######## pipeline_hazard_ctrl_flat ########
Fig. 1: pipeline_hazard_ctrl_flat, metal 1
Scale: 10 px per µm. Supply wires on this layer in gray.
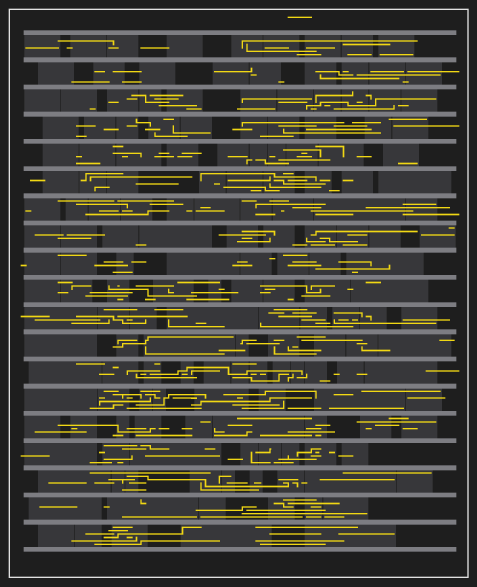
Fig. 2: pipeline_hazard_ctrl_flat, cells by drive strength
Scale: 6 px per µm.
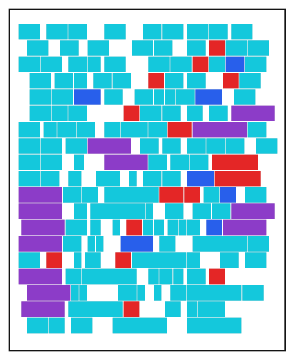
## config.mk

```make
export PLATFORM = sky130hd
export DESIGN_NAME = pipeline_hazard_ctrl_flat
export DESIGN_NICKNAME = d
export VERILOG_FILES = /design/src/rtl/pipeline_hazard_ctrl_if.sv /design/src/rtl/pipeline_hazard_ctrl.sv /design/src/flat_wrapper.sv
export SDC_FILE = /design/constraint.sdc
export NUM_CORES = 1
export LEC_CHECK = 0
export CORE_ASPECT_RATIO = 1.25
export CORE_MARGIN = 1
export CORE_UTILIZATION = 39
export DETAILED_ROUTE_END_ITERATION = 16
export PLACE_DENSITY_LB_ADDON = 0.1
export RECOVER_POWER = 25
export SLEW_MARGIN = 15
export SYNTH_ARGS = -nofsm -noshare
export SYNTH_HDL_FRONTEND = slang
export SYNTH_SLANG_ARGS = --single-unit
```

## constraint.sdc

```tcl
create_clock -name clk -period 2.8 [get_ports clk]
set_clock_uncertainty 0.2 [all_clocks]
set_input_delay 0.42 -clock clk [delete_from_list [all_inputs] [get_ports clk]]
set_output_delay 0.42 -clock clk [all_outputs]
set_load 0.05 [all_outputs]
```

## src/rtl/pipeline_hazard_ctrl_if.sv

```systemverilog
// Bundle of pipeline-control signals between the Datapath and the hazard controller.
// Optional macro HAZARD_PERF_EN adds the performance-counter outputs.
interface pipeline_hazard_ctrl_if #(
    parameter int REG_W = 5
);
    logic [REG_W-1:0] id_rs1;
    logic [REG_W-1:0] id_rs2;
    logic             id_use_rs1;
    logic             id_use_rs2;
    logic [REG_W-1:0] ex_rs1;
    logic [REG_W-1:0] ex_rs2;
    logic [REG_W-1:0] ex_rd;
    logic             ex_mem_read;
    logic             ex_redirect;
    logic [REG_W-1:0] mem_rd;
    logic             mem_reg_write;
    logic             mem_access;
    logic [REG_W-1:0] wb_rd;
    logic             wb_reg_write;
    logic             dmem_ack;

    logic             dmem_req;
    logic             pc_en;
    logic             ifid_en;
    logic             idex_en;
    logic             exmem_en;
    logic             memwb_en;
    logic             ifid_flush;
    logic             idex_flush;
    logic [1:0]       fwd_a;
    logic [1:0]       fwd_b;
    logic             mem_err;
`ifdef HAZARD_PERF_EN
    logic [31:0]      stall_cycles;
    logic [31:0]      flush_events;
`endif

    // Datapath side: supplies pipeline state, consumes control.
    modport master (
        output id_rs1, id_rs2, id_use_rs1, id_use_rs2,
        output ex_rs1, ex_rs2, ex_rd, ex_mem_read, ex_redirect,
        output mem_rd, mem_reg_write, mem_access,
        output wb_rd, wb_reg_write, dmem_ack,
        input  dmem_req, pc_en, ifid_en, idex_en, exmem_en, memwb_en,
        input  ifid_flush, idex_flush, fwd_a, fwd_b, mem_err
`ifdef HAZARD_PERF_EN
        , input stall_cycles, flush_events
`endif
    );

    // Controller side.
    modport slave (
        input  id_rs1, id_rs2, id_use_rs1, id_use_rs2,
        input  ex_rs1, ex_rs2, ex_rd, ex_mem_read, ex_redirect,
        input  mem_rd, mem_reg_write, mem_access,
        input  wb_rd, wb_reg_write, dmem_ack,
        output dmem_req, pc_en, ifid_en, idex_en, exmem_en, memwb_en,
        output ifid_flush, idex_flush, fwd_a, fwd_b, mem_err
`ifdef HAZARD_PERF_EN
        , output stall_cycles, flush_events
`endif
    );
endinterface

```

## src/rtl/pipeline_hazard_ctrl.sv

```systemverilog
// Stall/flush/forwarding controller for the 5-stage pipeline, plus the
// MEM-stage req/ack sequencer with a wait-timeout watchdog.
// Optional macro HAZARD_PERF_EN adds saturating stall/flush event counters.
module pipeline_hazard_ctrl #(
    parameter int TIMEOUT = 64,
    parameter int REG_W   = 5
) (
    input logic clk,
    input logic reset,
    pipeline_hazard_ctrl_if.slave hif
);
    localparam int CNT_W = (TIMEOUT < 2) ? 1 : $clog2(TIMEOUT + 1);
    localparam logic [REG_W-1:0] X0 = '0;

    typedef enum logic [1:0] {
        RUN      = 2'd0,
        MEM_WAIT = 2'd1,
        ERR      = 2'd2
    } state_t;

    state_t           state_q, state_d;
    logic [CNT_W-1:0] wait_cnt_q, wait_cnt_d;

    logic req_w;
    logic mem_stall;
    logic load_use;
    logic pc_en_w, ifid_en_w, idex_en_w, exmem_en_w, memwb_en_w;
    logic ifid_flush_w, idex_flush_w;

    // wait_cnt holds the number of cycles the current access has already
    // stalled, so the first (RUN) request cycle is included in the budget.
    function automatic logic [1:0] fwdSel(
        input logic [REG_W-1:0] rs,
        input logic [REG_W-1:0] mrd,
        input logic             mwe,
        input logic [REG_W-1:0] wrd,
        input logic             wwe
    );
        if (mwe && mrd != X0 && mrd == rs)
            return 2'b10;
        else if (wwe && wrd != X0 && wrd == rs)
            return 2'b01;
        else
            return 2'b00;
    endfunction

    // Memory sequencer state and wait counter.
    always_ff @(posedge clk or negedge reset) begin
        if (!reset) begin
            state_q    <= RUN;
            wait_cnt_q <= '0;
        end else begin
            state_q    <= state_d;
            wait_cnt_q <= wait_cnt_d;
        end
    end

    // Next-state, request and memory-stall decode; ack in the final allowed cycle still completes.
    always_comb begin
        state_d    = state_q;
        wait_cnt_d = wait_cnt_q;
        req_w      = 1'b0;
        mem_stall  = 1'b0;
        case (state_q)
            RUN: begin
                req_w = hif.mem_access;
                if (hif.mem_access && !hif.dmem_ack) begin
                    mem_stall  = 1'b1;
                    state_d    = MEM_WAIT;
                    wait_cnt_d = CNT_W'(1);
                end
            end
            MEM_WAIT: begin
                req_w = 1'b1;
                if (hif.dmem_ack) begin
                    state_d    = RUN;
                    wait_cnt_d = '0;
                end else begin
                    mem_stall = 1'b1;
                    if (wait_cnt_q >= CNT_W'(TIMEOUT - 1)) begin
                        state_d    = ERR;
                        wait_cnt_d = '0;
                    end else begin
                        wait_cnt_d = wait_cnt_q + CNT_W'(1);
                    end
                end
            end
            ERR: begin
                mem_stall = 1'b1;
            end
            default: begin
                state_d    = RUN;
                wait_cnt_d = '0;
            end
        endcase
    end

    // Load-use detection; x0 is never a real producer.
    always_comb begin
        load_use = hif.ex_mem_read && (hif.ex_rd != X0) &&
                   ((hif.id_use_rs1 && hif.ex_rd == hif.id_rs1) ||
                    (hif.id_use_rs2 && hif.ex_rd == hif.id_rs2));
    end

    // Pipeline enable/flush priority: memory stall freezes everything (a held redirect waits), then redirect, then load-use.
    always_comb begin
        pc_en_w      = 1'b1;
        ifid_en_w    = 1'b1;
        idex_en_w    = 1'b1;
        exmem_en_w   = 1'b1;
        memwb_en_w   = 1'b1;
        ifid_flush_w = 1'b0;
        idex_flush_w = 1'b0;
        if (mem_stall) begin
            pc_en_w    = 1'b0;
            ifid_en_w  = 1'b0;
            idex_en_w  = 1'b0;
            exmem_en_w = 1'b0;
            memwb_en_w = 1'b0;
        end else if (hif.ex_redirect) begin
            ifid_flush_w = 1'b1;
            idex_flush_w = 1'b1;
        end else if (load_use) begin
            pc_en_w      = 1'b0;
            ifid_en_w    = 1'b0;
            idex_flush_w = 1'b1;
        end
    end

    // Outputs are gated by reset so they fall immediately when reset asserts.
    always_comb begin
        hif.dmem_req   = reset & req_w;
        hif.pc_en      = reset & pc_en_w;
        hif.ifid_en    = reset & ifid_en_w;
        hif.idex_en    = reset & idex_en_w;
        hif.exmem_en   = reset & exmem_en_w;
        hif.memwb_en   = reset & memwb_en_w;
        hif.ifid_flush = reset & ifid_flush_w;
        hif.idex_flush = reset & idex_flush_w;
        hif.mem_err    = reset & (state_q == ERR);
        hif.fwd_a      = reset ? fwdSel(hif.ex_rs1, hif.mem_rd, hif.mem_reg_write,
                                        hif.wb_rd, hif.wb_reg_write) : 2'b00;
        hif.fwd_b      = reset ? fwdSel(hif.ex_rs2, hif.mem_rd, hif.mem_reg_write,
                                        hif.wb_rd, hif.wb_reg_write) : 2'b00;
    end

`ifdef HAZARD_PERF_EN
    logic [31:0] stall_cycles_q, stall_cycles_d;
    logic [31:0] flush_events_q, flush_events_d;

    // Saturating counters of stalled cycles and accepted redirects.
    always_comb begin
        stall_cycles_d = stall_cycles_q;
        flush_events_d = flush_events_q;
        if ((mem_stall || load_use) && stall_cycles_q != 32'hFFFF_FFFF)
            stall_cycles_d = stall_cycles_q + 32'd1;
        if (hif.ex_redirect && !mem_stall && flush_events_q != 32'hFFFF_FFFF)
            flush_events_d = flush_events_q + 32'd1;
    end

    // Counter registers.
    always_ff @(posedge clk or negedge reset) begin
        if (!reset) begin
            stall_cycles_q <= '0;
            flush_events_q <= '0;
        end else begin
            stall_cycles_q <= stall_cycles_d;
            flush_events_q <= flush_events_d;
        end
    end

    assign hif.stall_cycles = stall_cycles_q;
    assign hif.flush_events = flush_events_q;
`endif

endmodule

```

## src/flat_wrapper.sv

```systemverilog
// flat-port wrapper written by rule: the top's interface ports become plain ports
module pipeline_hazard_ctrl_flat 
#(
    parameter int TIMEOUT = 64,
    parameter int REG_W   = 5
)
  (clk, reset, hif_id_rs1, hif_id_rs2, hif_id_use_rs1, hif_id_use_rs2, hif_ex_rs1, hif_ex_rs2, hif_ex_rd, hif_ex_mem_read, hif_ex_redirect, hif_mem_rd, hif_mem_reg_write, hif_mem_access, hif_wb_rd, hif_wb_reg_write, hif_dmem_ack, hif_dmem_req, hif_pc_en, hif_ifid_en, hif_idex_en, hif_exmem_en, hif_memwb_en, hif_ifid_flush, hif_idex_flush, hif_fwd_a, hif_fwd_b, hif_mem_err);
  pipeline_hazard_ctrl_if #(.REG_W(REG_W)) hif_i ();
  input logic clk;
  input logic reset;
  input wire logic [$bits(hif_i.id_rs1)-1:0] hif_id_rs1;
  input wire logic [$bits(hif_i.id_rs2)-1:0] hif_id_rs2;
  input wire logic [$bits(hif_i.id_use_rs1)-1:0] hif_id_use_rs1;
  input wire logic [$bits(hif_i.id_use_rs2)-1:0] hif_id_use_rs2;
  input wire logic [$bits(hif_i.ex_rs1)-1:0] hif_ex_rs1;
  input wire logic [$bits(hif_i.ex_rs2)-1:0] hif_ex_rs2;
  input wire logic [$bits(hif_i.ex_rd)-1:0] hif_ex_rd;
  input wire logic [$bits(hif_i.ex_mem_read)-1:0] hif_ex_mem_read;
  input wire logic [$bits(hif_i.ex_redirect)-1:0] hif_ex_redirect;
  input wire logic [$bits(hif_i.mem_rd)-1:0] hif_mem_rd;
  input wire logic [$bits(hif_i.mem_reg_write)-1:0] hif_mem_reg_write;
  input wire logic [$bits(hif_i.mem_access)-1:0] hif_mem_access;
  input wire logic [$bits(hif_i.wb_rd)-1:0] hif_wb_rd;
  input wire logic [$bits(hif_i.wb_reg_write)-1:0] hif_wb_reg_write;
  input wire logic [$bits(hif_i.dmem_ack)-1:0] hif_dmem_ack;
  output wire logic [$bits(hif_i.dmem_req)-1:0] hif_dmem_req;
  output wire logic [$bits(hif_i.pc_en)-1:0] hif_pc_en;
  output wire logic [$bits(hif_i.ifid_en)-1:0] hif_ifid_en;
  output wire logic [$bits(hif_i.idex_en)-1:0] hif_idex_en;
  output wire logic [$bits(hif_i.exmem_en)-1:0] hif_exmem_en;
  output wire logic [$bits(hif_i.memwb_en)-1:0] hif_memwb_en;
  output wire logic [$bits(hif_i.ifid_flush)-1:0] hif_ifid_flush;
  output wire logic [$bits(hif_i.idex_flush)-1:0] hif_idex_flush;
  output wire logic [$bits(hif_i.fwd_a)-1:0] hif_fwd_a;
  output wire logic [$bits(hif_i.fwd_b)-1:0] hif_fwd_b;
  output wire logic [$bits(hif_i.mem_err)-1:0] hif_mem_err;
  assign hif_i.id_rs1 = hif_id_rs1;
  assign hif_i.id_rs2 = hif_id_rs2;
  assign hif_i.id_use_rs1 = hif_id_use_rs1;
  assign hif_i.id_use_rs2 = hif_id_use_rs2;
  assign hif_i.ex_rs1 = hif_ex_rs1;
  assign hif_i.ex_rs2 = hif_ex_rs2;
  assign hif_i.ex_rd = hif_ex_rd;
  assign hif_i.ex_mem_read = hif_ex_mem_read;
  assign hif_i.ex_redirect = hif_ex_redirect;
  assign hif_i.mem_rd = hif_mem_rd;
  assign hif_i.mem_reg_write = hif_mem_reg_write;
  assign hif_i.mem_access = hif_mem_access;
  assign hif_i.wb_rd = hif_wb_rd;
  assign hif_i.wb_reg_write = hif_wb_reg_write;
  assign hif_i.dmem_ack = hif_dmem_ack;
  assign hif_dmem_req = hif_i.dmem_req;
  assign hif_pc_en = hif_i.pc_en;
  assign hif_ifid_en = hif_i.ifid_en;
  assign hif_idex_en = hif_i.idex_en;
  assign hif_exmem_en = hif_i.exmem_en;
  assign hif_memwb_en = hif_i.memwb_en;
  assign hif_ifid_flush = hif_i.ifid_flush;
  assign hif_idex_flush = hif_i.idex_flush;
  assign hif_fwd_a = hif_i.fwd_a;
  assign hif_fwd_b = hif_i.fwd_b;
  assign hif_mem_err = hif_i.mem_err;
  pipeline_hazard_ctrl #(.TIMEOUT(TIMEOUT), .REG_W(REG_W)) u_core (.clk(clk), .reset(reset), .hif(hif_i));
endmodule
```

==> impl_metrics.toml <==
# physical design summary
[status]
outcome = "completed"

[cts]
ctsResizeCount = 9
cts_buffer_depth = 2
clock_sinks = 9

[setup_path]
reg2reg_slack_ns = 0.77
path_class = "in -> out"

[timing]
period_needed_ns = 2.76
hold_violations = 0
post-route-period-util_pct = 98.7

[detailed_routing]
wl_met3_um = 164
drtAntennaViolNets = 0

[place]
place_inst = 196

[finish]
n_multi_input_combinational_cell = 87
drive_gt1_share_pct = 20.7
diodes = 0

[synthesis]
synth.distinct_cells = 37
ys_top_logic_family = "XOR/XNOR gates"
ys_sh_xor_pct = 28.2
syn_area_um2 = 932

[job]
warning_count = 27
## Picture notes: Fig. 1
The longest straight run is 17.5 µm. The wires run mostly horizontal. The layer holds 37% of the routed length. 179 nets have wire on it. The layer carries 1,170 µm of wire.
via count: 1,089
drt total wl: 3140 µm
met1 usage: 28.5%

## Picture notes: Fig. 2
Blue stands for drive 2, cells 7, share 4.1%. Purple stands for drive 6 and up, cells 13, share 7.7%. Red stands for drive 3 to 4, cells 15, share 8.9%. Cyan stands for drive 1 or less, cells 134, share 79%.

[power breakdown]
| part | internal (W) | total, W | switching (W) |
|---|---|---|---|
| clock network | 0.0000549 | 0.000101 | 0.0000457 |
| logic | 0.0000908 | 0.000158 | 0.0000668 |
| registers | 0.000131 | 0.000132 | 0.000000945 |
| total | 0.000277 | 0.000391 | 0.000113 |
[cell usage after synthesis]
cell	n
a31oi_1	1
xor2_1	22
o2bb2ai_1	1
o2111a_1	1
xnor2_1	8
o21a_1	1
a32oi_1	1
nand4_1	1
o31a_1	1
a21o_1	2
a21oi_1	4
and2_1	1
o32a_1	1
or4_1	5
inv_1	4
nor2_1	3
o32ai_1	1
o211ai_1	2
o21ai_2	1
nand2_1	3
nor4_2	2
nand2b_1	1
and2_0	1
nor3b_1	2
dfrtp_1	9
o21bai_1	1
nor4_1	4
o2111ai_2	1
o31ai_1	1
o21ai_0	3
o311a_1	1
a41oi_1	2
and2_2	2
and3_1	2
nand3_1	3
ha_1	1
buf_4	3
[state kept, by name, indices dropped and copies added (netlist names)]
name               flops
u_core.state_q         2
u_core.wait_cnt_q      7

######## change_dispenser ########
File: config.mk
export PLATFORM = sky130hd
export DESIGN_NAME = change_dispenser
export DESIGN_NICKNAME = d
export VERILOG_FILES = /design/src/rtl/vend_pkg.sv /design/src/rtl/edge_sync.sv /design/src/rtl/change_dispenser.sv
export SDC_FILE = /design/constraint.sdc
export NUM_CORES = 1
export LEC_CHECK = 0
export CORE_ASPECT_RATIO = 1.4
export CORE_MARGIN = 1
export CORE_UTILIZATION = 59
export DETAILED_ROUTE_END_ITERATION = 10
export GPL_TIMING_DRIVEN = 0
export MAX_ROUTING_LAYER = met4
export PLACE_DENSITY = 0.9
export SETUP_SLACK_MARGIN = 0.4
export SYNTH_ARGS = -nofsm -noshare
export SYNTH_HDL_FRONTEND = slang
export SYNTH_SLANG_ARGS = --single-unit
File: constraint.sdc
create_clock -name clk -period 2.9 [get_ports clk]
set_input_delay 0.58 -clock clk [delete_from_list [all_inputs] [get_ports clk]]
set_output_delay 0.58 -clock clk [all_outputs]
set_load 0.02 [all_outputs]
File: src/rtl/vend_pkg.sv
// ---------------------------------------------------------------------------
// vend_pkg
// Shared definitions for the change dispenser and the vending-machine side
// logic that issues change requests.
//   coin_e  : change request codes carried on the 2-bit change bus
//   state_e : change dispenser FSM state encoding
//   coins_for_code / is_valid_code : decode a request code into a coin count
// ---------------------------------------------------------------------------
package vend_pkg;

  typedef enum logic [1:0] {
    NONE = 2'b00,
    C5   = 2'b01,
    C10  = 2'b10,
    RSVD = 2'b11
  } coin_e;

  typedef enum logic [2:0] {
    IDLE  = 3'd0,
    PULSE = 3'd1,
    WAIT  = 3'd2,
    DONE  = 3'd3,
    JAM   = 3'd4
  } state_e;

  // Number of 5-unit coins needed for a request; 0 means "not a request".
  function automatic logic [1:0] coins_for_code(input logic [1:0] code);
    case (code)
      C5:      return 2'd1;
      C10:     return 2'd2;
      default: return 2'd0;
    endcase
  endfunction

  function automatic logic is_valid_code(input logic [1:0] code);
    return (code == C5) || (code == C10);
  endfunction

endpackage

File: src/rtl/edge_sync.sv
// ---------------------------------------------------------------------------
// edge_sync
// Two-flop synchronizer followed by a rising-edge detector for a signal that
// is asynchronous to clk. A rise on async_in shows up on rise during the
// cycle after the second synchronizer flop captures it, so the consuming
// FSM acts on it at the third clock edge after the pin rises.
// Ports:
//   clk      : clock
//   reset    : asynchronous active-low reset
//   async_in : raw asynchronous input
//   rise     : one-cycle pulse per synchronized rising edge
// ---------------------------------------------------------------------------
module edge_sync (
  input  logic clk,
  input  logic reset,
  input  logic async_in,
  output logic rise
);

  logic meta_q;
  logic sync_q;
  logic prev_q;

  always_ff @(posedge clk or negedge reset) begin
    if (!reset) begin
      meta_q <= 1'b0;
      sync_q <= 1'b0;
      prev_q <= 1'b0;
    end else begin
      meta_q <= async_in;
      sync_q <= meta_q;
      prev_q <= sync_q;
    end
  end

  assign rise = sync_q & ~prev_q;

endmodule

File: src/rtl/change_dispenser.sv
// ---------------------------------------------------------------------------
// change_dispenser
// Drives a coin hopper to pay out 5 or 10 units of change as one or two
// 5-unit coins. Each coin is ejected by a PULSE_CYCLES-long pulse on
// coin_out; the hopper exit sensor confirms each coin. A coin that is not
// sensed within TIMEOUT_CYCLES after its pulse is retried, and after
// MAX_RETRY unsuccessful attempts the block latches a jam until clear_jam.
// One further request may be queued while busy; extra requests are dropped.
//
// Optional feature macro: CHANGE_DISP_STATS_EN adds coins_total (wrapping
// count of coins paid) and jam_count (saturating count of jams).
//
// Ports:
//   clk         : clock, rising edge
//   reset       : asynchronous active-low reset
//   change      : request code (00 none, 01 = 5, 10 = 10, 11 ignored)
//   coin_sensed : hopper exit sensor, asynchronous
//   clear_jam   : jam acknowledge, only effective in JAM
//   coin_out    : hopper eject drive (registered)
//   busy        : state is not IDLE
//   done        : one-cycle pulse when a request completes (registered)
//   jam         : hopper fault, held until clear_jam
//   req_drop    : one-cycle pulse when a request is lost (registered)
//   coins_total : [stats] coins paid, 16-bit wrapping
//   jam_count   : [stats] jams seen, 8-bit saturating
// ---------------------------------------------------------------------------
module change_dispenser
  import vend_pkg::*;
#(
  parameter int PULSE_CYCLES   = 4,
  parameter int TIMEOUT_CYCLES = 50,
  parameter int MAX_RETRY      = 2
) (
  input  logic        clk,
  input  logic        reset,
  input  logic [1:0]  change,
  input  logic        coin_sensed,
  input  logic        clear_jam,
  output logic        coin_out,
  output logic        busy,
  output logic        done,
  output logic        jam,
  output logic        req_drop
`ifdef CHANGE_DISP_STATS_EN
  ,
  output logic [15:0] coins_total,
  output logic [7:0]  jam_count
`endif
);

  localparam logic [7:0] PULSE_LAST  = 8'(PULSE_CYCLES - 1);
  localparam logic [9:0] WAIT_LAST   = 10'(TIMEOUT_CYCLES - 1);
  localparam logic [2:0] RETRY_LIMIT = 3'(MAX_RETRY);

  state_e     state_q, state_d;
  logic [1:0] remaining_q, remaining_d;
  logic [7:0] pulse_cnt_q, pulse_cnt_d;
  logic [9:0] wait_cnt_q, wait_cnt_d;
  logic [2:0] retry_q, retry_d;
  logic       coin_seen_q, coin_seen_d;
  logic       pend_valid_q, pend_valid_d;
  logic [1:0] pend_coins_q, pend_coins_d;
  logic       coin_out_q, coin_out_d;
  logic       done_q, done_d;
  logic       req_drop_q, req_drop_d;

  logic       coin_edge;
  logic       req_valid;
  logic [1:0] req_coins;
  logic       count_coin;
  logic [2:0] retry_next;

  edge_sync u_edge_sync (
    .clk      (clk),
    .reset    (reset),
    .async_in (coin_sensed),
    .rise     (coin_edge)
  );

  assign req_valid  = is_valid_code(change);
  assign req_coins  = coins_for_code(change);
  assign retry_next = retry_q + 3'd1;
  // Sensor edges only mean something while a coin is being paid out.
  assign count_coin = coin_edge && ((state_q == PULSE) || (state_q == WAIT))
                      && (remaining_q != 2'd0);

  always_comb begin
    state_d      = state_q;
    remaining_d  = remaining_q;
    pulse_cnt_d  = pulse_cnt_q;
    wait_cnt_d   = wait_cnt_q;
    retry_d      = retry_q;
    coin_seen_d  = coin_seen_q;
    pend_valid_d = pend_valid_q;
    pend_coins_d = pend_coins_q;
    req_drop_d   = 1'b0;

    // Requests arriving while busy go to the one-deep slot or are dropped.
    if (req_valid && (state_q != IDLE)) begin
      if ((state_q == JAM) || pend_valid_q) begin
        req_drop_d = 1'b1;
      end else begin
        pend_valid_d = 1'b1;
        pend_coins_d = req_coins;
      end
    end

    if (count_coin) begin
      remaining_d = remaining_q - 2'd1;
      retry_d     = 3'd0;
    end

    case (state_q)
      IDLE: begin
        if (req_valid) begin
          state_d     = PULSE;
          remaining_d = req_coins;
          pulse_cnt_d = 8'd0;
          coin_seen_d = 1'b0;
          retry_d     = 3'd0;
        end
      end

      // The pulse always runs to full length; a coin sensed mid-pulse is
      // remembered and acted on when the pulse ends.
      PULSE: begin
        if (count_coin) begin
          coin_seen_d = 1'b1;
        end
        if (pulse_cnt_q == PULSE_LAST) begin
          pulse_cnt_d = 8'd0;
          if (count_coin || coin_seen_q) begin
            coin_seen_d = 1'b0;
            state_d     = (remaining_d == 2'd0) ? DONE : PULSE;
          end else begin
            state_d    = WAIT;
            wait_cnt_d = 10'd0;
          end
        end else begin
          pulse_cnt_d = pulse_cnt_q + 8'd1;
        end
      end

      // A sensed coin wins over a timeout landing in the same cycle.
      WAIT: begin
        if (count_coin) begin
          state_d     = (remaining_d == 2'd0) ? DONE : PULSE;
          pulse_cnt_d = 8'd0;
          coin_seen_d = 1'b0;
        end else if (wait_cnt_q == WAIT_LAST) begin
          wait_cnt_d = 10'd0;
          retry_d    = retry_next;
          if (retry_next < RETRY_LIMIT) begin
            state_d     = PULSE;
            pulse_cnt_d = 8'd0;
          end else begin
            state_d = JAM;
          end
        end else begin
          wait_cnt_d = wait_cnt_q + 10'd1;
        end
      end

      // A new request seen in DONE with an empty slot starts directly,
      // otherwise it would be stranded in the slot once we reach IDLE.
      DONE: begin
        pulse_cnt_d = 8'd0;
        coin_seen_d = 1'b0;
        retry_d     = 3'd0;
        if (pend_valid_q) begin
          state_d      = PULSE;
          remaining_d  = pend_coins_q;
          pend_valid_d = 1'b0;
        end else if (req_valid) begin
          state_d      = PULSE;
          remaining_d  = req_coins;
          pend_valid_d = 1'b0;
        end else begin
          state_d = IDLE;
        end
      end

      JAM: begin
        pend_valid_d = 1'b0;
        if (clear_jam) begin
          state_d     = IDLE;
          retry_d     = 3'd0;
          remaining_d = 2'd0;
        end
      end

      default: begin
        state_d = IDLE;
      end
    endcase

    coin_out_d = (state_d == PULSE);
    done_d     = (state_d == DONE);
  end

  always_ff @(posedge clk or negedge reset) begin
    if (!reset) begin
      state_q      <= IDLE;
      remaining_q  <= 2'd0;
      pulse_cnt_q  <= 8'd0;
      wait_cnt_q   <= 10'd0;
      retry_q      <= 3'd0;
      coin_seen_q  <= 1'b0;
      pend_valid_q <= 1'b0;
      pend_coins_q <= 2'd0;
      coin_out_q   <= 1'b0;
      done_q       <= 1'b0;
      req_drop_q   <= 1'b0;
    end else begin
      state_q      <= state_d;
      remaining_q  <= remaining_d;
      pulse_cnt_q  <= pulse_cnt_d;
      wait_cnt_q   <= wait_cnt_d;
      retry_q      <= retry_d;
      coin_seen_q  <= coin_seen_d;
      pend_valid_q <= pend_valid_d;
      pend_coins_q <= pend_coins_d;
      coin_out_q   <= coin_out_d;
      done_q       <= done_d;
      req_drop_q   <= req_drop_d;
    end
  end

  assign coin_out = coin_out_q;
  assign done     = done_q;
  assign req_drop = req_drop_q;
  assign busy     = (state_q != IDLE);
  assign jam      = (state_q == JAM);

`ifdef CHANGE_DISP_STATS_EN
  logic [15:0] coins_total_q, coins_total_d;
  logic [7:0]  jam_count_q, jam_count_d;

  always_comb begin
    coins_total_d = coins_total_q + (count_coin ? 16'd1 : 16'd0);
    jam_count_d   = jam_count_q;
    if ((state_q != JAM) && (state_d == JAM) && (jam_count_q != 8'hFF)) begin
      jam_count_d = jam_count_q + 8'd1;
    end
  end

  always_ff @(posedge clk or negedge reset) begin
    if (!reset) begin
      coins_total_q <= 16'd0;
      jam_count_q   <= 8'd0;
    end else begin
      coins_total_q <= coins_total_d;
      jam_count_q   <= jam_count_d;
    end
  end

  assign coins_total = coins_total_q;
  assign jam_count   = jam_count_q;
`endif

endmodule

==> impl_metrics.toml <==
# physical design summary
[power]
switching_share_pct = 39.0
p_switching_w = 0.000707
powerDensity_mw_per_mm2 = 763
finalPower_w = 0.00181

[hold_path]
hold_depth = 0
hold_path.class = "reg -> reg"

[die]
core_mm2 = 0.00338
die_y_um = 72.6

[detailed_routing]
wl_met3_um = 230
drtAntennaViolNets = 0
wl_per_cell_um = 15.8

[place]
io_buffers = 10

[setup_path]
start_kind = "primary input"

[synthesis]
top_cell_area_share_pct = 42.8

[timing]
maxSlewViolCount = 0

[status]
outcome = "completed"

[cts]
htreeDepth = 2

[grt]
track_usage_pct = 27.7
-- cell usage after synthesis (2+ instances only) --
cell and instances:
nand3_1 10, clkbuf_1 5, o22ai_1 3, and2_1 3
or3_1 3, nand2_1 27, a22o_1 2, or4b_4 2
xnor2_1 2, nand2b_1 3, nor3_4 2, ha_1 9
mux2_2 3, and3_1 3, nor3_1 4, nor3b_1 3
buf_2 2, a31oi_1 13, dfrtp_1 36, o31ai_1 5
a21oi_1 11, o21ai_0 23, nor2b_1 3, inv_1 11
nor2_1 16
-- metrics by stage --
| stage | worst slack [ns] | hold slack (ns) |
|---|---|---|
| after floorplan | 0.761 | 0.284 |
| after global placement | 0.0293 | 0.333 |
| after detailed placement | -0.0177 | 0.336 |
| after CTS | 0.380 | 0.351 |
| after global routing | 0.374 | 0.355 |
| final | 0.487 | 0.350 |
-- sequential cells by signal, summed over array words and instances (netlist names), 2 cells and up --
signal,flops
pulse_cnt_q,8
retry_q,3
wait_cnt_q,10
remaining_q,2
pend_coins_q,2
state_q,3
-- layout make-up --
class                      count  area (µm²)
fill                         257        1000
buffer                         8        53.8
clock buffer                   5        68.8
multi-input combinational    172        1130
tap                           40        50.0
inverter                      11        41.3
timing repair buffer          14         130
sequential                    36         901
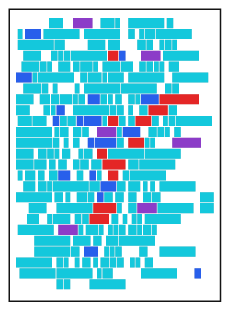
Fig. 3. Cells by drive strength (change_dispenser).
Scale: 4 px per µm.
Blue stands for drive 2, cells 18, share 7.3%. Purple stands for drive 6 and up, cells 6, share 2.4%. Cyan stands for drive 1 or less, cells 211, share 86%. Red stands for drive 3 to 4, cells 11, share 4.5%.
area delta synth->final: 13.0%
Non-clk bufs: 22
fin area: 0.00238 mm²
worst setup margin: 0.487 ns

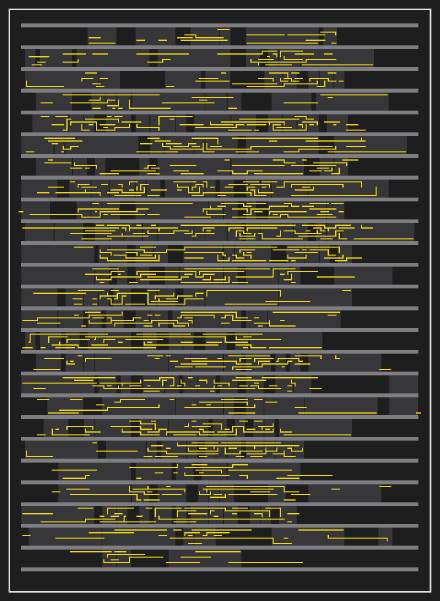
Fig. 4. Metal 1 (change_dispenser).
Scale: 8 px per µm. Supply wires on this layer in gray.
The wires run mostly horizontal. The layer holds 43% of the routed length. The longest straight run is 18.9 µm. The layer carries 1,930 µm of wire. 242 nets have wire on it.


######## mem_port_arbiter_flat ########
==> src/rtl/mem_if_pkg.sv <==
// mem_if_pkg: shared encodings for the DDR user-port arbiter.
package mem_if_pkg;

    localparam logic [2:0] APP_CMD_RD = 3'b001;
    localparam logic [2:0] APP_CMD_WR = 3'b000;

    typedef enum logic [2:0] {
        ST_IDLE  = 3'd0,
        ST_WDATA = 3'd1,
        ST_WCMD  = 3'd2,
        ST_RCMD  = 3'd3,
        ST_RWAIT = 3'd4,
        ST_ACK   = 3'd5
    } arb_state_e;

    typedef enum logic {
        OWN_IC = 1'b0,
        OWN_DC = 1'b1
    } owner_e;

    // Command code presented on app_cmd for a given (next) state.
    function automatic logic [2:0] cmd_for_state(input arb_state_e st);
        if (st == ST_RCMD) begin
            return APP_CMD_RD;
        end else begin
            return APP_CMD_WR;
        end
    endfunction

endpackage

==> src/rtl/mem_port_arbiter_if.sv <==
// mem_port_arbiter_if: MIG-style app_* user-interface bundle.
interface mem_port_arbiter_if #(
    parameter int ADR_W  = 28,
    parameter int DATA_W = 128,
    parameter int MASK_W = 16
);
    logic              app_en;
    logic [2:0]        app_cmd;
    logic [ADR_W-1:0]  app_addr;
    logic              app_rdy;
    logic              app_wdf_wren;
    logic              app_wdf_end;
    logic [DATA_W-1:0] app_wdf_data;
    logic [MASK_W-1:0] app_wdf_mask;
    logic              app_wdf_rdy;
    logic              app_rd_data_valid;
    logic [DATA_W-1:0] app_rd_data;

    // Arbiter side: issues commands and write data.
    modport master (
        output app_en, app_cmd, app_addr, app_wdf_wren, app_wdf_end,
               app_wdf_data, app_wdf_mask,
        input  app_rdy, app_wdf_rdy, app_rd_data_valid, app_rd_data
    );

    // Memory-controller side.
    modport slave (
        input  app_en, app_cmd, app_addr, app_wdf_wren, app_wdf_end,
               app_wdf_data, app_wdf_mask,
        output app_rdy, app_wdf_rdy, app_rd_data_valid, app_rd_data
    );
endinterface

==> src/rtl/mem_port_arbiter_rr_arb2.sv <==
// rr_arb2: two-requester round-robin picker; a tie goes to the requester
// that did not win last time. last_grant only moves when a grant is taken.
module rr_arb2
    import mem_if_pkg::*;
(
    input  logic   clk,
    input  logic   rst_n,
    input  logic   i_en,
    input  logic   i_req_ic,
    input  logic   i_req_dc,
    output logic   o_gnt_valid,
    output owner_e o_gnt_owner
);

    owner_e r_last_grant;

    // Pick a winner among the pending requests.
    always_comb begin
        o_gnt_valid = i_en & (i_req_ic | i_req_dc);
        o_gnt_owner = OWN_IC;
        if (i_req_ic && i_req_dc) begin
            o_gnt_owner = (r_last_grant == OWN_IC) ? OWN_DC : OWN_IC;
        end else if (i_req_dc) begin
            o_gnt_owner = OWN_DC;
        end else begin
            o_gnt_owner = OWN_IC;
        end
    end

    // Remember the last winner; reset to IC so the first tie goes to D$.
    always_ff @(posedge clk or negedge rst_n) begin
        if (!rst_n) begin
            r_last_grant <= OWN_IC;
        end else if (o_gnt_valid) begin
            r_last_grant <= o_gnt_owner;
        end else begin
            r_last_grant <= r_last_grant;
        end
    end

endmodule

==> src/rtl/mem_port_arbiter.sv <==
// mem_port_arbiter: shares one DDR app_* port between I$ refills and D$
// refills/writebacks, one line-sized transaction at a time.
module mem_port_arbiter
    import mem_if_pkg::*;
#(
    parameter int ADR_W  = 28,
    parameter int DATA_W = 128,
    parameter int MASK_W = 16
) (
    input  logic               clk,
    input  logic               rst_n,
    input  logic               init_calib_complete,
    input  logic               ic_req,
    input  logic [ADR_W-1:0]   ic_adr,
    output logic               ic_ack,
    output logic [DATA_W-1:0]  ic_rdata,
    input  logic               dc_req,
    input  logic               dc_we,
    input  logic [ADR_W-1:0]   dc_adr,
    input  logic [DATA_W-1:0]  dc_wdata,
    output logic               dc_ack,
    output logic [DATA_W-1:0]  dc_rdata,
    mem_port_arbiter_if.master app,
    output logic               arb_busy
);

    arb_state_e        r_state;
    arb_state_e        w_state_nxt;
    owner_e            r_owner;
    logic [ADR_W-1:0]  r_adr;
    logic [DATA_W-1:0] r_wdata;
    logic [DATA_W-1:0] r_ic_rdata;
    logic [DATA_W-1:0] r_dc_rdata;
    logic              r_ic_ack;
    logic              r_dc_ack;
    logic              r_app_en;
    logic [2:0]        r_app_cmd;
    logic              r_app_wdf_wren;
    logic              r_arb_busy;
    logic              w_arb_en;
    logic              w_gnt_valid;
    owner_e            w_gnt_owner;

    // Grants are only considered while idle with calibration done.
    assign w_arb_en = (r_state == ST_IDLE) && init_calib_complete;

    rr_arb2 u_rr_arb2 (
        .clk         (clk),
        .rst_n       (rst_n),
        .i_en        (w_arb_en),
        .i_req_ic    (ic_req),
        .i_req_dc    (dc_req),
        .o_gnt_valid (w_gnt_valid),
        .o_gnt_owner (w_gnt_owner)
    );

    // Transaction sequencing: write data, command, read wait, acknowledge.
    always_comb begin
        w_state_nxt = r_state;
        case (r_state)
            ST_IDLE: begin
                if (w_gnt_valid) begin
                    if ((w_gnt_owner == OWN_DC) && dc_we) begin
                        w_state_nxt = ST_WDATA;
                    end else begin
                        w_state_nxt = ST_RCMD;
                    end
                end else begin
                    w_state_nxt = ST_IDLE;
                end
            end
            ST_WDATA: w_state_nxt = app.app_wdf_rdy       ? ST_WCMD  : ST_WDATA;
            ST_WCMD:  w_state_nxt = app.app_rdy           ? ST_ACK   : ST_WCMD;
            ST_RCMD:  w_state_nxt = app.app_rdy           ? ST_RWAIT : ST_RCMD;
            ST_RWAIT: w_state_nxt = app.app_rd_data_valid ? ST_ACK   : ST_RWAIT;
            ST_ACK:   w_state_nxt = ST_IDLE;
            default:  w_state_nxt = ST_IDLE;
        endcase
    end

    // State register.
    always_ff @(posedge clk or negedge rst_n) begin
        if (!rst_n) begin
            r_state <= ST_IDLE;
        end else begin
            r_state <= w_state_nxt;
        end
    end

    // Capture owner, address and write line at grant; held for the whole transaction.
    always_ff @(posedge clk or negedge rst_n) begin
        if (!rst_n) begin
            r_owner <= OWN_IC;
            r_adr   <= {ADR_W{1'b0}};
            r_wdata <= {DATA_W{1'b0}};
        end else if (w_gnt_valid) begin
            r_owner <= w_gnt_owner;
            if (w_gnt_owner == OWN_DC) begin
                r_adr   <= dc_adr;
                r_wdata <= dc_wdata;
            end else begin
                r_adr   <= ic_adr;
                r_wdata <= {DATA_W{1'b0}};
            end
        end else begin
            r_owner <= r_owner;
            r_adr   <= r_adr;
            r_wdata <= r_wdata;
        end
    end

    // Read data lands in the owner's line register; stray valids are ignored.
    always_ff @(posedge clk or negedge rst_n) begin
        if (!rst_n) begin
            r_ic_rdata <= {DATA_W{1'b0}};
            r_dc_rdata <= {DATA_W{1'b0}};
        end else if ((r_state == ST_RWAIT) && app.app_rd_data_valid) begin
            if (r_owner == OWN_DC) begin
                r_dc_rdata <= app.app_rd_data;
            end else begin
                r_ic_rdata <= app.app_rd_data;
            end
        end else begin
            r_ic_rdata <= r_ic_rdata;
            r_dc_rdata <= r_dc_rdata;
        end
    end

    // Handshake outputs decoded from the next state so they align with the state register.
    always_ff @(posedge clk or negedge rst_n) begin
        if (!rst_n) begin
            r_app_en       <= 1'b0;
            r_app_cmd      <= 3'b000;
            r_app_wdf_wren <= 1'b0;
            r_ic_ack       <= 1'b0;
            r_dc_ack       <= 1'b0;
            r_arb_busy     <= 1'b0;
        end else begin
            r_app_en       <= (w_state_nxt == ST_RCMD) || (w_state_nxt == ST_WCMD);
            r_app_cmd      <= cmd_for_state(w_state_nxt);
            r_app_wdf_wren <= (w_state_nxt == ST_WDATA);
            r_ic_ack       <= (w_state_nxt == ST_ACK) && (r_owner == OWN_IC);
            r_dc_ack       <= (w_state_nxt == ST_ACK) && (r_owner == OWN_DC);
            r_arb_busy     <= (w_state_nxt != ST_IDLE);
        end
    end

    assign app.app_en       = r_app_en;
    assign app.app_cmd      = r_app_cmd;
    assign app.app_addr     = r_adr;
    assign app.app_wdf_wren = r_app_wdf_wren;
    assign app.app_wdf_end  = r_app_wdf_wren;
    assign app.app_wdf_data = r_wdata;
    assign app.app_wdf_mask = {MASK_W{1'b0}};
    assign ic_ack           = r_ic_ack;
    assign dc_ack           = r_dc_ack;
    assign ic_rdata         = r_ic_rdata;
    assign dc_rdata         = r_dc_rdata;
    assign arb_busy         = r_arb_busy;

endmodule

==> src/flat_wrapper.sv <==
// flat-port wrapper written by rule: the top's interface ports become plain ports
module mem_port_arbiter_flat import mem_if_pkg::*;
#(
    parameter int ADR_W  = 28,
    parameter int DATA_W = 128,
    parameter int MASK_W = 16
)
  (clk, rst_n, init_calib_complete, ic_req, ic_adr, ic_ack, ic_rdata, dc_req, dc_we, dc_adr, dc_wdata, dc_ack, dc_rdata, arb_busy, app_app_en, app_app_cmd, app_app_addr, app_app_wdf_wren, app_app_wdf_end, app_app_wdf_data, app_app_wdf_mask, app_app_rdy, app_app_wdf_rdy, app_app_rd_data_valid, app_app_rd_data);
  mem_port_arbiter_if #(.ADR_W(ADR_W), .DATA_W(DATA_W), .MASK_W(MASK_W)) app_i ();
  input  logic clk;
  input  logic rst_n;
  input  logic init_calib_complete;
  input  logic ic_req;
  input  logic [ADR_W-1:0] ic_adr;
  output logic ic_ack;
  output logic [DATA_W-1:0] ic_rdata;
  input  logic dc_req;
  input  logic dc_we;
  input  logic [ADR_W-1:0] dc_adr;
  input  logic [DATA_W-1:0] dc_wdata;
  output logic dc_ack;
  output logic [DATA_W-1:0] dc_rdata;
  output logic arb_busy;
  output wire logic [$bits(app_i.app_en)-1:0] app_app_en;
  output wire logic [$bits(app_i.app_cmd)-1:0] app_app_cmd;
  output wire logic [$bits(app_i.app_addr)-1:0] app_app_addr;
  output wire logic [$bits(app_i.app_wdf_wren)-1:0] app_app_wdf_wren;
  output wire logic [$bits(app_i.app_wdf_end)-1:0] app_app_wdf_end;
  output wire logic [$bits(app_i.app_wdf_data)-1:0] app_app_wdf_data;
  output wire logic [$bits(app_i.app_wdf_mask)-1:0] app_app_wdf_mask;
  input wire logic [$bits(app_i.app_rdy)-1:0] app_app_rdy;
  input wire logic [$bits(app_i.app_wdf_rdy)-1:0] app_app_wdf_rdy;
  input wire logic [$bits(app_i.app_rd_data_valid)-1:0] app_app_rd_data_valid;
  input wire logic [$bits(app_i.app_rd_data)-1:0] app_app_rd_data;
  assign app_app_en = app_i.app_en;
  assign app_app_cmd = app_i.app_cmd;
  assign app_app_addr = app_i.app_addr;
  assign app_app_wdf_wren = app_i.app_wdf_wren;
  assign app_app_wdf_end = app_i.app_wdf_end;
  assign app_app_wdf_data = app_i.app_wdf_data;
  assign app_app_wdf_mask = app_i.app_wdf_mask;
  assign app_i.app_rdy = app_app_rdy;
  assign app_i.app_wdf_rdy = app_app_wdf_rdy;
  assign app_i.app_rd_data_valid = app_app_rd_data_valid;
  assign app_i.app_rd_data = app_app_rd_data;
  mem_port_arbiter #(.ADR_W(ADR_W), .DATA_W(DATA_W), .MASK_W(MASK_W)) u_core (.clk(clk), .rst_n(rst_n), .init_calib_complete(init_calib_complete), .ic_req(ic_req), .ic_adr(ic_adr), .ic_ack(ic_ack), .ic_rdata(ic_rdata), .dc_req(dc_req), .dc_we(dc_we), .dc_adr(dc_adr), .dc_wdata(dc_wdata), .dc_ack(dc_ack), .dc_rdata(dc_rdata), .app(app_i), .arb_busy(arb_busy));
endmodule
==> config.mk <==
export PLATFORM = sky130hd
export DESIGN_NAME = mem_port_arbiter_flat
export DESIGN_NICKNAME = d
export VERILOG_FILES = /design/src/rtl/mem_if_pkg.sv /design/src/rtl/mem_port_arbiter_if.sv /design/src/rtl/mem_port_arbiter_rr_arb2.sv /design/src/rtl/mem_port_arbiter.sv /design/src/flat_wrapper.sv
export SDC_FILE = /design/constraint.sdc
export NUM_CORES = 1
export LEC_CHECK = 0
export CORE_AREA = 2 2 297 299
export DETAILED_ROUTE_END_ITERATION = 7
export DIE_AREA = 0 0 299 301
export HOLD_SLACK_MARGIN = 0.06
export PLACE_DENSITY = 0.41
export SYNTH_ARGS = -nofsm -noshare
export SYNTH_HDL_FRONTEND = slang
export SYNTH_SLANG_ARGS = --single-unit
==> constraint.sdc <==
create_clock -name clk -period 3.8 [get_ports clk]
set_clock_uncertainty 0.05 [all_clocks]
set_input_delay 0.76 -clock clk [delete_from_list [all_inputs] [get_ports clk]]
set_output_delay 0.76 -clock clk [all_outputs]
set_load 0.03 [all_outputs]
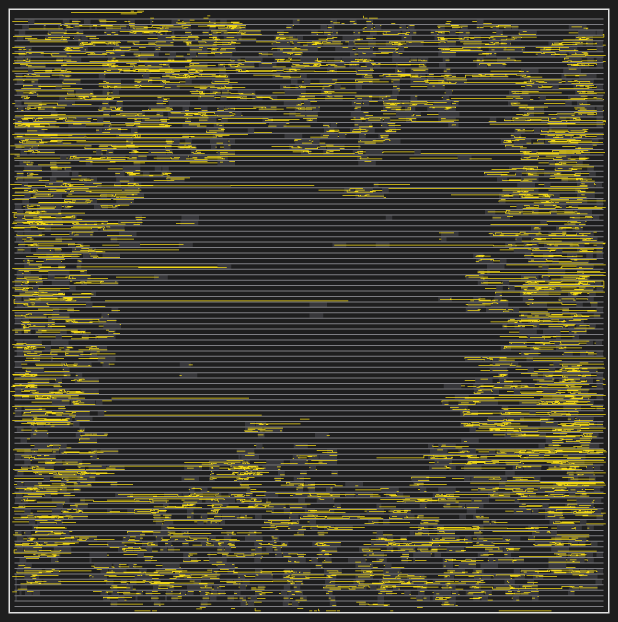
Fig. 5. Metal 1 (mem_port_arbiter_flat).
Scale: 2 px per µm. Supply wires on this layer in gray.
The layer carries 24.4 mm of wire. 1,810 nets have wire on it.

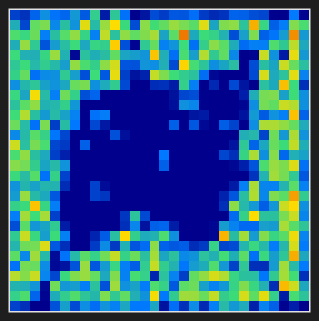
Fig. 6. Cell area per tile (mem_port_arbiter_flat).
Scale: 1 px per µm. 30 x 30 tiles, from dark blue (low) to red (high), 0 to 100% covered.
25% of the tiles are nearly empty. The mean over all tiles is 29%. The emptiest ninth of the die: center. 1.7% of the tiles are over 75% full.

==> registers in the layout, summed over array words and instances, names as in the netlist <==
name / count
u_core.app.app_cmd: 1
u_core.ic_rdata: 128
u_core.dc_rdata: 128
u_core.r_state: 3
u_core.app.app_wdf_end: 1
u_core.app.app_en: 1
u_core.app.app_addr: 28
u_core.r_owner: 1
u_core.app.app_wdf_data: 128
u_core.arb_busy: 1
u_core.ic_ack: 1
u_core.dc_ack: 1
==> synthesized netlist by cell type (2+ instances only) <==
| cell type | number | area, µm² |
|---|---|---|
| inv_1 | 3 | 11.3 |
| a31oi_1 | 2 | 12.5 |
| o21bai_1 | 2 | 15.0 |
| clkbuf_1 | 2 | 7.51 |
| buf_6 | 19 | 214 |
| buf_4 | 30 | 225 |
| a21oi_1 | 3 | 15.0 |
| buf_2 | 20 | 100 |
| nor2_1 | 3 | 11.3 |
| a22o_1 | 128 | 1120 |
| buf_12 | 11 | 220 |
| nand2_1 | 2 | 7.51 |
| mux2_4 | 230 | 3450 |
| mux2_1 | 9 | 101 |
| dfrtp_1 | 422 | 10600 |
| mux2_2 | 74 | 833 |
==> impl_metrics.toml <==
# physical design summary
[power]
leakagePower_nw = 12.0
comb-power_w = 0.0135

[grt]
grt_pass1_vias = 12539

[die]
die_y_um = 301

[place]
hpwl_um = 45100

[finish]
n_all_buffers = 773
clk_share_pct = 6.53
flop-count = 422
diodes = 4

[detailed_routing]
top_layer = "met5"
drc = 0
drtAntennaViolNets = 0

[setup_path]
path_class = "reg -> out"
crit_path_cell_trace = "clkdlybuf4s50_1"
startpoint = "u_core.app.app_wdf_end$_DFF_PN0_"
rr_worst_depth = 4
reg2reg_slack_ns = 1.54

[synthesis]
async_flop_share_pct = 100
yosysWarnings = 0
synth.avg_cell_area_um2 = 17.5
synth-edff-count = 0

[job]
cap_violations = 0

[status]
outcome = "completed"

######## max7219_frame_tx ########
File: src/rtl/max7219_frame_tx.sv
// -----------------------------------------------------------------------------
// max7219_frame_tx
//
// Serial transmitter for a cascade of MAX7219 LED drivers. A parallel frame of
// 16 bits per device is shifted out MSB first on a divided serial clock. LOAD
// is then pulsed high so that every chip in the chain latches its word.
//
// Frame layout: i_data[16*G_NB_DEVICES-1 -: 16] is the word for the device
// farthest from the transmitter. Each word is {4'hx, addr[3:0], data[7:0]}.
//
// Serial timing: each bit gets G_CLK_DIV cycles with the serial clock low and
// then G_CLK_DIV cycles with it high. DIN changes only when a low phase starts,
// so it is stable around the rising edge at which the device samples it.
//
// Optional feature: define MAX7219_TX_OVERRUN_EN to add the o_overrun output.
// It gives a registered one-cycle pulse after any cycle in which i_start was
// asserted while the transmitter was busy. Without the macro, such requests are
// dropped silently and the port does not exist.
//
// All pin-facing outputs are registered. They are decoded from the next-state
// values so they change exactly on the state transitions, with no
// combinational glitches reaching the display.
// -----------------------------------------------------------------------------
module max7219_frame_tx #(
    parameter int G_NB_DEVICES  = 1,
    parameter int G_CLK_DIV     = 4,
    parameter int G_LOAD_CYCLES = 2
) (
    input  logic                      clk,
    input  logic                      rst_n,
    input  logic                      i_start,
    input  logic [16*G_NB_DEVICES-1:0] i_data,
    output logic                      o_busy,
    output logic                      o_done,
    output logic                      o_max7219_clk,
    output logic                      o_max7219_data,
    output logic                      o_max7219_load
`ifdef MAX7219_TX_OVERRUN_EN
    ,
    output logic                      o_overrun
`endif
);

    // -------------------------------------------------------------------------
    // Derived sizes
    // -------------------------------------------------------------------------
    localparam int FRAME_W = 16 * G_NB_DEVICES;

    // The bit counter runs from FRAME_W-1 down to 0.
    localparam int BIT_MAX = FRAME_W - 1;
    localparam int BIT_W   = (BIT_MAX < 1) ? 1 : $clog2(BIT_MAX + 1);

    // The phase counter times both the serial half-periods and the LOAD pulse,
    // so it is sized for the longer of the two.
    localparam int PH_MAX = ((G_CLK_DIV > G_LOAD_CYCLES) ? G_CLK_DIV : G_LOAD_CYCLES) - 1;
    localparam int PH_W   = (PH_MAX < 1) ? 1 : $clog2(PH_MAX + 1);

    localparam logic [PH_W-1:0]  DIV_LAST  = PH_W'(G_CLK_DIV - 1);
    localparam logic [PH_W-1:0]  LOAD_LAST = PH_W'(G_LOAD_CYCLES - 1);
    localparam logic [BIT_W-1:0] BIT_LAST  = BIT_W'(BIT_MAX);
    localparam logic [PH_W-1:0]  PH_ZERO   = '0;
    localparam logic [BIT_W-1:0] BIT_ZERO  = '0;

    // -------------------------------------------------------------------------
    // FSM encoding
    // -------------------------------------------------------------------------
    localparam logic [2:0] ST_IDLE       = 3'd0;
    localparam logic [2:0] ST_SHIFT_LOW  = 3'd1;
    localparam logic [2:0] ST_SHIFT_HIGH = 3'd2;
    localparam logic [2:0] ST_LOAD       = 3'd3;
    localparam logic [2:0] ST_DONE       = 3'd4;

    // -------------------------------------------------------------------------
    // State and next-state signals
    // -------------------------------------------------------------------------
    logic [2:0]         state,     state_nxt;
    logic [PH_W-1:0]    ph_cnt,    ph_cnt_nxt;
    logic [BIT_W-1:0]   bit_cnt,   bit_cnt_nxt;
    logic [FRAME_W-1:0] shift_reg, shift_reg_nxt;

    // Phase counter helpers. The counter is reloaded explicitly at every phase
    // boundary, so it never relies on wrapping.
    logic div_end;
    logic load_end;
    logic ph_step_nxt;

    assign div_end  = (ph_cnt == DIV_LAST);
    assign load_end = (ph_cnt == LOAD_LAST);

    // Next-state logic: sequencing of serial phases, bit shifting and LOAD.
    always_comb begin
        // NOTE: every signal gets a default first, so no path through the case leaves one unassigned (which would infer a latch).
        state_nxt     = state;
        ph_cnt_nxt    = ph_cnt;
        bit_cnt_nxt   = bit_cnt;
        shift_reg_nxt = shift_reg;
        ph_step_nxt   = 1'b0;

        case (state)
            // IDLE and DONE both accept a new frame. Accepting in DONE lets
            // frames run back to back with no dead cycle.
            ST_IDLE, ST_DONE: begin
                if (i_start) begin
                    shift_reg_nxt = i_data;
                    bit_cnt_nxt   = BIT_LAST;
                    ph_cnt_nxt    = PH_ZERO;
                    state_nxt     = ST_SHIFT_LOW;
                end else begin
                    state_nxt     = ST_IDLE;
                end
            end

            ST_SHIFT_LOW: begin
                if (div_end) begin
                    ph_cnt_nxt = PH_ZERO;
                    state_nxt  = ST_SHIFT_HIGH;
                end else begin
                    ph_step_nxt = 1'b1;
                end
            end

            // The next bit is exposed only when the following low phase
            // starts. After the last bit nothing shifts, so DIN keeps the final
            // bit through LOAD and into IDLE.
            ST_SHIFT_HIGH: begin
                if (div_end) begin
                    ph_cnt_nxt = PH_ZERO;
                    if (bit_cnt == BIT_ZERO) begin
                        state_nxt = ST_LOAD;
                    end else begin
                        shift_reg_nxt = {shift_reg[FRAME_W-2:0], 1'b0};
                        bit_cnt_nxt   = bit_cnt - 1'b1;
                        state_nxt     = ST_SHIFT_LOW;
                    end
                end else begin
                    ph_step_nxt = 1'b1;
                end
            end

            ST_LOAD: begin
                if (load_end) begin
                    ph_cnt_nxt = PH_ZERO;
                    state_nxt  = ST_DONE;
                end else begin
                    ph_step_nxt = 1'b1;
                end
            end

            default: begin
                state_nxt  = ST_IDLE;
                ph_cnt_nxt = PH_ZERO;
            end
        endcase

        if (ph_step_nxt) begin
            ph_cnt_nxt = ph_cnt + 1'b1;
        end
    end

    // State, counters and shift register, with synchronous active-low reset.
    always_ff @(posedge clk) begin
        // NOTE: sequential state uses non-blocking assignments only, so every flop samples pre-edge values.
        if (!rst_n) begin
            state     <= ST_IDLE;
            ph_cnt    <= '0;
            bit_cnt   <= '0;
            shift_reg <= '0;
        end else begin
            state     <= state_nxt;
            ph_cnt    <= ph_cnt_nxt;
            bit_cnt   <= bit_cnt_nxt;
            shift_reg <= shift_reg_nxt;
        end
    end

    // Registered outputs, decoded from the next state so they line up with it.
    always_ff @(posedge clk) begin
        if (!rst_n) begin
            o_busy         <= 1'b0;
            o_done         <= 1'b0;
            o_max7219_clk  <= 1'b0;
            o_max7219_data <= 1'b0;
            o_max7219_load <= 1'b0;
        end else begin
            o_busy         <= (state_nxt == ST_SHIFT_LOW) ||
                              (state_nxt == ST_SHIFT_HIGH) ||
                              (state_nxt == ST_LOAD);
            o_done         <= (state_nxt == ST_DONE);
            o_max7219_clk  <= (state_nxt == ST_SHIFT_HIGH);
            o_max7219_data <= shift_reg_nxt[FRAME_W-1];
            o_max7219_load <= (state_nxt == ST_LOAD);
        end
    end

`ifdef MAX7219_TX_OVERRUN_EN
    // Flag any request made while a frame is in flight. The flag comes one
    // cycle later and does not disturb the current frame.
    always_ff @(posedge clk) begin
        if (!rst_n) begin
            o_overrun <= 1'b0;
        end else begin
            o_overrun <= i_start && o_busy;
        end
    end
`endif

endmodule
File: config.mk
export PLATFORM = sky130hd
export DESIGN_NAME = max7219_frame_tx
export DESIGN_NICKNAME = d
export VERILOG_FILES = /design/src/rtl/max7219_frame_tx.sv
export SDC_FILE = /design/constraint.sdc
export NUM_CORES = 1
export LEC_CHECK = 0
export CAP_MARGIN = 20
export CORE_MARGIN = 2
export CORE_UTILIZATION = 32
export DETAILED_ROUTE_END_ITERATION = 10
export PLACE_DENSITY = 0.57
export SLEW_MARGIN = 20
export SYNTH_ARGS = -nofsm -noshare
export SYNTH_HDL_FRONTEND = slang
export SYNTH_SLANG_ARGS = --single-unit
File: constraint.sdc
create_clock -name clk -period 2.8 [get_ports clk]
set_input_delay 0.28 -clock clk [delete_from_list [all_inputs] [get_ports clk]]
set_output_delay 0.28 -clock clk [all_outputs]
set_load 0.01 [all_outputs]
==> impl_metrics.toml <==
# physical design summary
[synthesis]
ys_top_logic_family = "simple AND/OR/NAND/NOR gates"
numSynthFlops = 29
ys_area_mm2 = 0.00163
synth_top_cell_by_area = "dfxtp_1"
yosys_cells = 173

[setup_path]
reg2reg_slack_ns = 0.68

[detailed_routing]
drc = 0
wl_met3_um = 173

[status]
outcome = "completed"

[timing]
fin_skew_ns = 0.00503

[power]
powerDensity_mw_per_mm2 = 469
switching_share_pct = 26.0

[hold_path]
hold_path.class = "reg -> reg"
min_to = "shift_reg[4]$_SDFFE_PN0P_"

[place]
dp_slack_ns = 0.670

[cts]
clock_sinks = 29
postCtsSetupRepairBufs = 0
clk-insertion-delay-late_ns = 0.28

[finish]
largest_reg_flops = 16

[grt]
track_usage_pct = 13.5

[die]
die_y_um = 75.4
-- cell usage after synthesis, drive strengths merged (4+ instances only) --
| master | number |
|---|---|
| a21boi | 5 |
| buf | 7 |
| clkbuf | 6 |
| dfxtp | 29 |
| ha | 4 |
| inv | 7 |
| mux2 | 15 |
| nand2 | 18 |
| nand2b | 15 |
| nand3 | 17 |
| nor3b | 4 |
| o211ai | 14 |
| o21ai | 5 |
-- layout make-up --
cell class              count  area [µm²]
repair buffers             26         253
well taps                  67        83.8
multi-input cells         124         942
flip-flops and latches     29         581
clock buffers               6        72.6
clock inverters             2        10.0
inverters                   7        26.3
fillers                   508        2850
-- layout by cell type (no fill, tap or decap), types with 4 or more instances in the layout --
master	synthesis	layout
mux2_2	15	15
o211ai_2	10	10
o21ai_0	5	5
dfxtp_1	29	29
nand2_1	18	18
o211ai_1	4	4
inv_1	7	7
nand2b_1	15	15
clkbuf_8	0	5
ha_1	4	4
nand3_1	17	17
clkdlybuf4s50_1	0	23
-- worst max-delay path: stages, from the launching register on --
cell and delay [ns]:
dfxtp_1 0.34, inv_1 0.09, ha_1 0.17, or3b_1 0.47, a21boi_4 0.58, a21oi_2 0.12
o211a_1 0.25
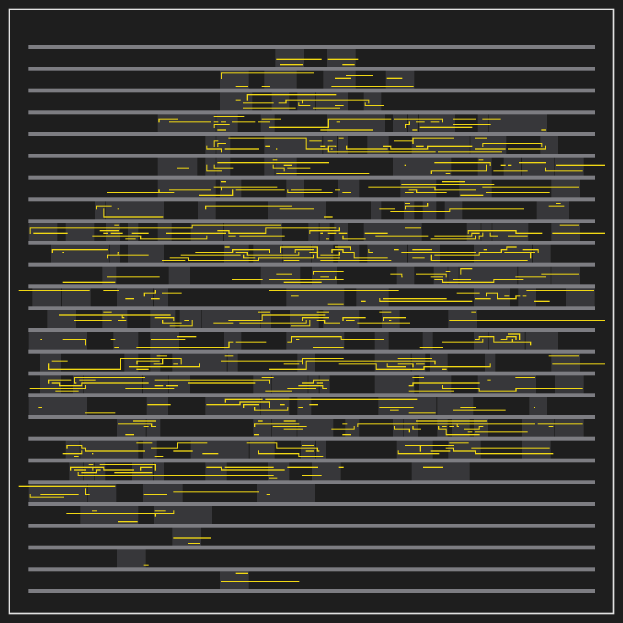
Fig. 7. Metal 1 (max7219_frame_tx).
Scale: 8 px per µm. Supply wires on this layer in gray.
189 nets have wire on it. The longest straight run is 24.4 µm. The wires run mostly horizontal.

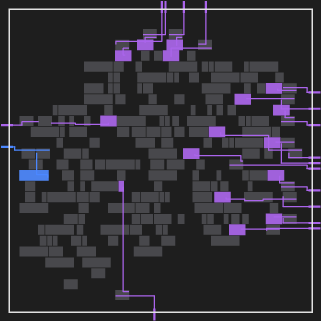
Fig. 8. Wires at chosen ports, followed through buffers (max7219_frame_tx).
Scale: 4 px per µm.
Blue stands for o_done, direction output, end cells 1, buffers 1, wire 19.2 µm. Purple stands for i_data, direction input, end cells 16, buffers 16, wire 341 µm.
Ports: 24
IO buf count: 23

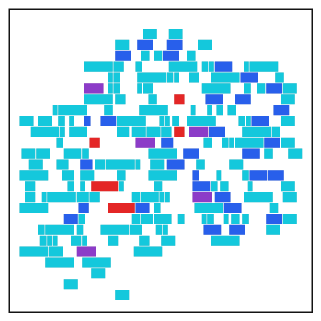
Fig. 9. Cells by drive strength (max7219_frame_tx).
Scale: 4 px per µm.
Cyan stands for drive 1 or less, cells 152, share 78%. Purple stands for drive 6 and up, cells 5, share 2.6%. Blue stands for drive 2, cells 32, share 16%. Red stands for drive 3 to 4, cells 5, share 2.6%.


######## regfile_wb_arbiter ########
Fig. 10: regfile_wb_arbiter, cell area per tile
Scale: 3 px per µm. 13 x 13 tiles, from dark blue (low) to red (high), 0 to 100% covered.
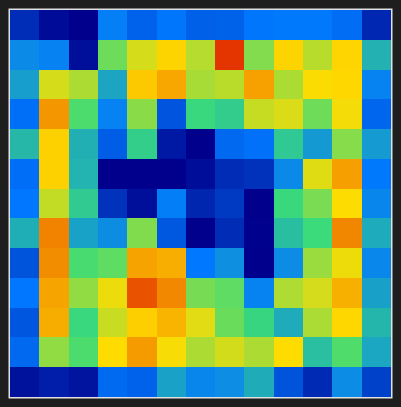
Fig. 11: regfile_wb_arbiter, cells by drive strength
Scale: 3 px per µm.
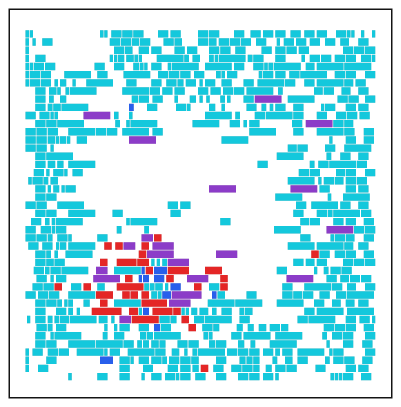
Fig. 12: regfile_wb_arbiter, metal 1
Scale: 4 px per µm. Supply wires on this layer in gray.
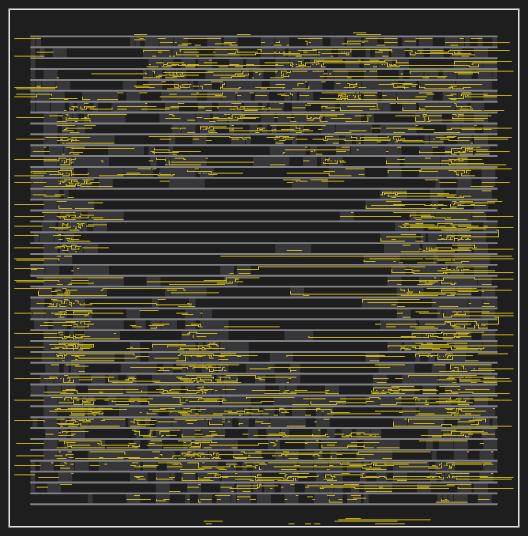
$ cat src/rtl/regfile_wb_arbiter.sv
// rtl/regfile_wb_arbiter.sv - round-robin writeback arbiter for ALU/MEM/MUL with optional busy scoreboard (REGFILE_WB_SCOREBOARD_EN)
module regfile_wb_arbiter #(
    parameter int XLEN = 64
) (
    input  logic                 clk,
    input  logic                 reset,
    input  logic [2:0]           req_valid,
    input  logic [2:0][4:0]      req_rd,
    input  logic [2:0][XLEN-1:0] req_data,
    output logic [2:0]           req_ready,
    output logic                 wb_en,
    output logic [4:0]           wb_reg,
    output logic [XLEN-1:0]      wb_data,
    input  logic                 issue_en,
    input  logic [4:0]           issue_rd,
    output logic [31:0]          busy
);

    logic [1:0] ptr;
    logic [1:0] ord0, ord1, ord2;
    logic       gnt;
    logic [1:0] gnt_idx;
    logic [4:0] gnt_rd;

    // Search order starts at ptr and wraps; first valid requester wins.
    always_comb begin
        ord0      = 2'd0;
        ord1      = 2'd1;
        ord2      = 2'd2;
        gnt       = 1'b0;
        gnt_idx   = 2'd0;
        req_ready = 3'b000;
        case (ptr)
            2'd1: begin
                ord0 = 2'd1;
                ord1 = 2'd2;
                ord2 = 2'd0;
            end
            2'd2: begin
                ord0 = 2'd2;
                ord1 = 2'd0;
                ord2 = 2'd1;
            end
            default: begin
                ord0 = 2'd0;
                ord1 = 2'd1;
                ord2 = 2'd2;
            end
        endcase
        if (req_valid[ord0]) begin
            gnt     = 1'b1;
            gnt_idx = ord0;
        end else if (req_valid[ord1]) begin
            gnt     = 1'b1;
            gnt_idx = ord1;
        end else if (req_valid[ord2]) begin
            gnt     = 1'b1;
            gnt_idx = ord2;
        end
        // No handshake may complete while reset is held.
        if (gnt && !reset) begin
            req_ready[gnt_idx] = 1'b1;
        end
    end

    assign gnt_rd = req_rd[gnt_idx];

    // Priority pointer moves just past the winner; holds when idle.
    always_ff @(posedge clk or posedge reset) begin
        if (reset) begin
            ptr <= 2'd0;
        end else if (gnt) begin
            ptr <= (gnt_idx == 2'd2) ? 2'd0 : gnt_idx + 2'd1;
        end
    end

    // Registered writeback port; rd=0 grants complete but never write.
    always_ff @(posedge clk or posedge reset) begin
        if (reset) begin
            wb_en   <= 1'b0;
            wb_reg  <= 5'd0;
            wb_data <= '0;
        end else begin
            wb_en <= gnt && (gnt_rd != 5'd0);
            if (gnt) begin
                wb_reg  <= gnt_rd;
                wb_data <= req_data[gnt_idx];
            end
        end
    end

`ifdef REGFILE_WB_SCOREBOARD_EN
    logic [31:0] busy_q;
    logic [31:0] set_mask;
    logic [31:0] clr_mask;

    // Issue sets a bit, completed writeback clears it; set is applied last so it wins.
    always_comb begin
        set_mask = 32'd0;
        clr_mask = 32'd0;
        if (issue_en && issue_rd != 5'd0) begin
            set_mask[issue_rd] = 1'b1;
        end
        if (gnt && gnt_rd != 5'd0) begin
            clr_mask[gnt_rd] = 1'b1;
        end
    end

    // Scoreboard state; x0 is never tracked.
    always_ff @(posedge clk or posedge reset) begin
        if (reset) begin
            busy_q <= 32'd0;
        end else begin
            busy_q <= ((busy_q & ~clr_mask) | set_mask) & 32'hFFFF_FFFE;
        end
    end

    assign busy = busy_q;
`else
    logic unused_issue;
    assign unused_issue = ^{issue_en, issue_rd};
    assign busy         = 32'd0;
`endif

endmodule

$ cat config.mk
export PLATFORM = sky130hd
export DESIGN_NAME = regfile_wb_arbiter
export DESIGN_NICKNAME = d
export VERILOG_FILES = /design/src/rtl/regfile_wb_arbiter.sv
export SDC_FILE = /design/constraint.sdc
export NUM_CORES = 1
export LEC_CHECK = 0
export CORE_AREA = 5 5 122 124
export CTS_BUF_LIST = sky130_fd_sc_hd__clkbuf_16
export DETAILED_ROUTE_END_ITERATION = 16
export DIE_AREA = 0 0 127 129
export PLACE_DENSITY = 0.74
export REMOVE_ABC_BUFFERS = 1
export SLEW_MARGIN = 40
export SYNTH_ARGS = -nofsm -noshare
export SYNTH_HDL_FRONTEND = slang
export SYNTH_SLANG_ARGS = --single-unit
$ cat constraint.sdc
create_clock -name clk -period 2.4 [get_ports clk]
set_input_delay 0.24 -clock clk [delete_from_list [all_inputs] [get_ports clk]]
set_output_delay 0.24 -clock clk [all_outputs]
set_load 0.03 [all_outputs]
==> impl_metrics.toml <==
# physical design summary
[status]
outcome = "finished with violations"
violations = "negative setup slack"

[synthesis]
synth-edff-count = 0
ys_seq_share_pct = 45.9
synth.avg_cell_area_um2 = 10.0
synth.most_common_cell = "dfrtp_1"
synthTopCellsByCount = "dfrtp_1 (72), nand2_1 (46), buf_4 (35)"

[setup_path]
start_kind = "flip-flop"
cp_max_fo = 5
path_buffers = 3
arrival_ns = 2.21

[power]
p_comb_share_pct = 67.3

[timing]
period_needed_ns = 2.45
finalWorstSetupSlack_ns = -0.0506
setup_violations = 1

[detailed_routing]
via_count = 4524
dr_wl_met2_um = 8760

[place]
place.gp.congestion = 0.949
place_inst = 840

[cts]
numCtsBuffers = 9

[finish]
largest_reg_flops = 64
## Picture notes: Fig. 10
The emptiest ninth of the die: center. The densest ninth of the die: south. 16% of the tiles are over 75% full.
Final Util: 53.8%
fp util: 28.7%
core box area: 0.0137 mm²

## Picture notes: Fig. 11
Cyan stands for drive 1 or less, cells 619, share 90%. Blue stands for drive 2, cells 12, share 1.8%. Red stands for drive 3 to 4, cells 34, share 5.0%. Purple stands for drive 6 and up, cells 20, share 2.9%.

## Picture notes: Fig. 12
The layer holds 38% of the routed length. The wires run mostly horizontal. The longest straight run is 72.7 µm.

[final cells by class]
type / count / area [µm²] / area share, %
Clock buffer: 9 / 225 / 3.06
Clock inverter: 4 / 16.3 / 0.221
Inverter: 3 / 12.5 / 0.170
Multi-Input combinational cell: 281 / 1880 / 25.6
Sequential cell: 72 / 1800 / 24.5
Tap cell: 180 / 225 / 3.06
Timing Repair Buffer: 316 / 3190 / 43.4
[timing repair]
item | 4_1_cts | 5_1_grt
endpoints found under the setup margin | 23 | 8
hold buffers | 0 | 0
gates resized | 10 | 11
cloned | 0 | 1
endpoints found under the hold margin | 0 | 0
pin swaps | 4 | 6
buffers inserted | 4 | 7
[worst min-delay path, stage by stage]
cell             delay, ns
clkdlybuf4s50_1       0.49
clkinv_2              0.08
buf_4                 0.37
[logic make-up after synthesis]
logic type | Yosys count | share of synthesized area, %
fa+ha+maj | 2 | 0.637
simple gates | 110 | 13.0
other cells | 1 | 0.0955
flops | 72 | 45.9
compound gates | 137 | 28.8
buf+inv | 70 | 11.6

######## pipe_reg_stage ########
Fig. 13: pipe_reg_stage, cell area per tile
Scale: 6 px per µm. 11 x 12 tiles, from dark blue (low) to red (high), 0 to 100% covered.
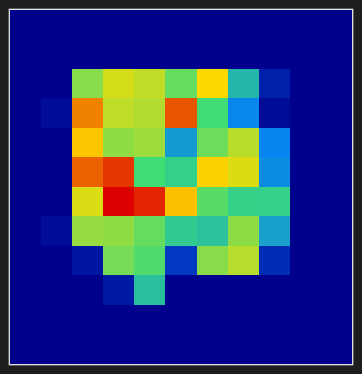
Fig. 14: pipe_reg_stage, cell placement
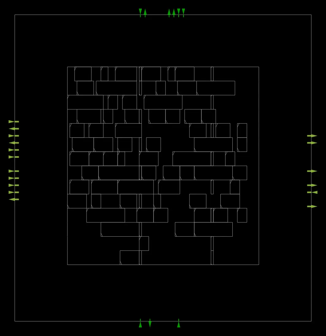
--- config.mk ---
export PLATFORM = sky130hd
export DESIGN_NAME = pipe_reg_stage
export DESIGN_NICKNAME = d
export VERILOG_FILES = /design/src/rtl/pipe_reg_stage.sv
export SDC_FILE = /design/constraint.sdc
export NUM_CORES = 1
export LEC_CHECK = 0
export CAP_MARGIN = 20
export CORE_AREA = 10 10 47 49
export CTS_CLUSTER_SIZE = 8
export DETAILED_ROUTE_END_ITERATION = 8
export DIE_AREA = 0 0 57 59
export PLACE_DENSITY = 0.69
export SYNTH_ARGS = -nofsm -noshare
export SYNTH_HDL_FRONTEND = slang
export SYNTH_SLANG_ARGS = --single-unit
--- constraint.sdc ---
create_clock -name clk -period 1.2 [get_ports clk]
set_clock_uncertainty 0.15 [all_clocks]
set_input_delay 0.18 -clock clk [delete_from_list [all_inputs] [get_ports clk]]
set_output_delay 0.18 -clock clk [all_outputs]
set_load 0.02 [all_outputs]
--- src/rtl/pipe_reg_stage.sv ---
// Parametrised inter-stage pipeline register: DEPTH collapsing slots with valid/ready, stall and flush.
// Optional one-entry input skid buffer when PIPE_REG_STAGE_SKID_EN is defined.
module pipe_reg_stage #(
    parameter int                 WIDTH       = 8,
    parameter int                 DEPTH       = 1,
    parameter logic [WIDTH-1:0]   BUBBLE_DATA = '0
) (
    input  logic                         clk,
    input  logic                         start,
    input  logic                         in_valid,
    output logic                         in_ready,
    input  logic [WIDTH-1:0]             in_data,
    input  logic                         stall,
    input  logic                         flush,
    output logic                         out_valid,
    input  logic                         out_ready,
    output logic [WIDTH-1:0]             out_data,
    output logic [$clog2(DEPTH+2)-1:0]   occupancy
);

    localparam int OCC_W = $clog2(DEPTH + 2);

    logic                 run;
    logic                 in_fire;
    logic                 skid_valid;
    logic [DEPTH-1:0]     v_vec;
    logic [WIDTH-1:0]     d_arr [DEPTH];
    logic [DEPTH-1:0]     load;
    logic [DEPTH-1:0]     src_v;
    logic [WIDTH-1:0]     src_d [DEPTH];
    logic [OCC_W-1:0]     occ_sum;

    assign run = !stall && !flush && !start;

    // A slot can take its source when empty or when the slot ahead is taking it this cycle.
    always_comb begin
        logic chain;
        load  = '0;
        chain = !v_vec[DEPTH-1] || out_ready;
        load[DEPTH-1] = chain;
        for (int i = DEPTH - 2; i >= 0; i--) begin
            chain   = !v_vec[i] || chain;
            load[i] = chain;
        end
    end

`ifdef PIPE_REG_STAGE_SKID_EN
    logic             skid_v_reg;
    logic [WIDTH-1:0] skid_d_reg;

    // Ready comes only from the skid flop (start gates it so nothing lands during reset).
    assign in_ready   = !skid_v_reg && !start;
    assign in_fire    = in_valid && in_ready;
    assign skid_valid = skid_v_reg;
    assign src_v[0]   = skid_v_reg || in_fire;
    assign src_d[0]   = skid_v_reg ? skid_d_reg : in_data;

    always_ff @(posedge clk) begin
        if (start || flush) begin
            skid_v_reg <= 1'b0;
            skid_d_reg <= BUBBLE_DATA;
        end else if (!stall && load[0]) begin
            skid_v_reg <= 1'b0;
        end else if (in_fire) begin
            skid_v_reg <= 1'b1;
            skid_d_reg <= in_data;
        end
    end
`else
    assign in_ready   = run && load[0];
    assign in_fire    = in_valid && in_ready;
    assign skid_valid = 1'b0;
    assign src_v[0]   = in_fire;
    assign src_d[0]   = in_data;
`endif

    generate
        for (genvar gi = 0; gi < DEPTH; gi++) begin : g_slot
            logic             v_reg;
            logic [WIDTH-1:0] d_reg;

            if (gi > 0) begin : g_src
                assign src_v[gi] = v_vec[gi-1];
                assign src_d[gi] = d_arr[gi-1];
            end

            // Payload is only overwritten by a valid source, so out_data holds the last beat.
            always_ff @(posedge clk) begin
                if (start || flush) begin
                    v_reg <= 1'b0;
                    d_reg <= BUBBLE_DATA;
                end else if (!stall && load[gi]) begin
                    v_reg <= src_v[gi];
                    if (src_v[gi]) begin
                        d_reg <= src_d[gi];
                    end
                end
            end

            assign v_vec[gi] = v_reg;
            assign d_arr[gi] = d_reg;
        end
    endgenerate

    always_comb begin
        occ_sum = {{(OCC_W-1){1'b0}}, skid_valid};
        for (int i = 0; i < DEPTH; i++) begin
            occ_sum = occ_sum + {{(OCC_W-1){1'b0}}, v_vec[i]};
        end
    end

    assign out_valid = v_vec[DEPTH-1] && run;
    assign out_data  = d_arr[DEPTH-1];
    assign occupancy = occ_sum;

endmodule

==> impl_metrics.toml <==
# physical design summary
[status]
outcome = "finished with violations"
violations = "negative setup slack"

[die]
ioPinCount = 26
core_mm2 = 0.00140
fp-utilization_pct = 26.5
chipArea_mm2 = 0.00336

[synthesis]
top_cell_area_share_pct = 48.5
ys.flop_type = "dfxtp_1"
yosysWarnings = 0
synth.most_common_cell = "dfxtp_1"
ys_top_logic_family = "AND-OR/OR-AND gates"
synth.avg_cell_area_um2 = 11.6
ys_sh_simple_pct = 14.1

[timing]
finalWorstSetupSlack_ns = -0.117
setup_violations = 10

[place]
io_buffers = 24
dpl-instance-area_um2 = 703

[detailed_routing]
top_layer = "met3"
via_count = 380
wl_per_cell_um = 12.4

[finish]
syn_to_final_growth_pct = 95.3
drive_gt1_share_pct = 50.0

[grt]
grt-ovfl-total = 0
track_usage_pct = 6.95
busiest_layer = "met2"

[setup_path]
arrival_ns = 0.99

[cts]
postCtsSetupRepairBufs = 0
ctsResizeCount = 54
root_buffer = "clkbuf_4"

[hold_path]
hp-start = "out_ready"

[power]
powerDensity_mw_per_mm2 = 916
Notes on Fig. 13 above:
The emptiest ninth of the die: south-west. The mean over all tiles is 21%. 60% of the tiles are nearly empty. 7.6% of the tiles are over 75% full. The fullest tile reaches 100%. The densest ninth of the die: center.

Notes on Fig. 14 above:
FF+latch count: 9
number of well taps: 16

## power breakdown
group | total (W) | internal, W | switching (W)
Sequential | 0.000310 | 0.000306 | 0.00000398
Clock | 0.000227 | 0.000128 | 0.0000991
Combinational | 0.000128 | 0.0000772 | 0.0000506
Total | 0.000665 | 0.000511 | 0.000154
## per-stage QoR
| stage | setup TNS [ns] | instances | hold slack, ns | utilization, % |
|---|---|---|---|---|
| after floorplan | -0.383 | 32 | 0.156 | - |
| after CTS | -0.565 | 86 | 0.256 | 54.1 |
| after detailed placement | -6.19 | 82 | 0.320 | 50.2 |
| after global routing | -1.10 | 86 | 0.302 | 51.8 |
| after global placement | -6.02 | 82 | 0.313 | 50.2 |
| final | -0.626 | 86 | 0.281 | 51.8 |
## worst max-delay path: cells and delay by family, from the launching register on
family	cells	cell delay [ns]
buffers and inverters	1	0.14
and+or+nand+nor	2	0.26
DFF	1	0.34
## layout make-up
class / instances / area, µm² / area share [%]
well taps: 16 / 20.0 / 2.76
repair buffers: 37 / 299 / 41.2
flip-flops and latches: 9 / 181 / 25.0
multi-input cells: 18 / 191 / 26.4
inverters: 2 / 7.51 / 1.03
clock buffers: 4 / 26.3 / 3.62

######## serial_add_seq_flat ########
Fig. 15: serial_add_seq_flat, wires at chosen ports, followed through buffers
Scale: 6 px per µm.
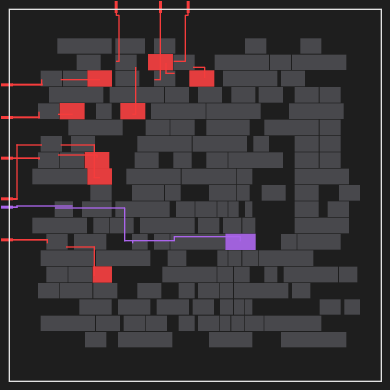
## config.mk

```make
export PLATFORM = sky130hd
export DESIGN_NAME = serial_add_seq_flat
export DESIGN_NICKNAME = d
export VERILOG_FILES = /design/src/rtl/addon_pkg.sv /design/src/rtl/serial_add_seq_if.sv /design/src/rtl/half_add_cell.sv /design/src/rtl/serial_add_seq.sv /design/src/flat_wrapper.sv
export SDC_FILE = /design/constraint.sdc
export NUM_CORES = 1
export LEC_CHECK = 0
export CORE_MARGIN = 3
export CORE_UTILIZATION = 50
export CTS_CLUSTER_DIAMETER = 120
export CTS_CLUSTER_SIZE = 16
export DETAILED_ROUTE_END_ITERATION = 7
export PLACE_DENSITY_LB_ADDON = 0.08
export SLEW_MARGIN = 20
export SYNTH_ARGS = -nofsm -noshare
export SYNTH_HDL_FRONTEND = slang
export SYNTH_SLANG_ARGS = --single-unit
```

## constraint.sdc

```tcl
create_clock -name clk -period 2.05 [get_ports clk]
set_input_delay 0.615 -clock clk [delete_from_list [all_inputs] [get_ports clk]]
set_output_delay 0.615 -clock clk [all_outputs]
set_load 0.01 [all_outputs]
```

## src/rtl/addon_pkg.sv

```systemverilog
// Shared definitions for the bit-serial adder.
// Holds the FSM state encoding and the default operand width so that the
// adder core, its bus interface and any neighbouring blocks agree on them.
package addon_pkg;

    localparam int WIDTH_DEFAULT = 8;

    typedef enum logic [1:0] {
        IDLE  = 2'd0,
        SHIFT = 2'd1,
        DONE  = 2'd2
    } state_t;

endpackage

```

## src/rtl/serial_add_seq_if.sv

```systemverilog
// Request/result bundle for serial_add_seq.
//   ena        : clock enable, low freezes the adder
//   start      : request an addition of op_a + op_b
//   op_a, op_b : operands, sampled when start is accepted
//   busy       : addition in progress
//   done       : one-cycle pulse, sum/carry_out valid
//   sum        : result bits, held until the next accepted start
//   carry_out  : carry out of the MSB, held with sum
// master = requester side, slave = adder side.
interface serial_add_seq_if #(
    parameter int WIDTH = addon_pkg::WIDTH_DEFAULT
);
    logic             ena;
    logic             start;
    logic [WIDTH-1:0] op_a;
    logic [WIDTH-1:0] op_b;
    logic             busy;
    logic             done;
    logic [WIDTH-1:0] sum;
    logic             carry_out;

    modport master (
        output ena, start, op_a, op_b,
        input  busy, done, sum, carry_out
    );

    modport slave (
        input  ena, start, op_a, op_b,
        output busy, done, sum, carry_out
    );
endinterface

```

## src/rtl/half_add_cell.sv

```systemverilog
// Purely combinational half adder, the building block of the serial
// full adder.
//   a, b : input bits
//   s    : a ^ b
//   c    : a & b
module half_add_cell (
    input  logic a,
    input  logic b,
    output logic s,
    output logic c
);
    assign s = a ^ b;
    assign c = a & b;
endmodule

```

## src/rtl/serial_add_seq.sv

```systemverilog
// Bit-serial adder: one result bit per enabled clock, LSB first.
// An accepted start loads both operands; WIDTH SHIFT cycles later the FSM
// spends one cycle in DONE (done=1) and returns to IDLE.
//   clk   : rising-edge clock
//   rst_n : asynchronous active-low reset
//   bus   : serial_add_seq_if slave modport (ena/start/operands in,
//           busy/done/sum/carry_out out)
module serial_add_seq
    import addon_pkg::*;
#(
    parameter int WIDTH = WIDTH_DEFAULT
) (
    input  logic             clk,
    input  logic             rst_n,
    serial_add_seq_if.slave  bus
);
    localparam int CNT_W = $clog2(WIDTH + 1);

    state_t           state_reg, state_next;
    logic [WIDTH-1:0] a_reg, a_next;
    logic [WIDTH-1:0] b_reg, b_next;
    logic [WIDTH-1:0] sum_reg, sum_next;
    logic             carry_reg, carry_next;
    logic             cout_reg, cout_next;
    logic [CNT_W-1:0] cnt_reg, cnt_next;

    // Full adder on the current LSBs: two half adders plus an OR of carries.
    logic s_ab, c_ab, fa_s, c_sc, fa_c;

    half_add_cell u_ha_ab (
        .a (a_reg[0]),
        .b (b_reg[0]),
        .s (s_ab),
        .c (c_ab)
    );

    half_add_cell u_ha_sc (
        .a (s_ab),
        .b (carry_reg),
        .s (fa_s),
        .c (c_sc)
    );

    assign fa_c = c_ab | c_sc;

    // All state is gated by ena so a stall resumes exactly where it stopped.
    always_ff @(posedge clk or negedge rst_n) begin
        if (!rst_n) begin
            state_reg <= IDLE;
            a_reg     <= '0;
            b_reg     <= '0;
            sum_reg   <= '0;
            carry_reg <= 1'b0;
            cout_reg  <= 1'b0;
            cnt_reg   <= '0;
        end else if (bus.ena) begin
            state_reg <= state_next;
            a_reg     <= a_next;
            b_reg     <= b_next;
            sum_reg   <= sum_next;
            carry_reg <= carry_next;
            cout_reg  <= cout_next;
            cnt_reg   <= cnt_next;
        end
    end

    always_comb begin
        state_next = state_reg;
        a_next     = a_reg;
        b_next     = b_reg;
        sum_next   = sum_reg;
        carry_next = carry_reg;
        cout_next  = cout_reg;
        cnt_next   = cnt_reg;

        case (state_reg)
            IDLE: begin
                // sum/carry_out are left untouched here: they hold the
                // previous result until the new one starts shifting in.
                if (bus.start) begin
                    a_next     = bus.op_a;
                    b_next     = bus.op_b;
                    carry_next = 1'b0;
                    cnt_next   = '0;
                    state_next = SHIFT;
                end
            end
            SHIFT: begin
                a_next     = a_reg >> 1;
                b_next     = b_reg >> 1;
                sum_next   = {fa_s, sum_reg[WIDTH-1:1]};
                carry_next = fa_c;
                // carry_out tracks the running carry; after the last bit it
                // is the carry out of the MSB.
                cout_next  = fa_c;
                cnt_next   = cnt_reg + CNT_W'(1);
                if (cnt_reg == CNT_W'(WIDTH - 1)) begin
                    state_next = DONE;
                end
            end
            DONE: begin
                state_next = IDLE;
            end
            default: begin
                state_next = IDLE;
            end
        endcase
    end

    assign bus.busy      = (state_reg == SHIFT);
    assign bus.done      = (state_reg == DONE);
    assign bus.sum       = sum_reg;
    assign bus.carry_out = cout_reg;

endmodule
```

## src/flat_wrapper.sv

```systemverilog
// flat-port wrapper written by rule: the top's interface ports become plain ports
module serial_add_seq_flat import addon_pkg::*;
#(
    parameter int WIDTH = WIDTH_DEFAULT
)
  (clk, rst_n, bus_ena, bus_start, bus_op_a, bus_op_b, bus_busy, bus_done, bus_sum, bus_carry_out);
  serial_add_seq_if #(.WIDTH(WIDTH)) bus_i ();
  input  logic clk;
  input  logic rst_n;
  input wire logic [$bits(bus_i.ena)-1:0] bus_ena;
  input wire logic [$bits(bus_i.start)-1:0] bus_start;
  input wire logic [$bits(bus_i.op_a)-1:0] bus_op_a;
  input wire logic [$bits(bus_i.op_b)-1:0] bus_op_b;
  output wire logic [$bits(bus_i.busy)-1:0] bus_busy;
  output wire logic [$bits(bus_i.done)-1:0] bus_done;
  output wire logic [$bits(bus_i.sum)-1:0] bus_sum;
  output wire logic [$bits(bus_i.carry_out)-1:0] bus_carry_out;
  assign bus_i.ena = bus_ena;
  assign bus_i.start = bus_start;
  assign bus_i.op_a = bus_op_a;
  assign bus_i.op_b = bus_op_b;
  assign bus_busy = bus_i.busy;
  assign bus_done = bus_i.done;
  assign bus_sum = bus_i.sum;
  assign bus_carry_out = bus_i.carry_out;
  serial_add_seq #(.WIDTH(WIDTH)) u_core (.clk(clk), .rst_n(rst_n), .bus(bus_i));
endmodule
```

==> impl_metrics.toml <==
# physical design summary
[job]
warning_count = 26

[grt]
track_usage_pct = 15.8
grt-ovfl-total = 0

[detailed_routing]
drt_iter0_markers = 12
via_count = 947
avgViaCountPerCell = 5.38
firstDrtPassIters = 3

[setup_path]
end_kind = "primary output"
cp_max_fo = 7
path_class = "reg -> out"
rr_endpoint = "u_core.a_reg[6]$_DFFE_PN0P_"
rr_worst_depth = 4

[die]
fp.dieW_um = 61.8

[synthesis]
fa_ha_area_share_pct = 2.09
synth.avg_cell_area_um2 = 14.7
fp_nets = 128
ys_sh_xor_pct = 0
ys_sh_simple_pct = 7.25
yosysWarnings = 0
synth_top_cell_by_area = "dfrtp_1"
area_leaders = "dfrtp_1 (52%), mux2_2 (22%), mux2_4 (5.8%)"

[place]
hpwl_um = 1860

[cts]
clock_sinks = 32
htreeDepth = 2
cts_tree = "done"

[power]
irDropWorstVdd_v = 0.000893
leakagePower_nw = 0.902

[finish]
final_nets = 166
syn_to_final_growth_pct = 28.3

[status]
outcome = "completed"

[timing]
fmax_mhz = 531
setup_tns_ns = 0
maxSlewViolCount = 0
finalWorstSetupSlack_ns = 0.168

[hold_path]
min_to = "u_core.a_reg[4]$_DFFE_PN0P_"
## Picture notes: Fig. 15
Red stands for bus_op_a, direction input, end cells 8, buffers 8, wire 119 µm. Purple stands for bus_busy, direction output, end cells 1, buffers 1, wire 48.0 µm.
Ports: 31
IO buf count: 30

-- timing repair --
action                                  4_1_cts  5_1_grt
resized                                       3        0
setup buffers                                 1        0
endpoints found under the setup margin        2        0
-- metal layers --
metal	global-route usage, %	part of all wire, %
met5	0	0
met3	3.72	4.3
met4	8.18	1.2
met1	19.2	44
met2	26.0	50
-- power by group --
group	switching (W)	internal (W)
sequential	0.000183	0.000923
combinational	0.000426	0.000828
clock	0.000215	0.000324
-- layout make-up --
type / count / share of cell area (%)
clock buffers: 7 / 3.26
flip-flops and latches: 32 / 40.2
multi-input cells: 68 / 34.3
well taps: 31 / 1.94
repair buffers: 37 / 18.8
clock inverters: 1 / 1.51
-- cells in the mapped netlist, drive strengths merged --
cell type	number
o21ai	4
buf	6
nand2b	3
mux2	37
dfrtp	32
nor3b	1
a21o	2
nor2	1
and3b	1
nor4b	1
and3	1
nand3b	1
nand2	1
fa	1
a32o	2
nand3	1
nor2b	4
ha	1
and2b	1
a31oi	1
a31o	1
a22o	2
a211o	1
-- worst max-delay path, cell delays in order (launching register included) --
cell and delay, ns:
dfrtp_2 0.47, and2b_2 0.21, dlygate4sd2_1 0.28

######## multicycle_ctrl_flat ########
===== src/rtl/multicycle_ctrl_if.sv =====
// Memory bus between the multi-cycle control FSM and the shared instr/data memory.
//   mem_req   : controller requests an access; held until mem_ready
//   mem_we    : access is a write (SW)
//   iord      : address select, 0=PC, 1=ALUOut; stable while mem_req is high
//   mem_ready : memory completes the current request this cycle
// Modports: master = controller side, slave = memory side.
interface multicycle_ctrl_if;
  logic mem_req;
  logic mem_we;
  logic iord;
  logic mem_ready;

  modport master (
    output mem_req,
    output mem_we,
    output iord,
    input  mem_ready
  );

  modport slave (
    input  mem_req,
    input  mem_we,
    input  iord,
    output mem_ready
  );
endinterface


===== src/rtl/multicycle_ctrl.sv =====
// Multi-cycle MIPS control FSM: sequences fetch/decode/execute/memory/writeback and drives
// the datapath mux selects, enables and ALU funct code. Supports R-type, ADDI, BEQ, BNE, J,
// LW and SW, waits on a memory ready handshake with a watchdog, and parks in a sticky trap
// state on illegal opcodes or watchdog timeouts.
// Ports:
//   clk, rst_n          clock, asynchronous active-low reset
//   opcode, funct       IR fields (stable from DECODE until the next fetch completes)
//   zero                ALU result == 0
//   mem                 memory bus (master modport): mem_req, mem_we, iord, mem_ready
//   ir_write, pc_write  IR / PC load enables
//   pc_src              00=ALU result, 01=ALUOut, 10=jump target
//   alu_src_a/alu_src_b ALU operand selects
//   alu_funct           ALU operation (ADD, SUB, or IR funct in EXEC_R)
//   reg_write, rd_mux_s, mem_to_reg   register file write controls
//   retire              pulse on the last cycle of each instruction
//   illegal, fault      sticky trap causes
//   state               current state, for debug
module multicycle_ctrl #(
  parameter bit          EN_BNE    = 1'b1,
  parameter bit          EN_MEM    = 1'b1,
  parameter int unsigned TIMEOUT_W = 4
) (
  input  logic                     clk,
  input  logic                     rst_n,
  input  logic [5:0]               opcode,
  input  logic [5:0]               funct,
  input  logic                     zero,
  multicycle_ctrl_if.master        mem,
  output logic                     ir_write,
  output logic                     pc_write,
  output logic [1:0]               pc_src,
  output logic                     alu_src_a,
  output logic [1:0]               alu_src_b,
  output logic [5:0]               alu_funct,
  output logic                     reg_write,
  output logic                     rd_mux_s,
  output logic                     mem_to_reg,
  output logic                     retire,
  output logic                     illegal,
  output logic                     fault,
  output logic [3:0]               state
);

  localparam logic [5:0] OpRtype = 6'b000000;
  localparam logic [5:0] OpAddi  = 6'b001000;
  localparam logic [5:0] OpBeq   = 6'b000100;
  localparam logic [5:0] OpBne   = 6'b000101;
  localparam logic [5:0] OpJump  = 6'b000010;
  localparam logic [5:0] OpLw    = 6'b100011;
  localparam logic [5:0] OpSw    = 6'b101011;
  localparam logic [5:0] FnAdd   = 6'b100000;
  localparam logic [5:0] FnSub   = 6'b100010;

  // Watchdog value at the start of the last wait cycle the limit allows.
  localparam logic [TIMEOUT_W-1:0] WdogLast = TIMEOUT_W'((1 << TIMEOUT_W) - 2);

  typedef enum logic [3:0] {
    StRst     = 4'd0,
    StFetch   = 4'd1,
    StDecode  = 4'd2,
    StExecR   = 4'd3,
    StExecI   = 4'd4,
    StBranch  = 4'd5,
    StJump    = 4'd6,
    StMemAddr = 4'd7,
    StMemRd   = 4'd8,
    StMemWr   = 4'd9,
    StWbR     = 4'd10,
    StWbI     = 4'd11,
    StWbMem   = 4'd12,
    StTrap    = 4'd13
  } state_e;

  // Pure state-decoded controls; registered alongside the state they belong to.
  typedef struct packed {
    logic       mem_req;
    logic       mem_we;
    logic       iord;
    logic       pc_write;
    logic       alu_src_a;
    logic [1:0] alu_src_b;
    logic [1:0] pc_src;
    logic [5:0] alu_funct;
    logic       reg_write;
    logic       rd_mux_s;
    logic       mem_to_reg;
    logic       retire;
  } ctl_t;

  function automatic ctl_t ctl_decode(state_e s, logic [5:0] fn);
    ctl_t c;
    c = '0;
    case (s)
      StFetch: begin
        c.mem_req   = 1'b1;
        c.alu_src_b = 2'b01;
        c.alu_funct = FnAdd;
      end
      StDecode: begin
        c.alu_src_b = 2'b11;
        c.alu_funct = FnAdd;
      end
      StExecR: begin
        c.alu_src_a = 1'b1;
        c.alu_funct = fn;
      end
      StExecI, StMemAddr: begin
        c.alu_src_a = 1'b1;
        c.alu_src_b = 2'b10;
        c.alu_funct = FnAdd;
      end
      StBranch: begin
        c.alu_src_a = 1'b1;
        c.alu_funct = FnSub;
        c.pc_src    = 2'b01;
        c.retire    = 1'b1;
      end
      StJump: begin
        c.pc_src   = 2'b10;
        c.pc_write = 1'b1;
        c.retire   = 1'b1;
      end
      StMemRd: begin
        c.mem_req = 1'b1;
        c.iord    = 1'b1;
      end
      StMemWr: begin
        c.mem_req = 1'b1;
        c.mem_we  = 1'b1;
        c.iord    = 1'b1;
      end
      StWbR: begin
        c.reg_write = 1'b1;
        c.rd_mux_s  = 1'b1;
        c.retire    = 1'b1;
      end
      StWbI: begin
        c.reg_write = 1'b1;
        c.retire    = 1'b1;
      end
      StWbMem: begin
        c.reg_write  = 1'b1;
        c.mem_to_reg = 1'b1;
        c.retire     = 1'b1;
      end
      default: c = '0;
    endcase
    return c;
  endfunction

  state_e               state_q, state_d;
  logic [TIMEOUT_W-1:0] wdog_q, wdog_d;
  logic                 illegal_q, illegal_d;
  logic                 fault_q, fault_d;
  ctl_t                 ctl_q;
  logic                 waiting;
  logic                 timeout;

  always_comb begin
    state_d   = state_q;
    illegal_d = illegal_q;
    fault_d   = fault_q;

    waiting = ((state_q == StFetch) || (state_q == StMemRd) || (state_q == StMemWr)) &&
              !mem.mem_ready;
    // mem_ready on the limit cycle wins because waiting requires it low.
    timeout = waiting && (wdog_q == WdogLast);

    case (state_q)
      StRst: state_d = StFetch;
      StFetch: begin
        if (mem.mem_ready) begin
          state_d = StDecode;
        end else if (timeout) begin
          state_d = StTrap;
          fault_d = 1'b1;
        end
      end
      StDecode: begin
        case (opcode)
          OpRtype:    state_d = StExecR;
          OpAddi:     state_d = StExecI;
          OpBeq:      state_d = StBranch;
          OpBne:      state_d = EN_BNE ? StBranch : StTrap;
          OpJump:     state_d = StJump;
          OpLw, OpSw: state_d = EN_MEM ? StMemAddr : StTrap;
          default:    state_d = StTrap;
        endcase
        illegal_d = (state_d == StTrap);
      end
      StExecR:   state_d = StWbR;
      StExecI:   state_d = StWbI;
      StMemAddr: state_d = (opcode == OpLw) ? StMemRd : StMemWr;
      StMemRd: begin
        if (mem.mem_ready) begin
          state_d = StWbMem;
        end else if (timeout) begin
          state_d = StTrap;
          fault_d = 1'b1;
        end
      end
      StMemWr: begin
        if (mem.mem_ready) begin
          state_d = StFetch;
        end else if (timeout) begin
          state_d = StTrap;
          fault_d = 1'b1;
        end
      end
      StBranch, StJump, StWbR, StWbI, StWbMem: state_d = StFetch;
      StTrap:  state_d = StTrap;
      // Unreachable encodings park in TRAP without blaming a cause.
      default: state_d = StTrap;
    endcase

    if (state_d != state_q) begin
      wdog_d = '0;
    end else if (waiting) begin
      wdog_d = wdog_q + TIMEOUT_W'(1);
    end else begin
      wdog_d = wdog_q;
    end
  end

  always_ff @(posedge clk or negedge rst_n) begin
    if (!rst_n) begin
      state_q   <= StRst;
      wdog_q    <= '0;
      illegal_q <= 1'b0;
      fault_q   <= 1'b0;
      ctl_q     <= '0;
    end else begin
      state_q   <= state_d;
      wdog_q    <= wdog_d;
      illegal_q <= illegal_d;
      fault_q   <= fault_d;
      ctl_q     <= ctl_decode(state_d, funct);
    end
  end

  always_comb begin
    mem.mem_req = ctl_q.mem_req;
    mem.mem_we  = ctl_q.mem_we;
    mem.iord    = ctl_q.iord;
    pc_src      = ctl_q.pc_src;
    alu_src_a   = ctl_q.alu_src_a;
    alu_src_b   = ctl_q.alu_src_b;
    alu_funct   = ctl_q.alu_funct;
    reg_write   = ctl_q.reg_write;
    rd_mux_s    = ctl_q.rd_mux_s;
    mem_to_reg  = ctl_q.mem_to_reg;
    illegal     = illegal_q;
    fault       = fault_q;
    state       = state_q;
    // Handshake- and flag-qualified enables depend on this cycle's inputs.
    ir_write    = (state_q == StFetch) && mem.mem_ready;
    pc_write    = ctl_q.pc_write ||
                  ((state_q == StFetch) && mem.mem_ready) ||
                  ((state_q == StBranch) && ((opcode == OpBne) ? !zero : zero));
    retire      = ctl_q.retire || ((state_q == StMemWr) && mem.mem_ready);
  end

endmodule

===== src/flat_wrapper.sv =====
// flat-port wrapper written by rule: the top's interface ports become plain ports
module multicycle_ctrl_flat 
#(
  parameter bit          EN_BNE    = 1'b1,
  parameter bit          EN_MEM    = 1'b1,
  parameter int unsigned TIMEOUT_W = 4
)
  (clk, rst_n, opcode, funct, zero, ir_write, pc_write, pc_src, alu_src_a, alu_src_b, alu_funct, reg_write, rd_mux_s, mem_to_reg, retire, illegal, fault, state, mem_mem_req, mem_mem_we, mem_iord, mem_mem_ready);
  multicycle_ctrl_if mem_i ();
  input  logic clk;
  input  logic rst_n;
  input  logic [5:0] opcode;
  input  logic [5:0] funct;
  input  logic zero;
  output logic ir_write;
  output logic pc_write;
  output logic [1:0] pc_src;
  output logic alu_src_a;
  output logic [1:0] alu_src_b;
  output logic [5:0] alu_funct;
  output logic reg_write;
  output logic rd_mux_s;
  output logic mem_to_reg;
  output logic retire;
  output logic illegal;
  output logic fault;
  output logic [3:0] state;
  output wire logic [$bits(mem_i.mem_req)-1:0] mem_mem_req;
  output wire logic [$bits(mem_i.mem_we)-1:0] mem_mem_we;
  output wire logic [$bits(mem_i.iord)-1:0] mem_iord;
  input wire logic [$bits(mem_i.mem_ready)-1:0] mem_mem_ready;
  assign mem_mem_req = mem_i.mem_req;
  assign mem_mem_we = mem_i.mem_we;
  assign mem_iord = mem_i.iord;
  assign mem_i.mem_ready = mem_mem_ready;
  multicycle_ctrl #(.EN_BNE(EN_BNE), .EN_MEM(EN_MEM), .TIMEOUT_W(TIMEOUT_W)) u_core (.clk(clk), .rst_n(rst_n), .opcode(opcode), .funct(funct), .zero(zero), .mem(mem_i), .ir_write(ir_write), .pc_write(pc_write), .pc_src(pc_src), .alu_src_a(alu_src_a), .alu_src_b(alu_src_b), .alu_funct(alu_funct), .reg_write(reg_write), .rd_mux_s(rd_mux_s), .mem_to_reg(mem_to_reg), .retire(retire), .illegal(illegal), .fault(fault), .state(state));
endmodule

===== config.mk =====
export PLATFORM = sky130hd
export DESIGN_NAME = multicycle_ctrl_flat
export DESIGN_NICKNAME = d
export VERILOG_FILES = /design/src/rtl/multicycle_ctrl_if.sv /design/src/rtl/multicycle_ctrl.sv /design/src/flat_wrapper.sv
export SDC_FILE = /design/constraint.sdc
export NUM_CORES = 1
export LEC_CHECK = 0
export CAP_MARGIN = 20
export CORE_MARGIN = 3
export CORE_UTILIZATION = 43
export DETAILED_ROUTE_END_ITERATION = 6
export PLACE_DENSITY = 0.86
export RECOVER_POWER = 25
export SYNTH_ARGS = -nofsm -noshare
export SYNTH_HDL_FRONTEND = slang
export SYNTH_SLANG_ARGS = --single-unit

===== constraint.sdc =====
create_clock -name clk -period 2 [get_ports clk]
set_input_delay 0.4 -clock clk [delete_from_list [all_inputs] [get_ports clk]]
set_output_delay 0.4 -clock clk [all_outputs]
set_load 0.05 [all_outputs]

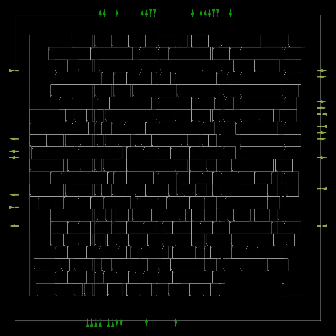
Fig. 16. Cell placement (multicycle_ctrl_flat).
core box area: 0.00344 mm²
sequential cell area share: 25.6%
fill count: 188

==> impl_metrics.toml <==
# physical design summary
[synthesis]
ys_sh_xor_pct = 4.39
ys_seq_share_pct = 43.9
syn_area_mm2 = 0.00160
aoi_share_pct = 15.1
ys_area_mm2 = 0.00160

[grt]
gr-usage-met3_pct = 4.55
busiest_layer = "met2"
use_met1_pct = 25.7
grt_max_degree = 29

[finish]
regArea_um2 = 708
logic_area_mm2 = 0.00101
n_multi_input_combinational_cell = 115
drive_gt1_share_pct = 51.8
bufAreaShareNonClock_pct = 32.2
clock_buffers = 3

[timing]
period_needed_ns = 2.04
post-route-period-util_pct = 102
relSlewSlack_pct = 55.5
finalWorstSetupSlack_ns = -0.0377
setup_violations = 2

[die]
die_y_um = 66.9
chipArea_mm2 = 0.00448

[detailed_routing]
wl_per_cell_um = 17.7
drtAntennaViolNets = 0
drt_iter0_markers = 79

[cts]
root_buffer = "clkbuf_8"
clk_pin_slew_ns = 0.09
clock_sinks = 28
htreeDepth = 1

[setup_path]
arrival_ns = 2.21
end_kind = "flip-flop"
cp_max_fo = 4
critPathTopFamily = "buffers and inverters"
path_class = "reg -> reg"

[status]
outcome = "finished with violations"
violations = "negative setup slack"

[power]
p_comb_share_pct = 8.5
powerDensity_mw_per_mm2 = 399
switching_share_pct = 20.0
internal_power_w = 0.000883

[place]
io_buffers = 41

[job]
cap_violations = 0
power groups by stage:
stage	clock [W]	combinational (W)	sequential, W
3_5_place_dp	0	0.0000775	0.000577
4_1_cts	0.000438	0.0000896	0.000565
6_report	0.000444	0.0000943	0.000565
3_3_place_gp	0	0.0000755	0.000577
2_1_floorplan	0	0.0000159	0.000577
5_1_grt	0.000478	0.000101	0.000566
final timing paths:
check	from	end	slack, ns	cells after the start
max in group asynchronous	rst_n	u_core.state[3]$_DFF_PN0_	0.83	2
min reg2reg	u_core.fault$_DFFE_PN0P_	u_core.fault$_DFFE_PN0P_	0.48	1
max	u_core.state[2]$_DFF_PN0_	u_core.ctl_q[0]$_DFF_PN0_	-0.04	10
max reg2reg	u_core.state[2]$_DFF_PN0_	u_core.ctl_q[0]$_DFF_PN0_	-0.04	10
min	u_core.fault$_DFFE_PN0P_	u_core.fault$_DFFE_PN0P_	0.48	1
min in group asynchronous	rst_n	u_core.wdog_q[2]$_DFFE_PN0P_	0.67	2
per-layer routing:
metal	vias up	wire [µm]
li1	767	-
met1	794	2090
met2	49	2940
met3	10	215
met4	0	94
met5	-	0

######## vc_arbiter ########
Fig. 17: vc_arbiter, cells by drive strength
Scale: 4 px per µm.
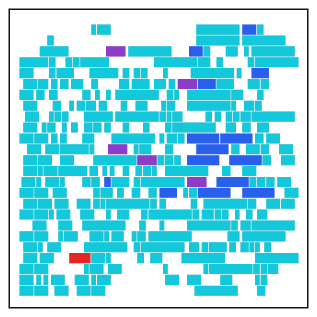
==> src/rtl/vc_arbiter_pkg.sv <==
// Shared encodings for the VC scheduler: FSM states, VC select values, destination field layout.
package vc_arbiter_pkg;

  typedef enum logic [1:0] {
    ST_RESET  = 2'd0,
    ST_IDLE   = 2'd1,
    ST_ACTIVE = 2'd2
  } arb_state_t;

  localparam logic SEL_VC0 = 1'b0;
  localparam logic SEL_VC1 = 1'b1;

  localparam int DEF_DW     = 10;
  localparam int DEF_WEIGHT = 4;
  localparam int DEF_CNTW   = 8;
  localparam int NUM_DST    = 4;
  // The destination field occupies the top DST_W bits of each word.
  localparam int DST_W      = 2;

  function automatic logic [NUM_DST-1:0] dst_onehot(input logic [DST_W-1:0] dst);
    dst_onehot      = '0;
    dst_onehot[dst] = 1'b1;
  endfunction

endpackage

==> src/rtl/vc_arbiter_dst_counter_bank.sv <==
// Per-destination saturating push counters with a select mux; 1-cycle update, no backpressure.
// Output is forced to zero while reset is held low.
module vc_arbiter_dst_counter_bank
  import vc_arbiter_pkg::*;
#(
  parameter int CNTW = DEF_CNTW
) (
  input  logic               clk,
  input  logic               reset,
  input  logic [NUM_DST-1:0] push,
  input  logic [1:0]         cnt_sel,
  output logic [CNTW-1:0]    cnt_out
);

  logic [CNTW-1:0] cnt [NUM_DST];

  always_ff @(posedge clk) begin
    for (int d = 0; d < NUM_DST; d++) begin
      if (!reset) begin
        cnt[d] <= '0;
      end else if (push[d] && (cnt[d] != '1)) begin
        cnt[d] <= cnt[d] + CNTW'(1);
      end
    end
  end

  assign cnt_out = reset ? cnt[cnt_sel] : '0;

endmodule

==> src/rtl/vc_arbiter.sv <==
// Two-VC to four-destination scheduler: pop in cycle N, push in N+1, one word per cycle.
// Any destination almost_full stops new pops; the single in-flight word is always delivered.
module vc_arbiter
  import vc_arbiter_pkg::*;
#(
  parameter int DW     = DEF_DW,
  parameter int WEIGHT = DEF_WEIGHT,
  parameter int CNTW   = DEF_CNTW
) (
  input  logic               clk,
  input  logic               reset,
  input  logic               vc0_empty,
  input  logic               vc1_empty,
  input  logic [DW-1:0]      vc0_data,
  input  logic [DW-1:0]      vc1_data,
  input  logic [NUM_DST-1:0] dst_afull,
  output logic               vc0_pop,
  output logic               vc1_pop,
  output logic [NUM_DST-1:0] dst_push,
  output logic [DW-1:0]      dst_data,
  input  logic [1:0]         cnt_sel,
  output logic [CNTW-1:0]    cnt_out,
  output logic               idle
);

  localparam int WCW = $clog2(WEIGHT + 1);

  arb_state_t     state;
  logic           in_flight;
  logic           sel;
  logic [WCW-1:0] wcnt;

  logic           eligible;
  logic           gnt0;
  logic           gnt1;
  logic           push_vld;
  logic [DW-1:0]  word;

  // Destination is unknown until the word is read, so any almost_full blocks all pops.
  always_comb begin
    eligible = reset && (state != ST_RESET) && (dst_afull == '0);
    gnt0     = eligible && !vc0_empty && (vc1_empty || (wcnt < WCW'(WEIGHT)));
    gnt1     = eligible && !gnt0 && !vc1_empty;
  end

  assign vc0_pop = gnt0;
  assign vc1_pop = gnt1;

  always_ff @(posedge clk) begin
    if (!reset) begin
      state     <= ST_RESET;
      in_flight <= 1'b0;
      sel       <= SEL_VC0;
      wcnt      <= '0;
    end else begin
      in_flight <= gnt0 || gnt1;
      sel       <= gnt1 ? SEL_VC1 : SEL_VC0;

      // Starvation bound only accumulates while VC1 actually has work waiting.
      if (vc1_empty || gnt1) begin
        wcnt <= '0;
      end else if (gnt0 && (wcnt < WCW'(WEIGHT))) begin
        wcnt <= wcnt + WCW'(1);
      end

      case (state)
        ST_RESET:  state <= ST_IDLE;
        ST_IDLE:   if (gnt0 || gnt1) state <= ST_ACTIVE;
        ST_ACTIVE: if (!(gnt0 || gnt1) && !in_flight) state <= ST_IDLE;
        default:   state <= ST_RESET;
      endcase
    end
  end

  always_comb begin
    push_vld = reset && in_flight;
    word     = (sel == SEL_VC1) ? vc1_data : vc0_data;
    dst_data = push_vld ? word : '0;
    dst_push = push_vld ? dst_onehot(word[DW-1:DW-DST_W]) : '0;
  end

  assign idle = reset && (state != ST_RESET) && vc0_empty && vc1_empty && !in_flight;

  vc_arbiter_dst_counter_bank #(
    .CNTW(CNTW)
  ) u_cnt_bank (
    .clk     (clk),
    .reset   (reset),
    .push    (dst_push),
    .cnt_sel (cnt_sel),
    .cnt_out (cnt_out)
  );

endmodule

==> config.mk <==
export PLATFORM = sky130hd
export DESIGN_NAME = vc_arbiter
export DESIGN_NICKNAME = d
export VERILOG_FILES = /design/src/rtl/vc_arbiter_pkg.sv /design/src/rtl/vc_arbiter_dst_counter_bank.sv /design/src/rtl/vc_arbiter.sv
export SDC_FILE = /design/constraint.sdc
export NUM_CORES = 1
export LEC_CHECK = 0
export CORE_MARGIN = 2
export CORE_UTILIZATION = 50
export DETAILED_ROUTE_END_ITERATION = 12
export GPL_TIMING_DRIVEN = 0
export PLACE_DENSITY = 0.79
export REMOVE_ABC_BUFFERS = 1
export SYNTH_ARGS = -nofsm -noshare
export SYNTH_HDL_FRONTEND = slang
export SYNTH_SLANG_ARGS = --single-unit
==> constraint.sdc <==
create_clock -name clk -period 6.8 [get_ports clk]
set_input_delay 1.02 -clock clk [delete_from_list [all_inputs] [get_ports clk]]
set_output_delay 1.02 -clock clk [all_outputs]
set_load 0.01 [all_outputs]
==> impl_metrics.toml <==
# physical design summary
[die]
chipArea_mm2 = 0.00552

[timing]
maxSlewViolCount = 0

[synthesis]
top_cell_area_share_pct = 38.9
ys_area_mm2 = 0.00247
synthTopCellsByCount = "edfxtp_1 (32), nor2_1 (19), a21oi_1 (16), nand3_1 (16), o21ai_0 (16)"
synth.distinct_cells = 38
synth.most_common_cell = "edfxtp_1"

[status]
outcome = "completed"

[setup_path]
crit_path_top_delay_cell = "clkdlybuf4s50_1"
start_kind = "primary input"
critPathTopFamily = "buffers and inverters"
startpoint = "reset"

[finish]
clock_buffers = 7
regArea_mm2 = 0.00110

[cts]
cts_hold_buf = 0

[grt]
grt_max_degree = 19
## Picture notes: Fig. 17
Cyan stands for drive 1 or less, cells 274, share 93%. Blue stands for drive 2, cells 14, share 4.8%. Red stands for drive 3 to 4, cells 1, share 0.34%. Purple stands for drive 6 and up, cells 5, share 1.7%.
Non-clk bufs: 54
fin area: 0.00313 mm²
worst setup margin: 2.26 ns
area delta synth->final: 26.7%

placed cells by master (no fill, tap or decap), drive strengths merged, types with 2 or more instances in the layout:
master / instances
or3: 10
nand4: 7
and4: 2
a21oi: 16
xor2: 8
inv: 10
dfxtp: 7
nand2b: 3
o21ai: 16
xnor2: 4
nor2b: 2
nor3: 15
nor2: 19
and2: 9
o31ai: 3
nand2: 12
clkbuf: 7
mux2i: 10
a211oi: 3
edfxtp: 32
nor3b: 3
ha: 5
nand3: 16
or4: 4
mux4: 8
clkdlybuf4s50: 54
routing by layer:
layer	track usage, %	routed length (µm)
met2	35.5	2670
met4	5.95	69
met5	0	0
met1	27.8	2240
met3	5.15	433
sequential cells by signal, indices dropped and copies added (netlist names):
| signal | count |
|---|---|
| u_cnt_bank.cnt | 32 |
| wcnt | 3 |
| state | 2 |
| in_flight | 1 |
| sel | 1 |
cell families after synthesis:
kind of cell | Yosys count | share of synthesized area (%)
buffers and inverters | 18 | 3.45
AOI/OAI and AO/OA | 43 | 10.3
xor gates and xnor gates | 12 | 4.26
and+or+nand+nor | 104 | 22.9
adders and majority gates | 5 | 2.53
muxes | 19 | 12.0
DFF | 39 | 44.6

######## pong_match_ctrl ########
Fig. 18: pong_match_ctrl, cell area per tile
Scale: 6 px per µm. 5 x 9 tiles, from dark blue (low) to red (high), 0 to 100% covered.
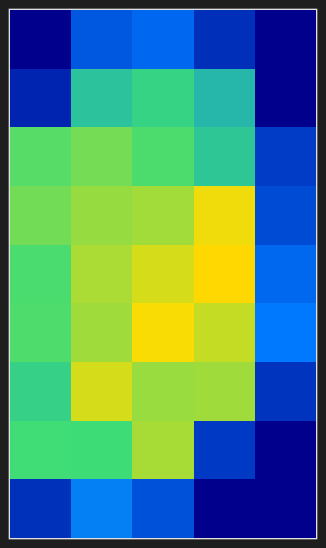
Fig. 19: pong_match_ctrl, cell placement
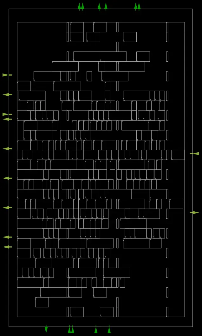
[src/rtl/pong_pkg.sv]
// Shared types and constants for the Pong match sequencer.
package pong_pkg;

    localparam int SCORE_W = 4;
    localparam int H_LAST  = 639;
    localparam int V_LAST  = 479;

    typedef enum logic [2:0] {
        ST_IDLE  = 3'd0,
        ST_SERVE = 3'd1,
        ST_PLAY  = 3'd2,
        ST_POINT = 3'd3,
        ST_PAUSE = 3'd4,
        ST_OVER  = 3'd5
    } state_t;

    localparam logic [1:0] WIN_NONE = 2'b00;
    localparam logic [1:0] WIN_P1   = 2'b01;
    localparam logic [1:0] WIN_P2   = 2'b10;

    function automatic logic [SCORE_W-1:0] sat_inc(input logic [SCORE_W-1:0] v);
        return (v == '1) ? v : v + SCORE_W'(1);
    endfunction

endpackage

[src/rtl/pong_match_ctrl_rise_detect.sv]
// Rising-edge detector; the history flop resets high so a level held through reset is not an event.
module rise_detect (
    input  logic clk,
    input  logic rst_b,
    input  logic sig,
    output logic rise
);

    logic prev;

    always_ff @(posedge clk) begin
        if (!rst_b) prev <= 1'b1;
        else        prev <= sig;
    end

    assign rise = sig & ~prev;

endmodule

[src/rtl/pong_match_ctrl.sv]
// Pong match sequencer: serve countdown, play, point hold, pause and game-over,
// driving the ball engine enable/recentre and keeping per-player scores.
//
// state | meaning
// IDLE  | waiting for start, ball held centred
// SERVE | counting SERVE_FRAMES frames before play
// PLAY  | ball engine running, point flags scored
// POINT | field frozen for POINT_FRAMES frames after a point
// PAUSE | ball frozen in place until the next pause press
// OVER  | match decided, winner shown until start
module pong_match_ctrl
    import pong_pkg::*;
#(
    parameter int WIN_SCORE    = 7,
    parameter int SERVE_FRAMES = 60,
    parameter int POINT_FRAMES = 30
) (
    input  logic               clk_in,
    input  logic               i_rst,
    input  logic               frame_end,
    input  logic               btn_start,
    input  logic               btn_pause,
    input  logic               pointPlayer1,
    input  logic               pointPlayer2,
    output logic               enablePong,
    output logic               ball_rst,
    output logic [SCORE_W-1:0] score1,
    output logic [SCORE_W-1:0] score2,
    output logic [1:0]         winner,
    output logic [2:0]         state_dbg
);

    localparam int MAX_FRAMES = (SERVE_FRAMES > POINT_FRAMES) ? SERVE_FRAMES : POINT_FRAMES;
    localparam int FW         = ($clog2(MAX_FRAMES) < 1) ? 1 : $clog2(MAX_FRAMES);
    localparam logic [FW-1:0]      SERVE_LAST = FW'(SERVE_FRAMES - 1);
    localparam logic [FW-1:0]      POINT_LAST = FW'(POINT_FRAMES - 1);
    localparam logic [SCORE_W-1:0] WIN_VAL    = SCORE_W'(WIN_SCORE);

    logic start_e, pause_e, p1_e, p2_e;

    rise_detect u_rd_start (.clk(clk_in), .rst_b(i_rst), .sig(btn_start),    .rise(start_e));
    rise_detect u_rd_pause (.clk(clk_in), .rst_b(i_rst), .sig(btn_pause),    .rise(pause_e));
    rise_detect u_rd_p1    (.clk(clk_in), .rst_b(i_rst), .sig(pointPlayer1), .rise(p1_e));
    rise_detect u_rd_p2    (.clk(clk_in), .rst_b(i_rst), .sig(pointPlayer2), .rise(p2_e));

    state_t              state, nxt;
    logic [FW-1:0]       fcnt, fcnt_nxt;
    logic [SCORE_W-1:0]  s1_nxt, s2_nxt;
    logic [1:0]          win_nxt;

    always_comb begin
        nxt      = state;
        fcnt_nxt = fcnt;
        s1_nxt   = score1;
        s2_nxt   = score2;
        win_nxt  = winner;
        case (state)
            ST_IDLE: begin
                if (start_e) begin
                    s1_nxt = '0;
                    s2_nxt = '0;
                    nxt    = ST_SERVE;
                end
            end
            ST_SERVE: begin
                if (frame_end) begin
                    if (fcnt == SERVE_LAST) nxt = ST_PLAY;
                    else                    fcnt_nxt = fcnt + FW'(1);
                end
            end
            ST_PLAY: begin
                // simultaneous point edges are a replay: freeze without scoring
                if (p1_e || p2_e) begin
                    nxt = ST_POINT;
                    if (p1_e && !p2_e) s1_nxt = sat_inc(score1);
                    if (p2_e && !p1_e) s2_nxt = sat_inc(score2);
                end else if (pause_e) begin
                    nxt = ST_PAUSE;
                end
            end
            ST_PAUSE: begin
                if (pause_e) nxt = ST_PLAY;
            end
            ST_POINT: begin
                if (frame_end) begin
                    if (fcnt == POINT_LAST) begin
                        if (score1 >= WIN_VAL || score2 >= WIN_VAL) begin
                            nxt     = ST_OVER;
                            win_nxt = (score1 >= WIN_VAL) ? WIN_P1 : WIN_P2;
                        end else begin
                            nxt = ST_SERVE;
                        end
                    end else begin
                        fcnt_nxt = fcnt + FW'(1);
                    end
                end
            end
            ST_OVER: begin
                if (start_e) begin
                    s1_nxt  = '0;
                    s2_nxt  = '0;
                    win_nxt = WIN_NONE;
                    nxt     = ST_SERVE;
                end
            end
            default: nxt = ST_IDLE;
        endcase
        if (nxt != state) fcnt_nxt = '0;
    end

    always_ff @(posedge clk_in) begin
        if (!i_rst) begin
            state      <= ST_IDLE;
            fcnt       <= '0;
            score1     <= '0;
            score2     <= '0;
            winner     <= WIN_NONE;
            enablePong <= 1'b0;
            ball_rst   <= 1'b1;
        end else begin
            state      <= nxt;
            fcnt       <= fcnt_nxt;
            score1     <= s1_nxt;
            score2     <= s2_nxt;
            winner     <= win_nxt;
            enablePong <= (nxt == ST_PLAY);
            ball_rst   <= !(nxt == ST_PLAY || nxt == ST_PAUSE);
        end
    end

    assign state_dbg = state;

endmodule

[config.mk]
export PLATFORM = sky130hd
export DESIGN_NAME = pong_match_ctrl
export DESIGN_NICKNAME = d
export VERILOG_FILES = /design/src/rtl/pong_pkg.sv /design/src/rtl/pong_match_ctrl_rise_detect.sv /design/src/rtl/pong_match_ctrl.sv
export SDC_FILE = /design/constraint.sdc
export NUM_CORES = 1
export LEC_CHECK = 0
export ABC_AREA = 1
export CAP_MARGIN = 20
export CORE_AREA = 2 2 49 86
export CTS_CLUSTER_DIAMETER = 100
export CTS_CLUSTER_SIZE = 30
export DETAILED_ROUTE_END_ITERATION = 16
export DIE_AREA = 0 0 51 88
export GPL_ROUTABILITY_DRIVEN = 1
export PLACE_DENSITY = 0.72
export SYNTH_ARGS = -nofsm -noshare
export SYNTH_HDL_FRONTEND = slang
export SYNTH_SLANG_ARGS = --single-unit
[constraint.sdc]
create_clock -name clk_in -period 3.8 [get_ports clk_in]
set_clock_uncertainty 0.2 [all_clocks]
set_input_delay 0.57 -clock clk_in [delete_from_list [all_inputs] [get_ports clk_in]]
set_output_delay 0.57 -clock clk_in [all_outputs]
set_load 0.05 [all_outputs]
==> impl_metrics.toml <==
# physical design summary
[detailed_routing]
drt_iter0_markers = 28
drtAntennaViolNets = 0
via_count = 1431

[synthesis]
yosys_cells = 230
fa_ha_area_share_pct = 3.40
syn_area_mm2 = 0.00147

[timing]
fmax_mhz = 414
maxSlewViolCount = 0
finalWorstSetupSlack_ns = 1.38
grt_setup_unrepaired = "false"

[setup_path]
startpoint = "state_dbg[0]$_SDFF_PN0_"
path_buffers = 1
crit_path_cell_trace = "clkdlybuf4s50_1"
end_kind = "primary output"

[power]
pwr-share-clk_pct = 28.8
internal_power_w = 0.000381
leakagePower_nw = 0.748
switching_share_pct = 30.3

[finish]
largest_reg_flops = 6

[hold_path]
hold_depth = 2
hold_path.class = "reg -> reg"
min_to = "winner[0]$_SDFFE_PN0P_"

[place]
place_inst = 298
hpwl_um = 2510

[grt]
grt_pass1_vias = 1389
grt_max_degree = 14

[status]
outcome = "completed"

[cts]
htreeDepth = 1
## Picture notes: Fig. 18
13% of the tiles are nearly empty. The mean over all tiles is 38%. 2.2% of the tiles are over 75% full.

## Picture notes: Fig. 19
Final Util: 47.0%
Site Rows: 30

per-layer routing:
layer / track usage, % / vias to the layer above / part of all wire (%)
met4: 9.58 / 0 / 2.9
met3: 1.54 / 7 / 2.1
met2: 31.6 / 20 / 55
li1: - / 770 / -
met5: 0 / - / 0
met1: 15.9 / 634 / 39
per-stage QoR:
stage | hold slack, ns | cell area, µm² | power [W] | util (%)
final | 0.272 | 1780 | 0.000546 | 47.0
after global routing | 0.315 | 1780 | 0.000576 | 47.0
after CTS | 0.278 | 1780 | 0.000556 | 47.0
after detailed placement | 0.266 | 1740 | 0.000396 | 45.8
after global placement | 0.264 | 1740 | 0.000395 | 45.8
after floorplan | 0.316 | 1470 | 0.000363 | -
layout make-up:
class	instances	area, µm²
flip-flops and latches	25	500
clock buffers	4	45.0
multi-input cells	164	816
well taps	48	60.1
inverters	40	150
repair buffers	21	210
fillers	394	2010
layout by cell type (no fill, tap or decap), types with 5 or more instances in the layout:
cell and n:
nand2_1 51, nand2_2 5, nand3_1 18, a21oi_1 7, clkdlybuf4s50_1 21, inv_2 5
o21ai_0 9, dfxtp_1 25, inv_1 34, nor2_1 40


==> notes/layouts.md <==
Pictures saved along the way, in no particular order.

Wires at chosen ports, followed through buffers.
(a)
Scale: 6 px per µm.
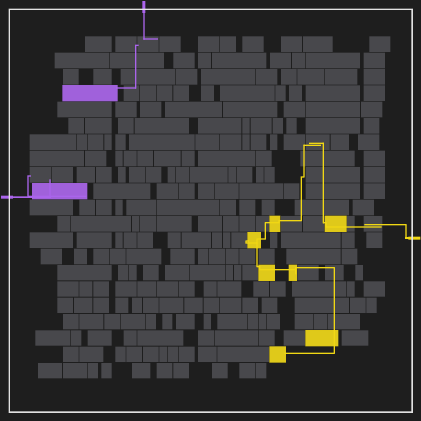
(b)
Scale: 1 px per µm.
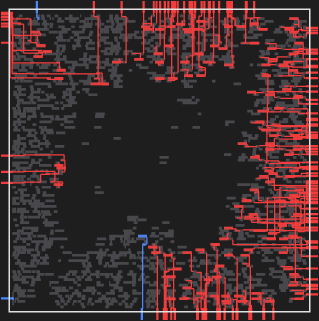
(c)
Scale: 6 px per µm.
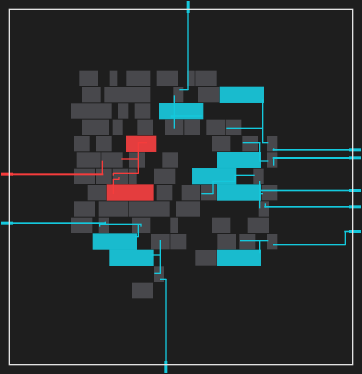
(d)
Scale: 4 px per µm.
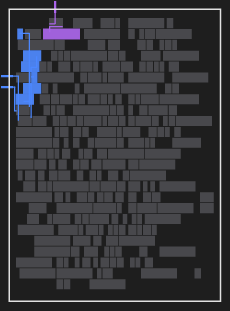
(e)
Scale: 3 px per µm.
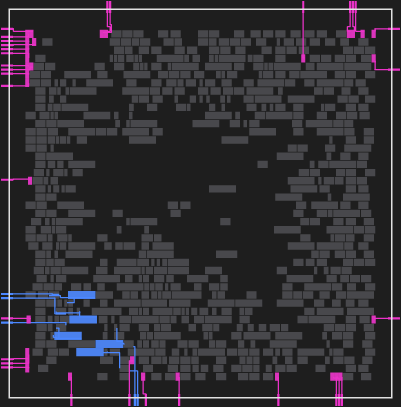
(f)
Scale: 4 px per µm.
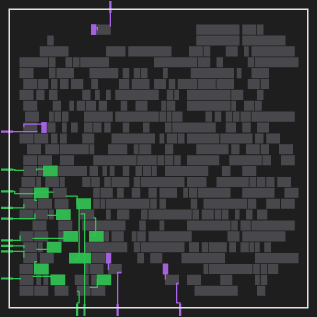
- fewest cells: (c)
- largest die: (b)
| from | picture |
|---|---|
| change_dispenser | (d) |
| vc_arbiter | (f) |
| multicycle_ctrl_flat | (a) |
| pipe_reg_stage | (c) |
| mem_port_arbiter_flat | (b) |
| regfile_wb_arbiter | (e) |


## Gallery

Cell area per tile.
panel A
Scale: 6 px per µm. 6 x 6 tiles, from dark blue (low) to red (high), 0 to 100% covered.
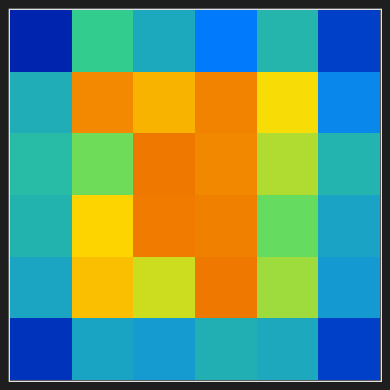
panel B
Scale: 6 px per µm. 9 x 11 tiles, from dark blue (low) to red (high), 0 to 100% covered.
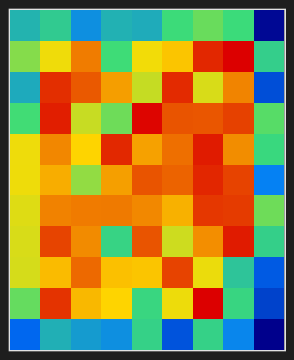
panel C
Scale: 4 px per µm. 7 x 7 tiles, from dark blue (low) to red (high), 0 to 100% covered.
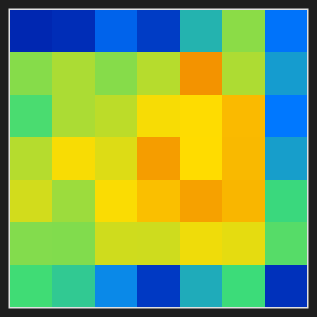
panel D
Scale: 6 px per µm. 7 x 7 tiles, from dark blue (low) to red (high), 0 to 100% covered.
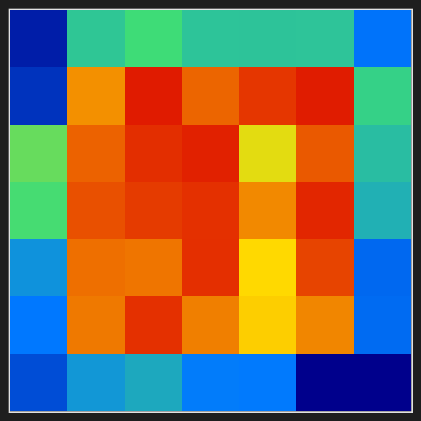
panel E
Scale: 4 px per µm. 5 x 7 tiles, from dark blue (low) to red (high), 0 to 100% covered.
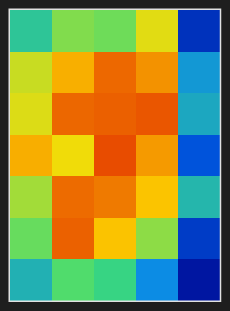
panel F
Scale: 4 px per µm. 8 x 8 tiles, from dark blue (low) to red (high), 0 to 100% covered.
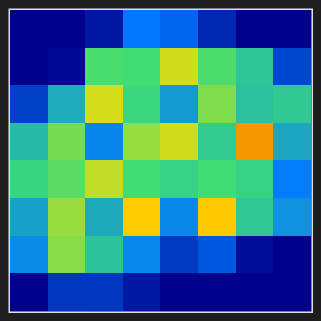
multicycle_ctrl_flat -> panel D
serial_add_seq_flat -> panel A
vc_arbiter -> panel C
change_dispenser -> panel E
pipeline_hazard_ctrl_flat -> panel B
max7219_frame_tx -> panel F
The one with the lowest utilization is panel F.
The one with the smallest die is panel B.

Power and IR drop assume default switching activity.
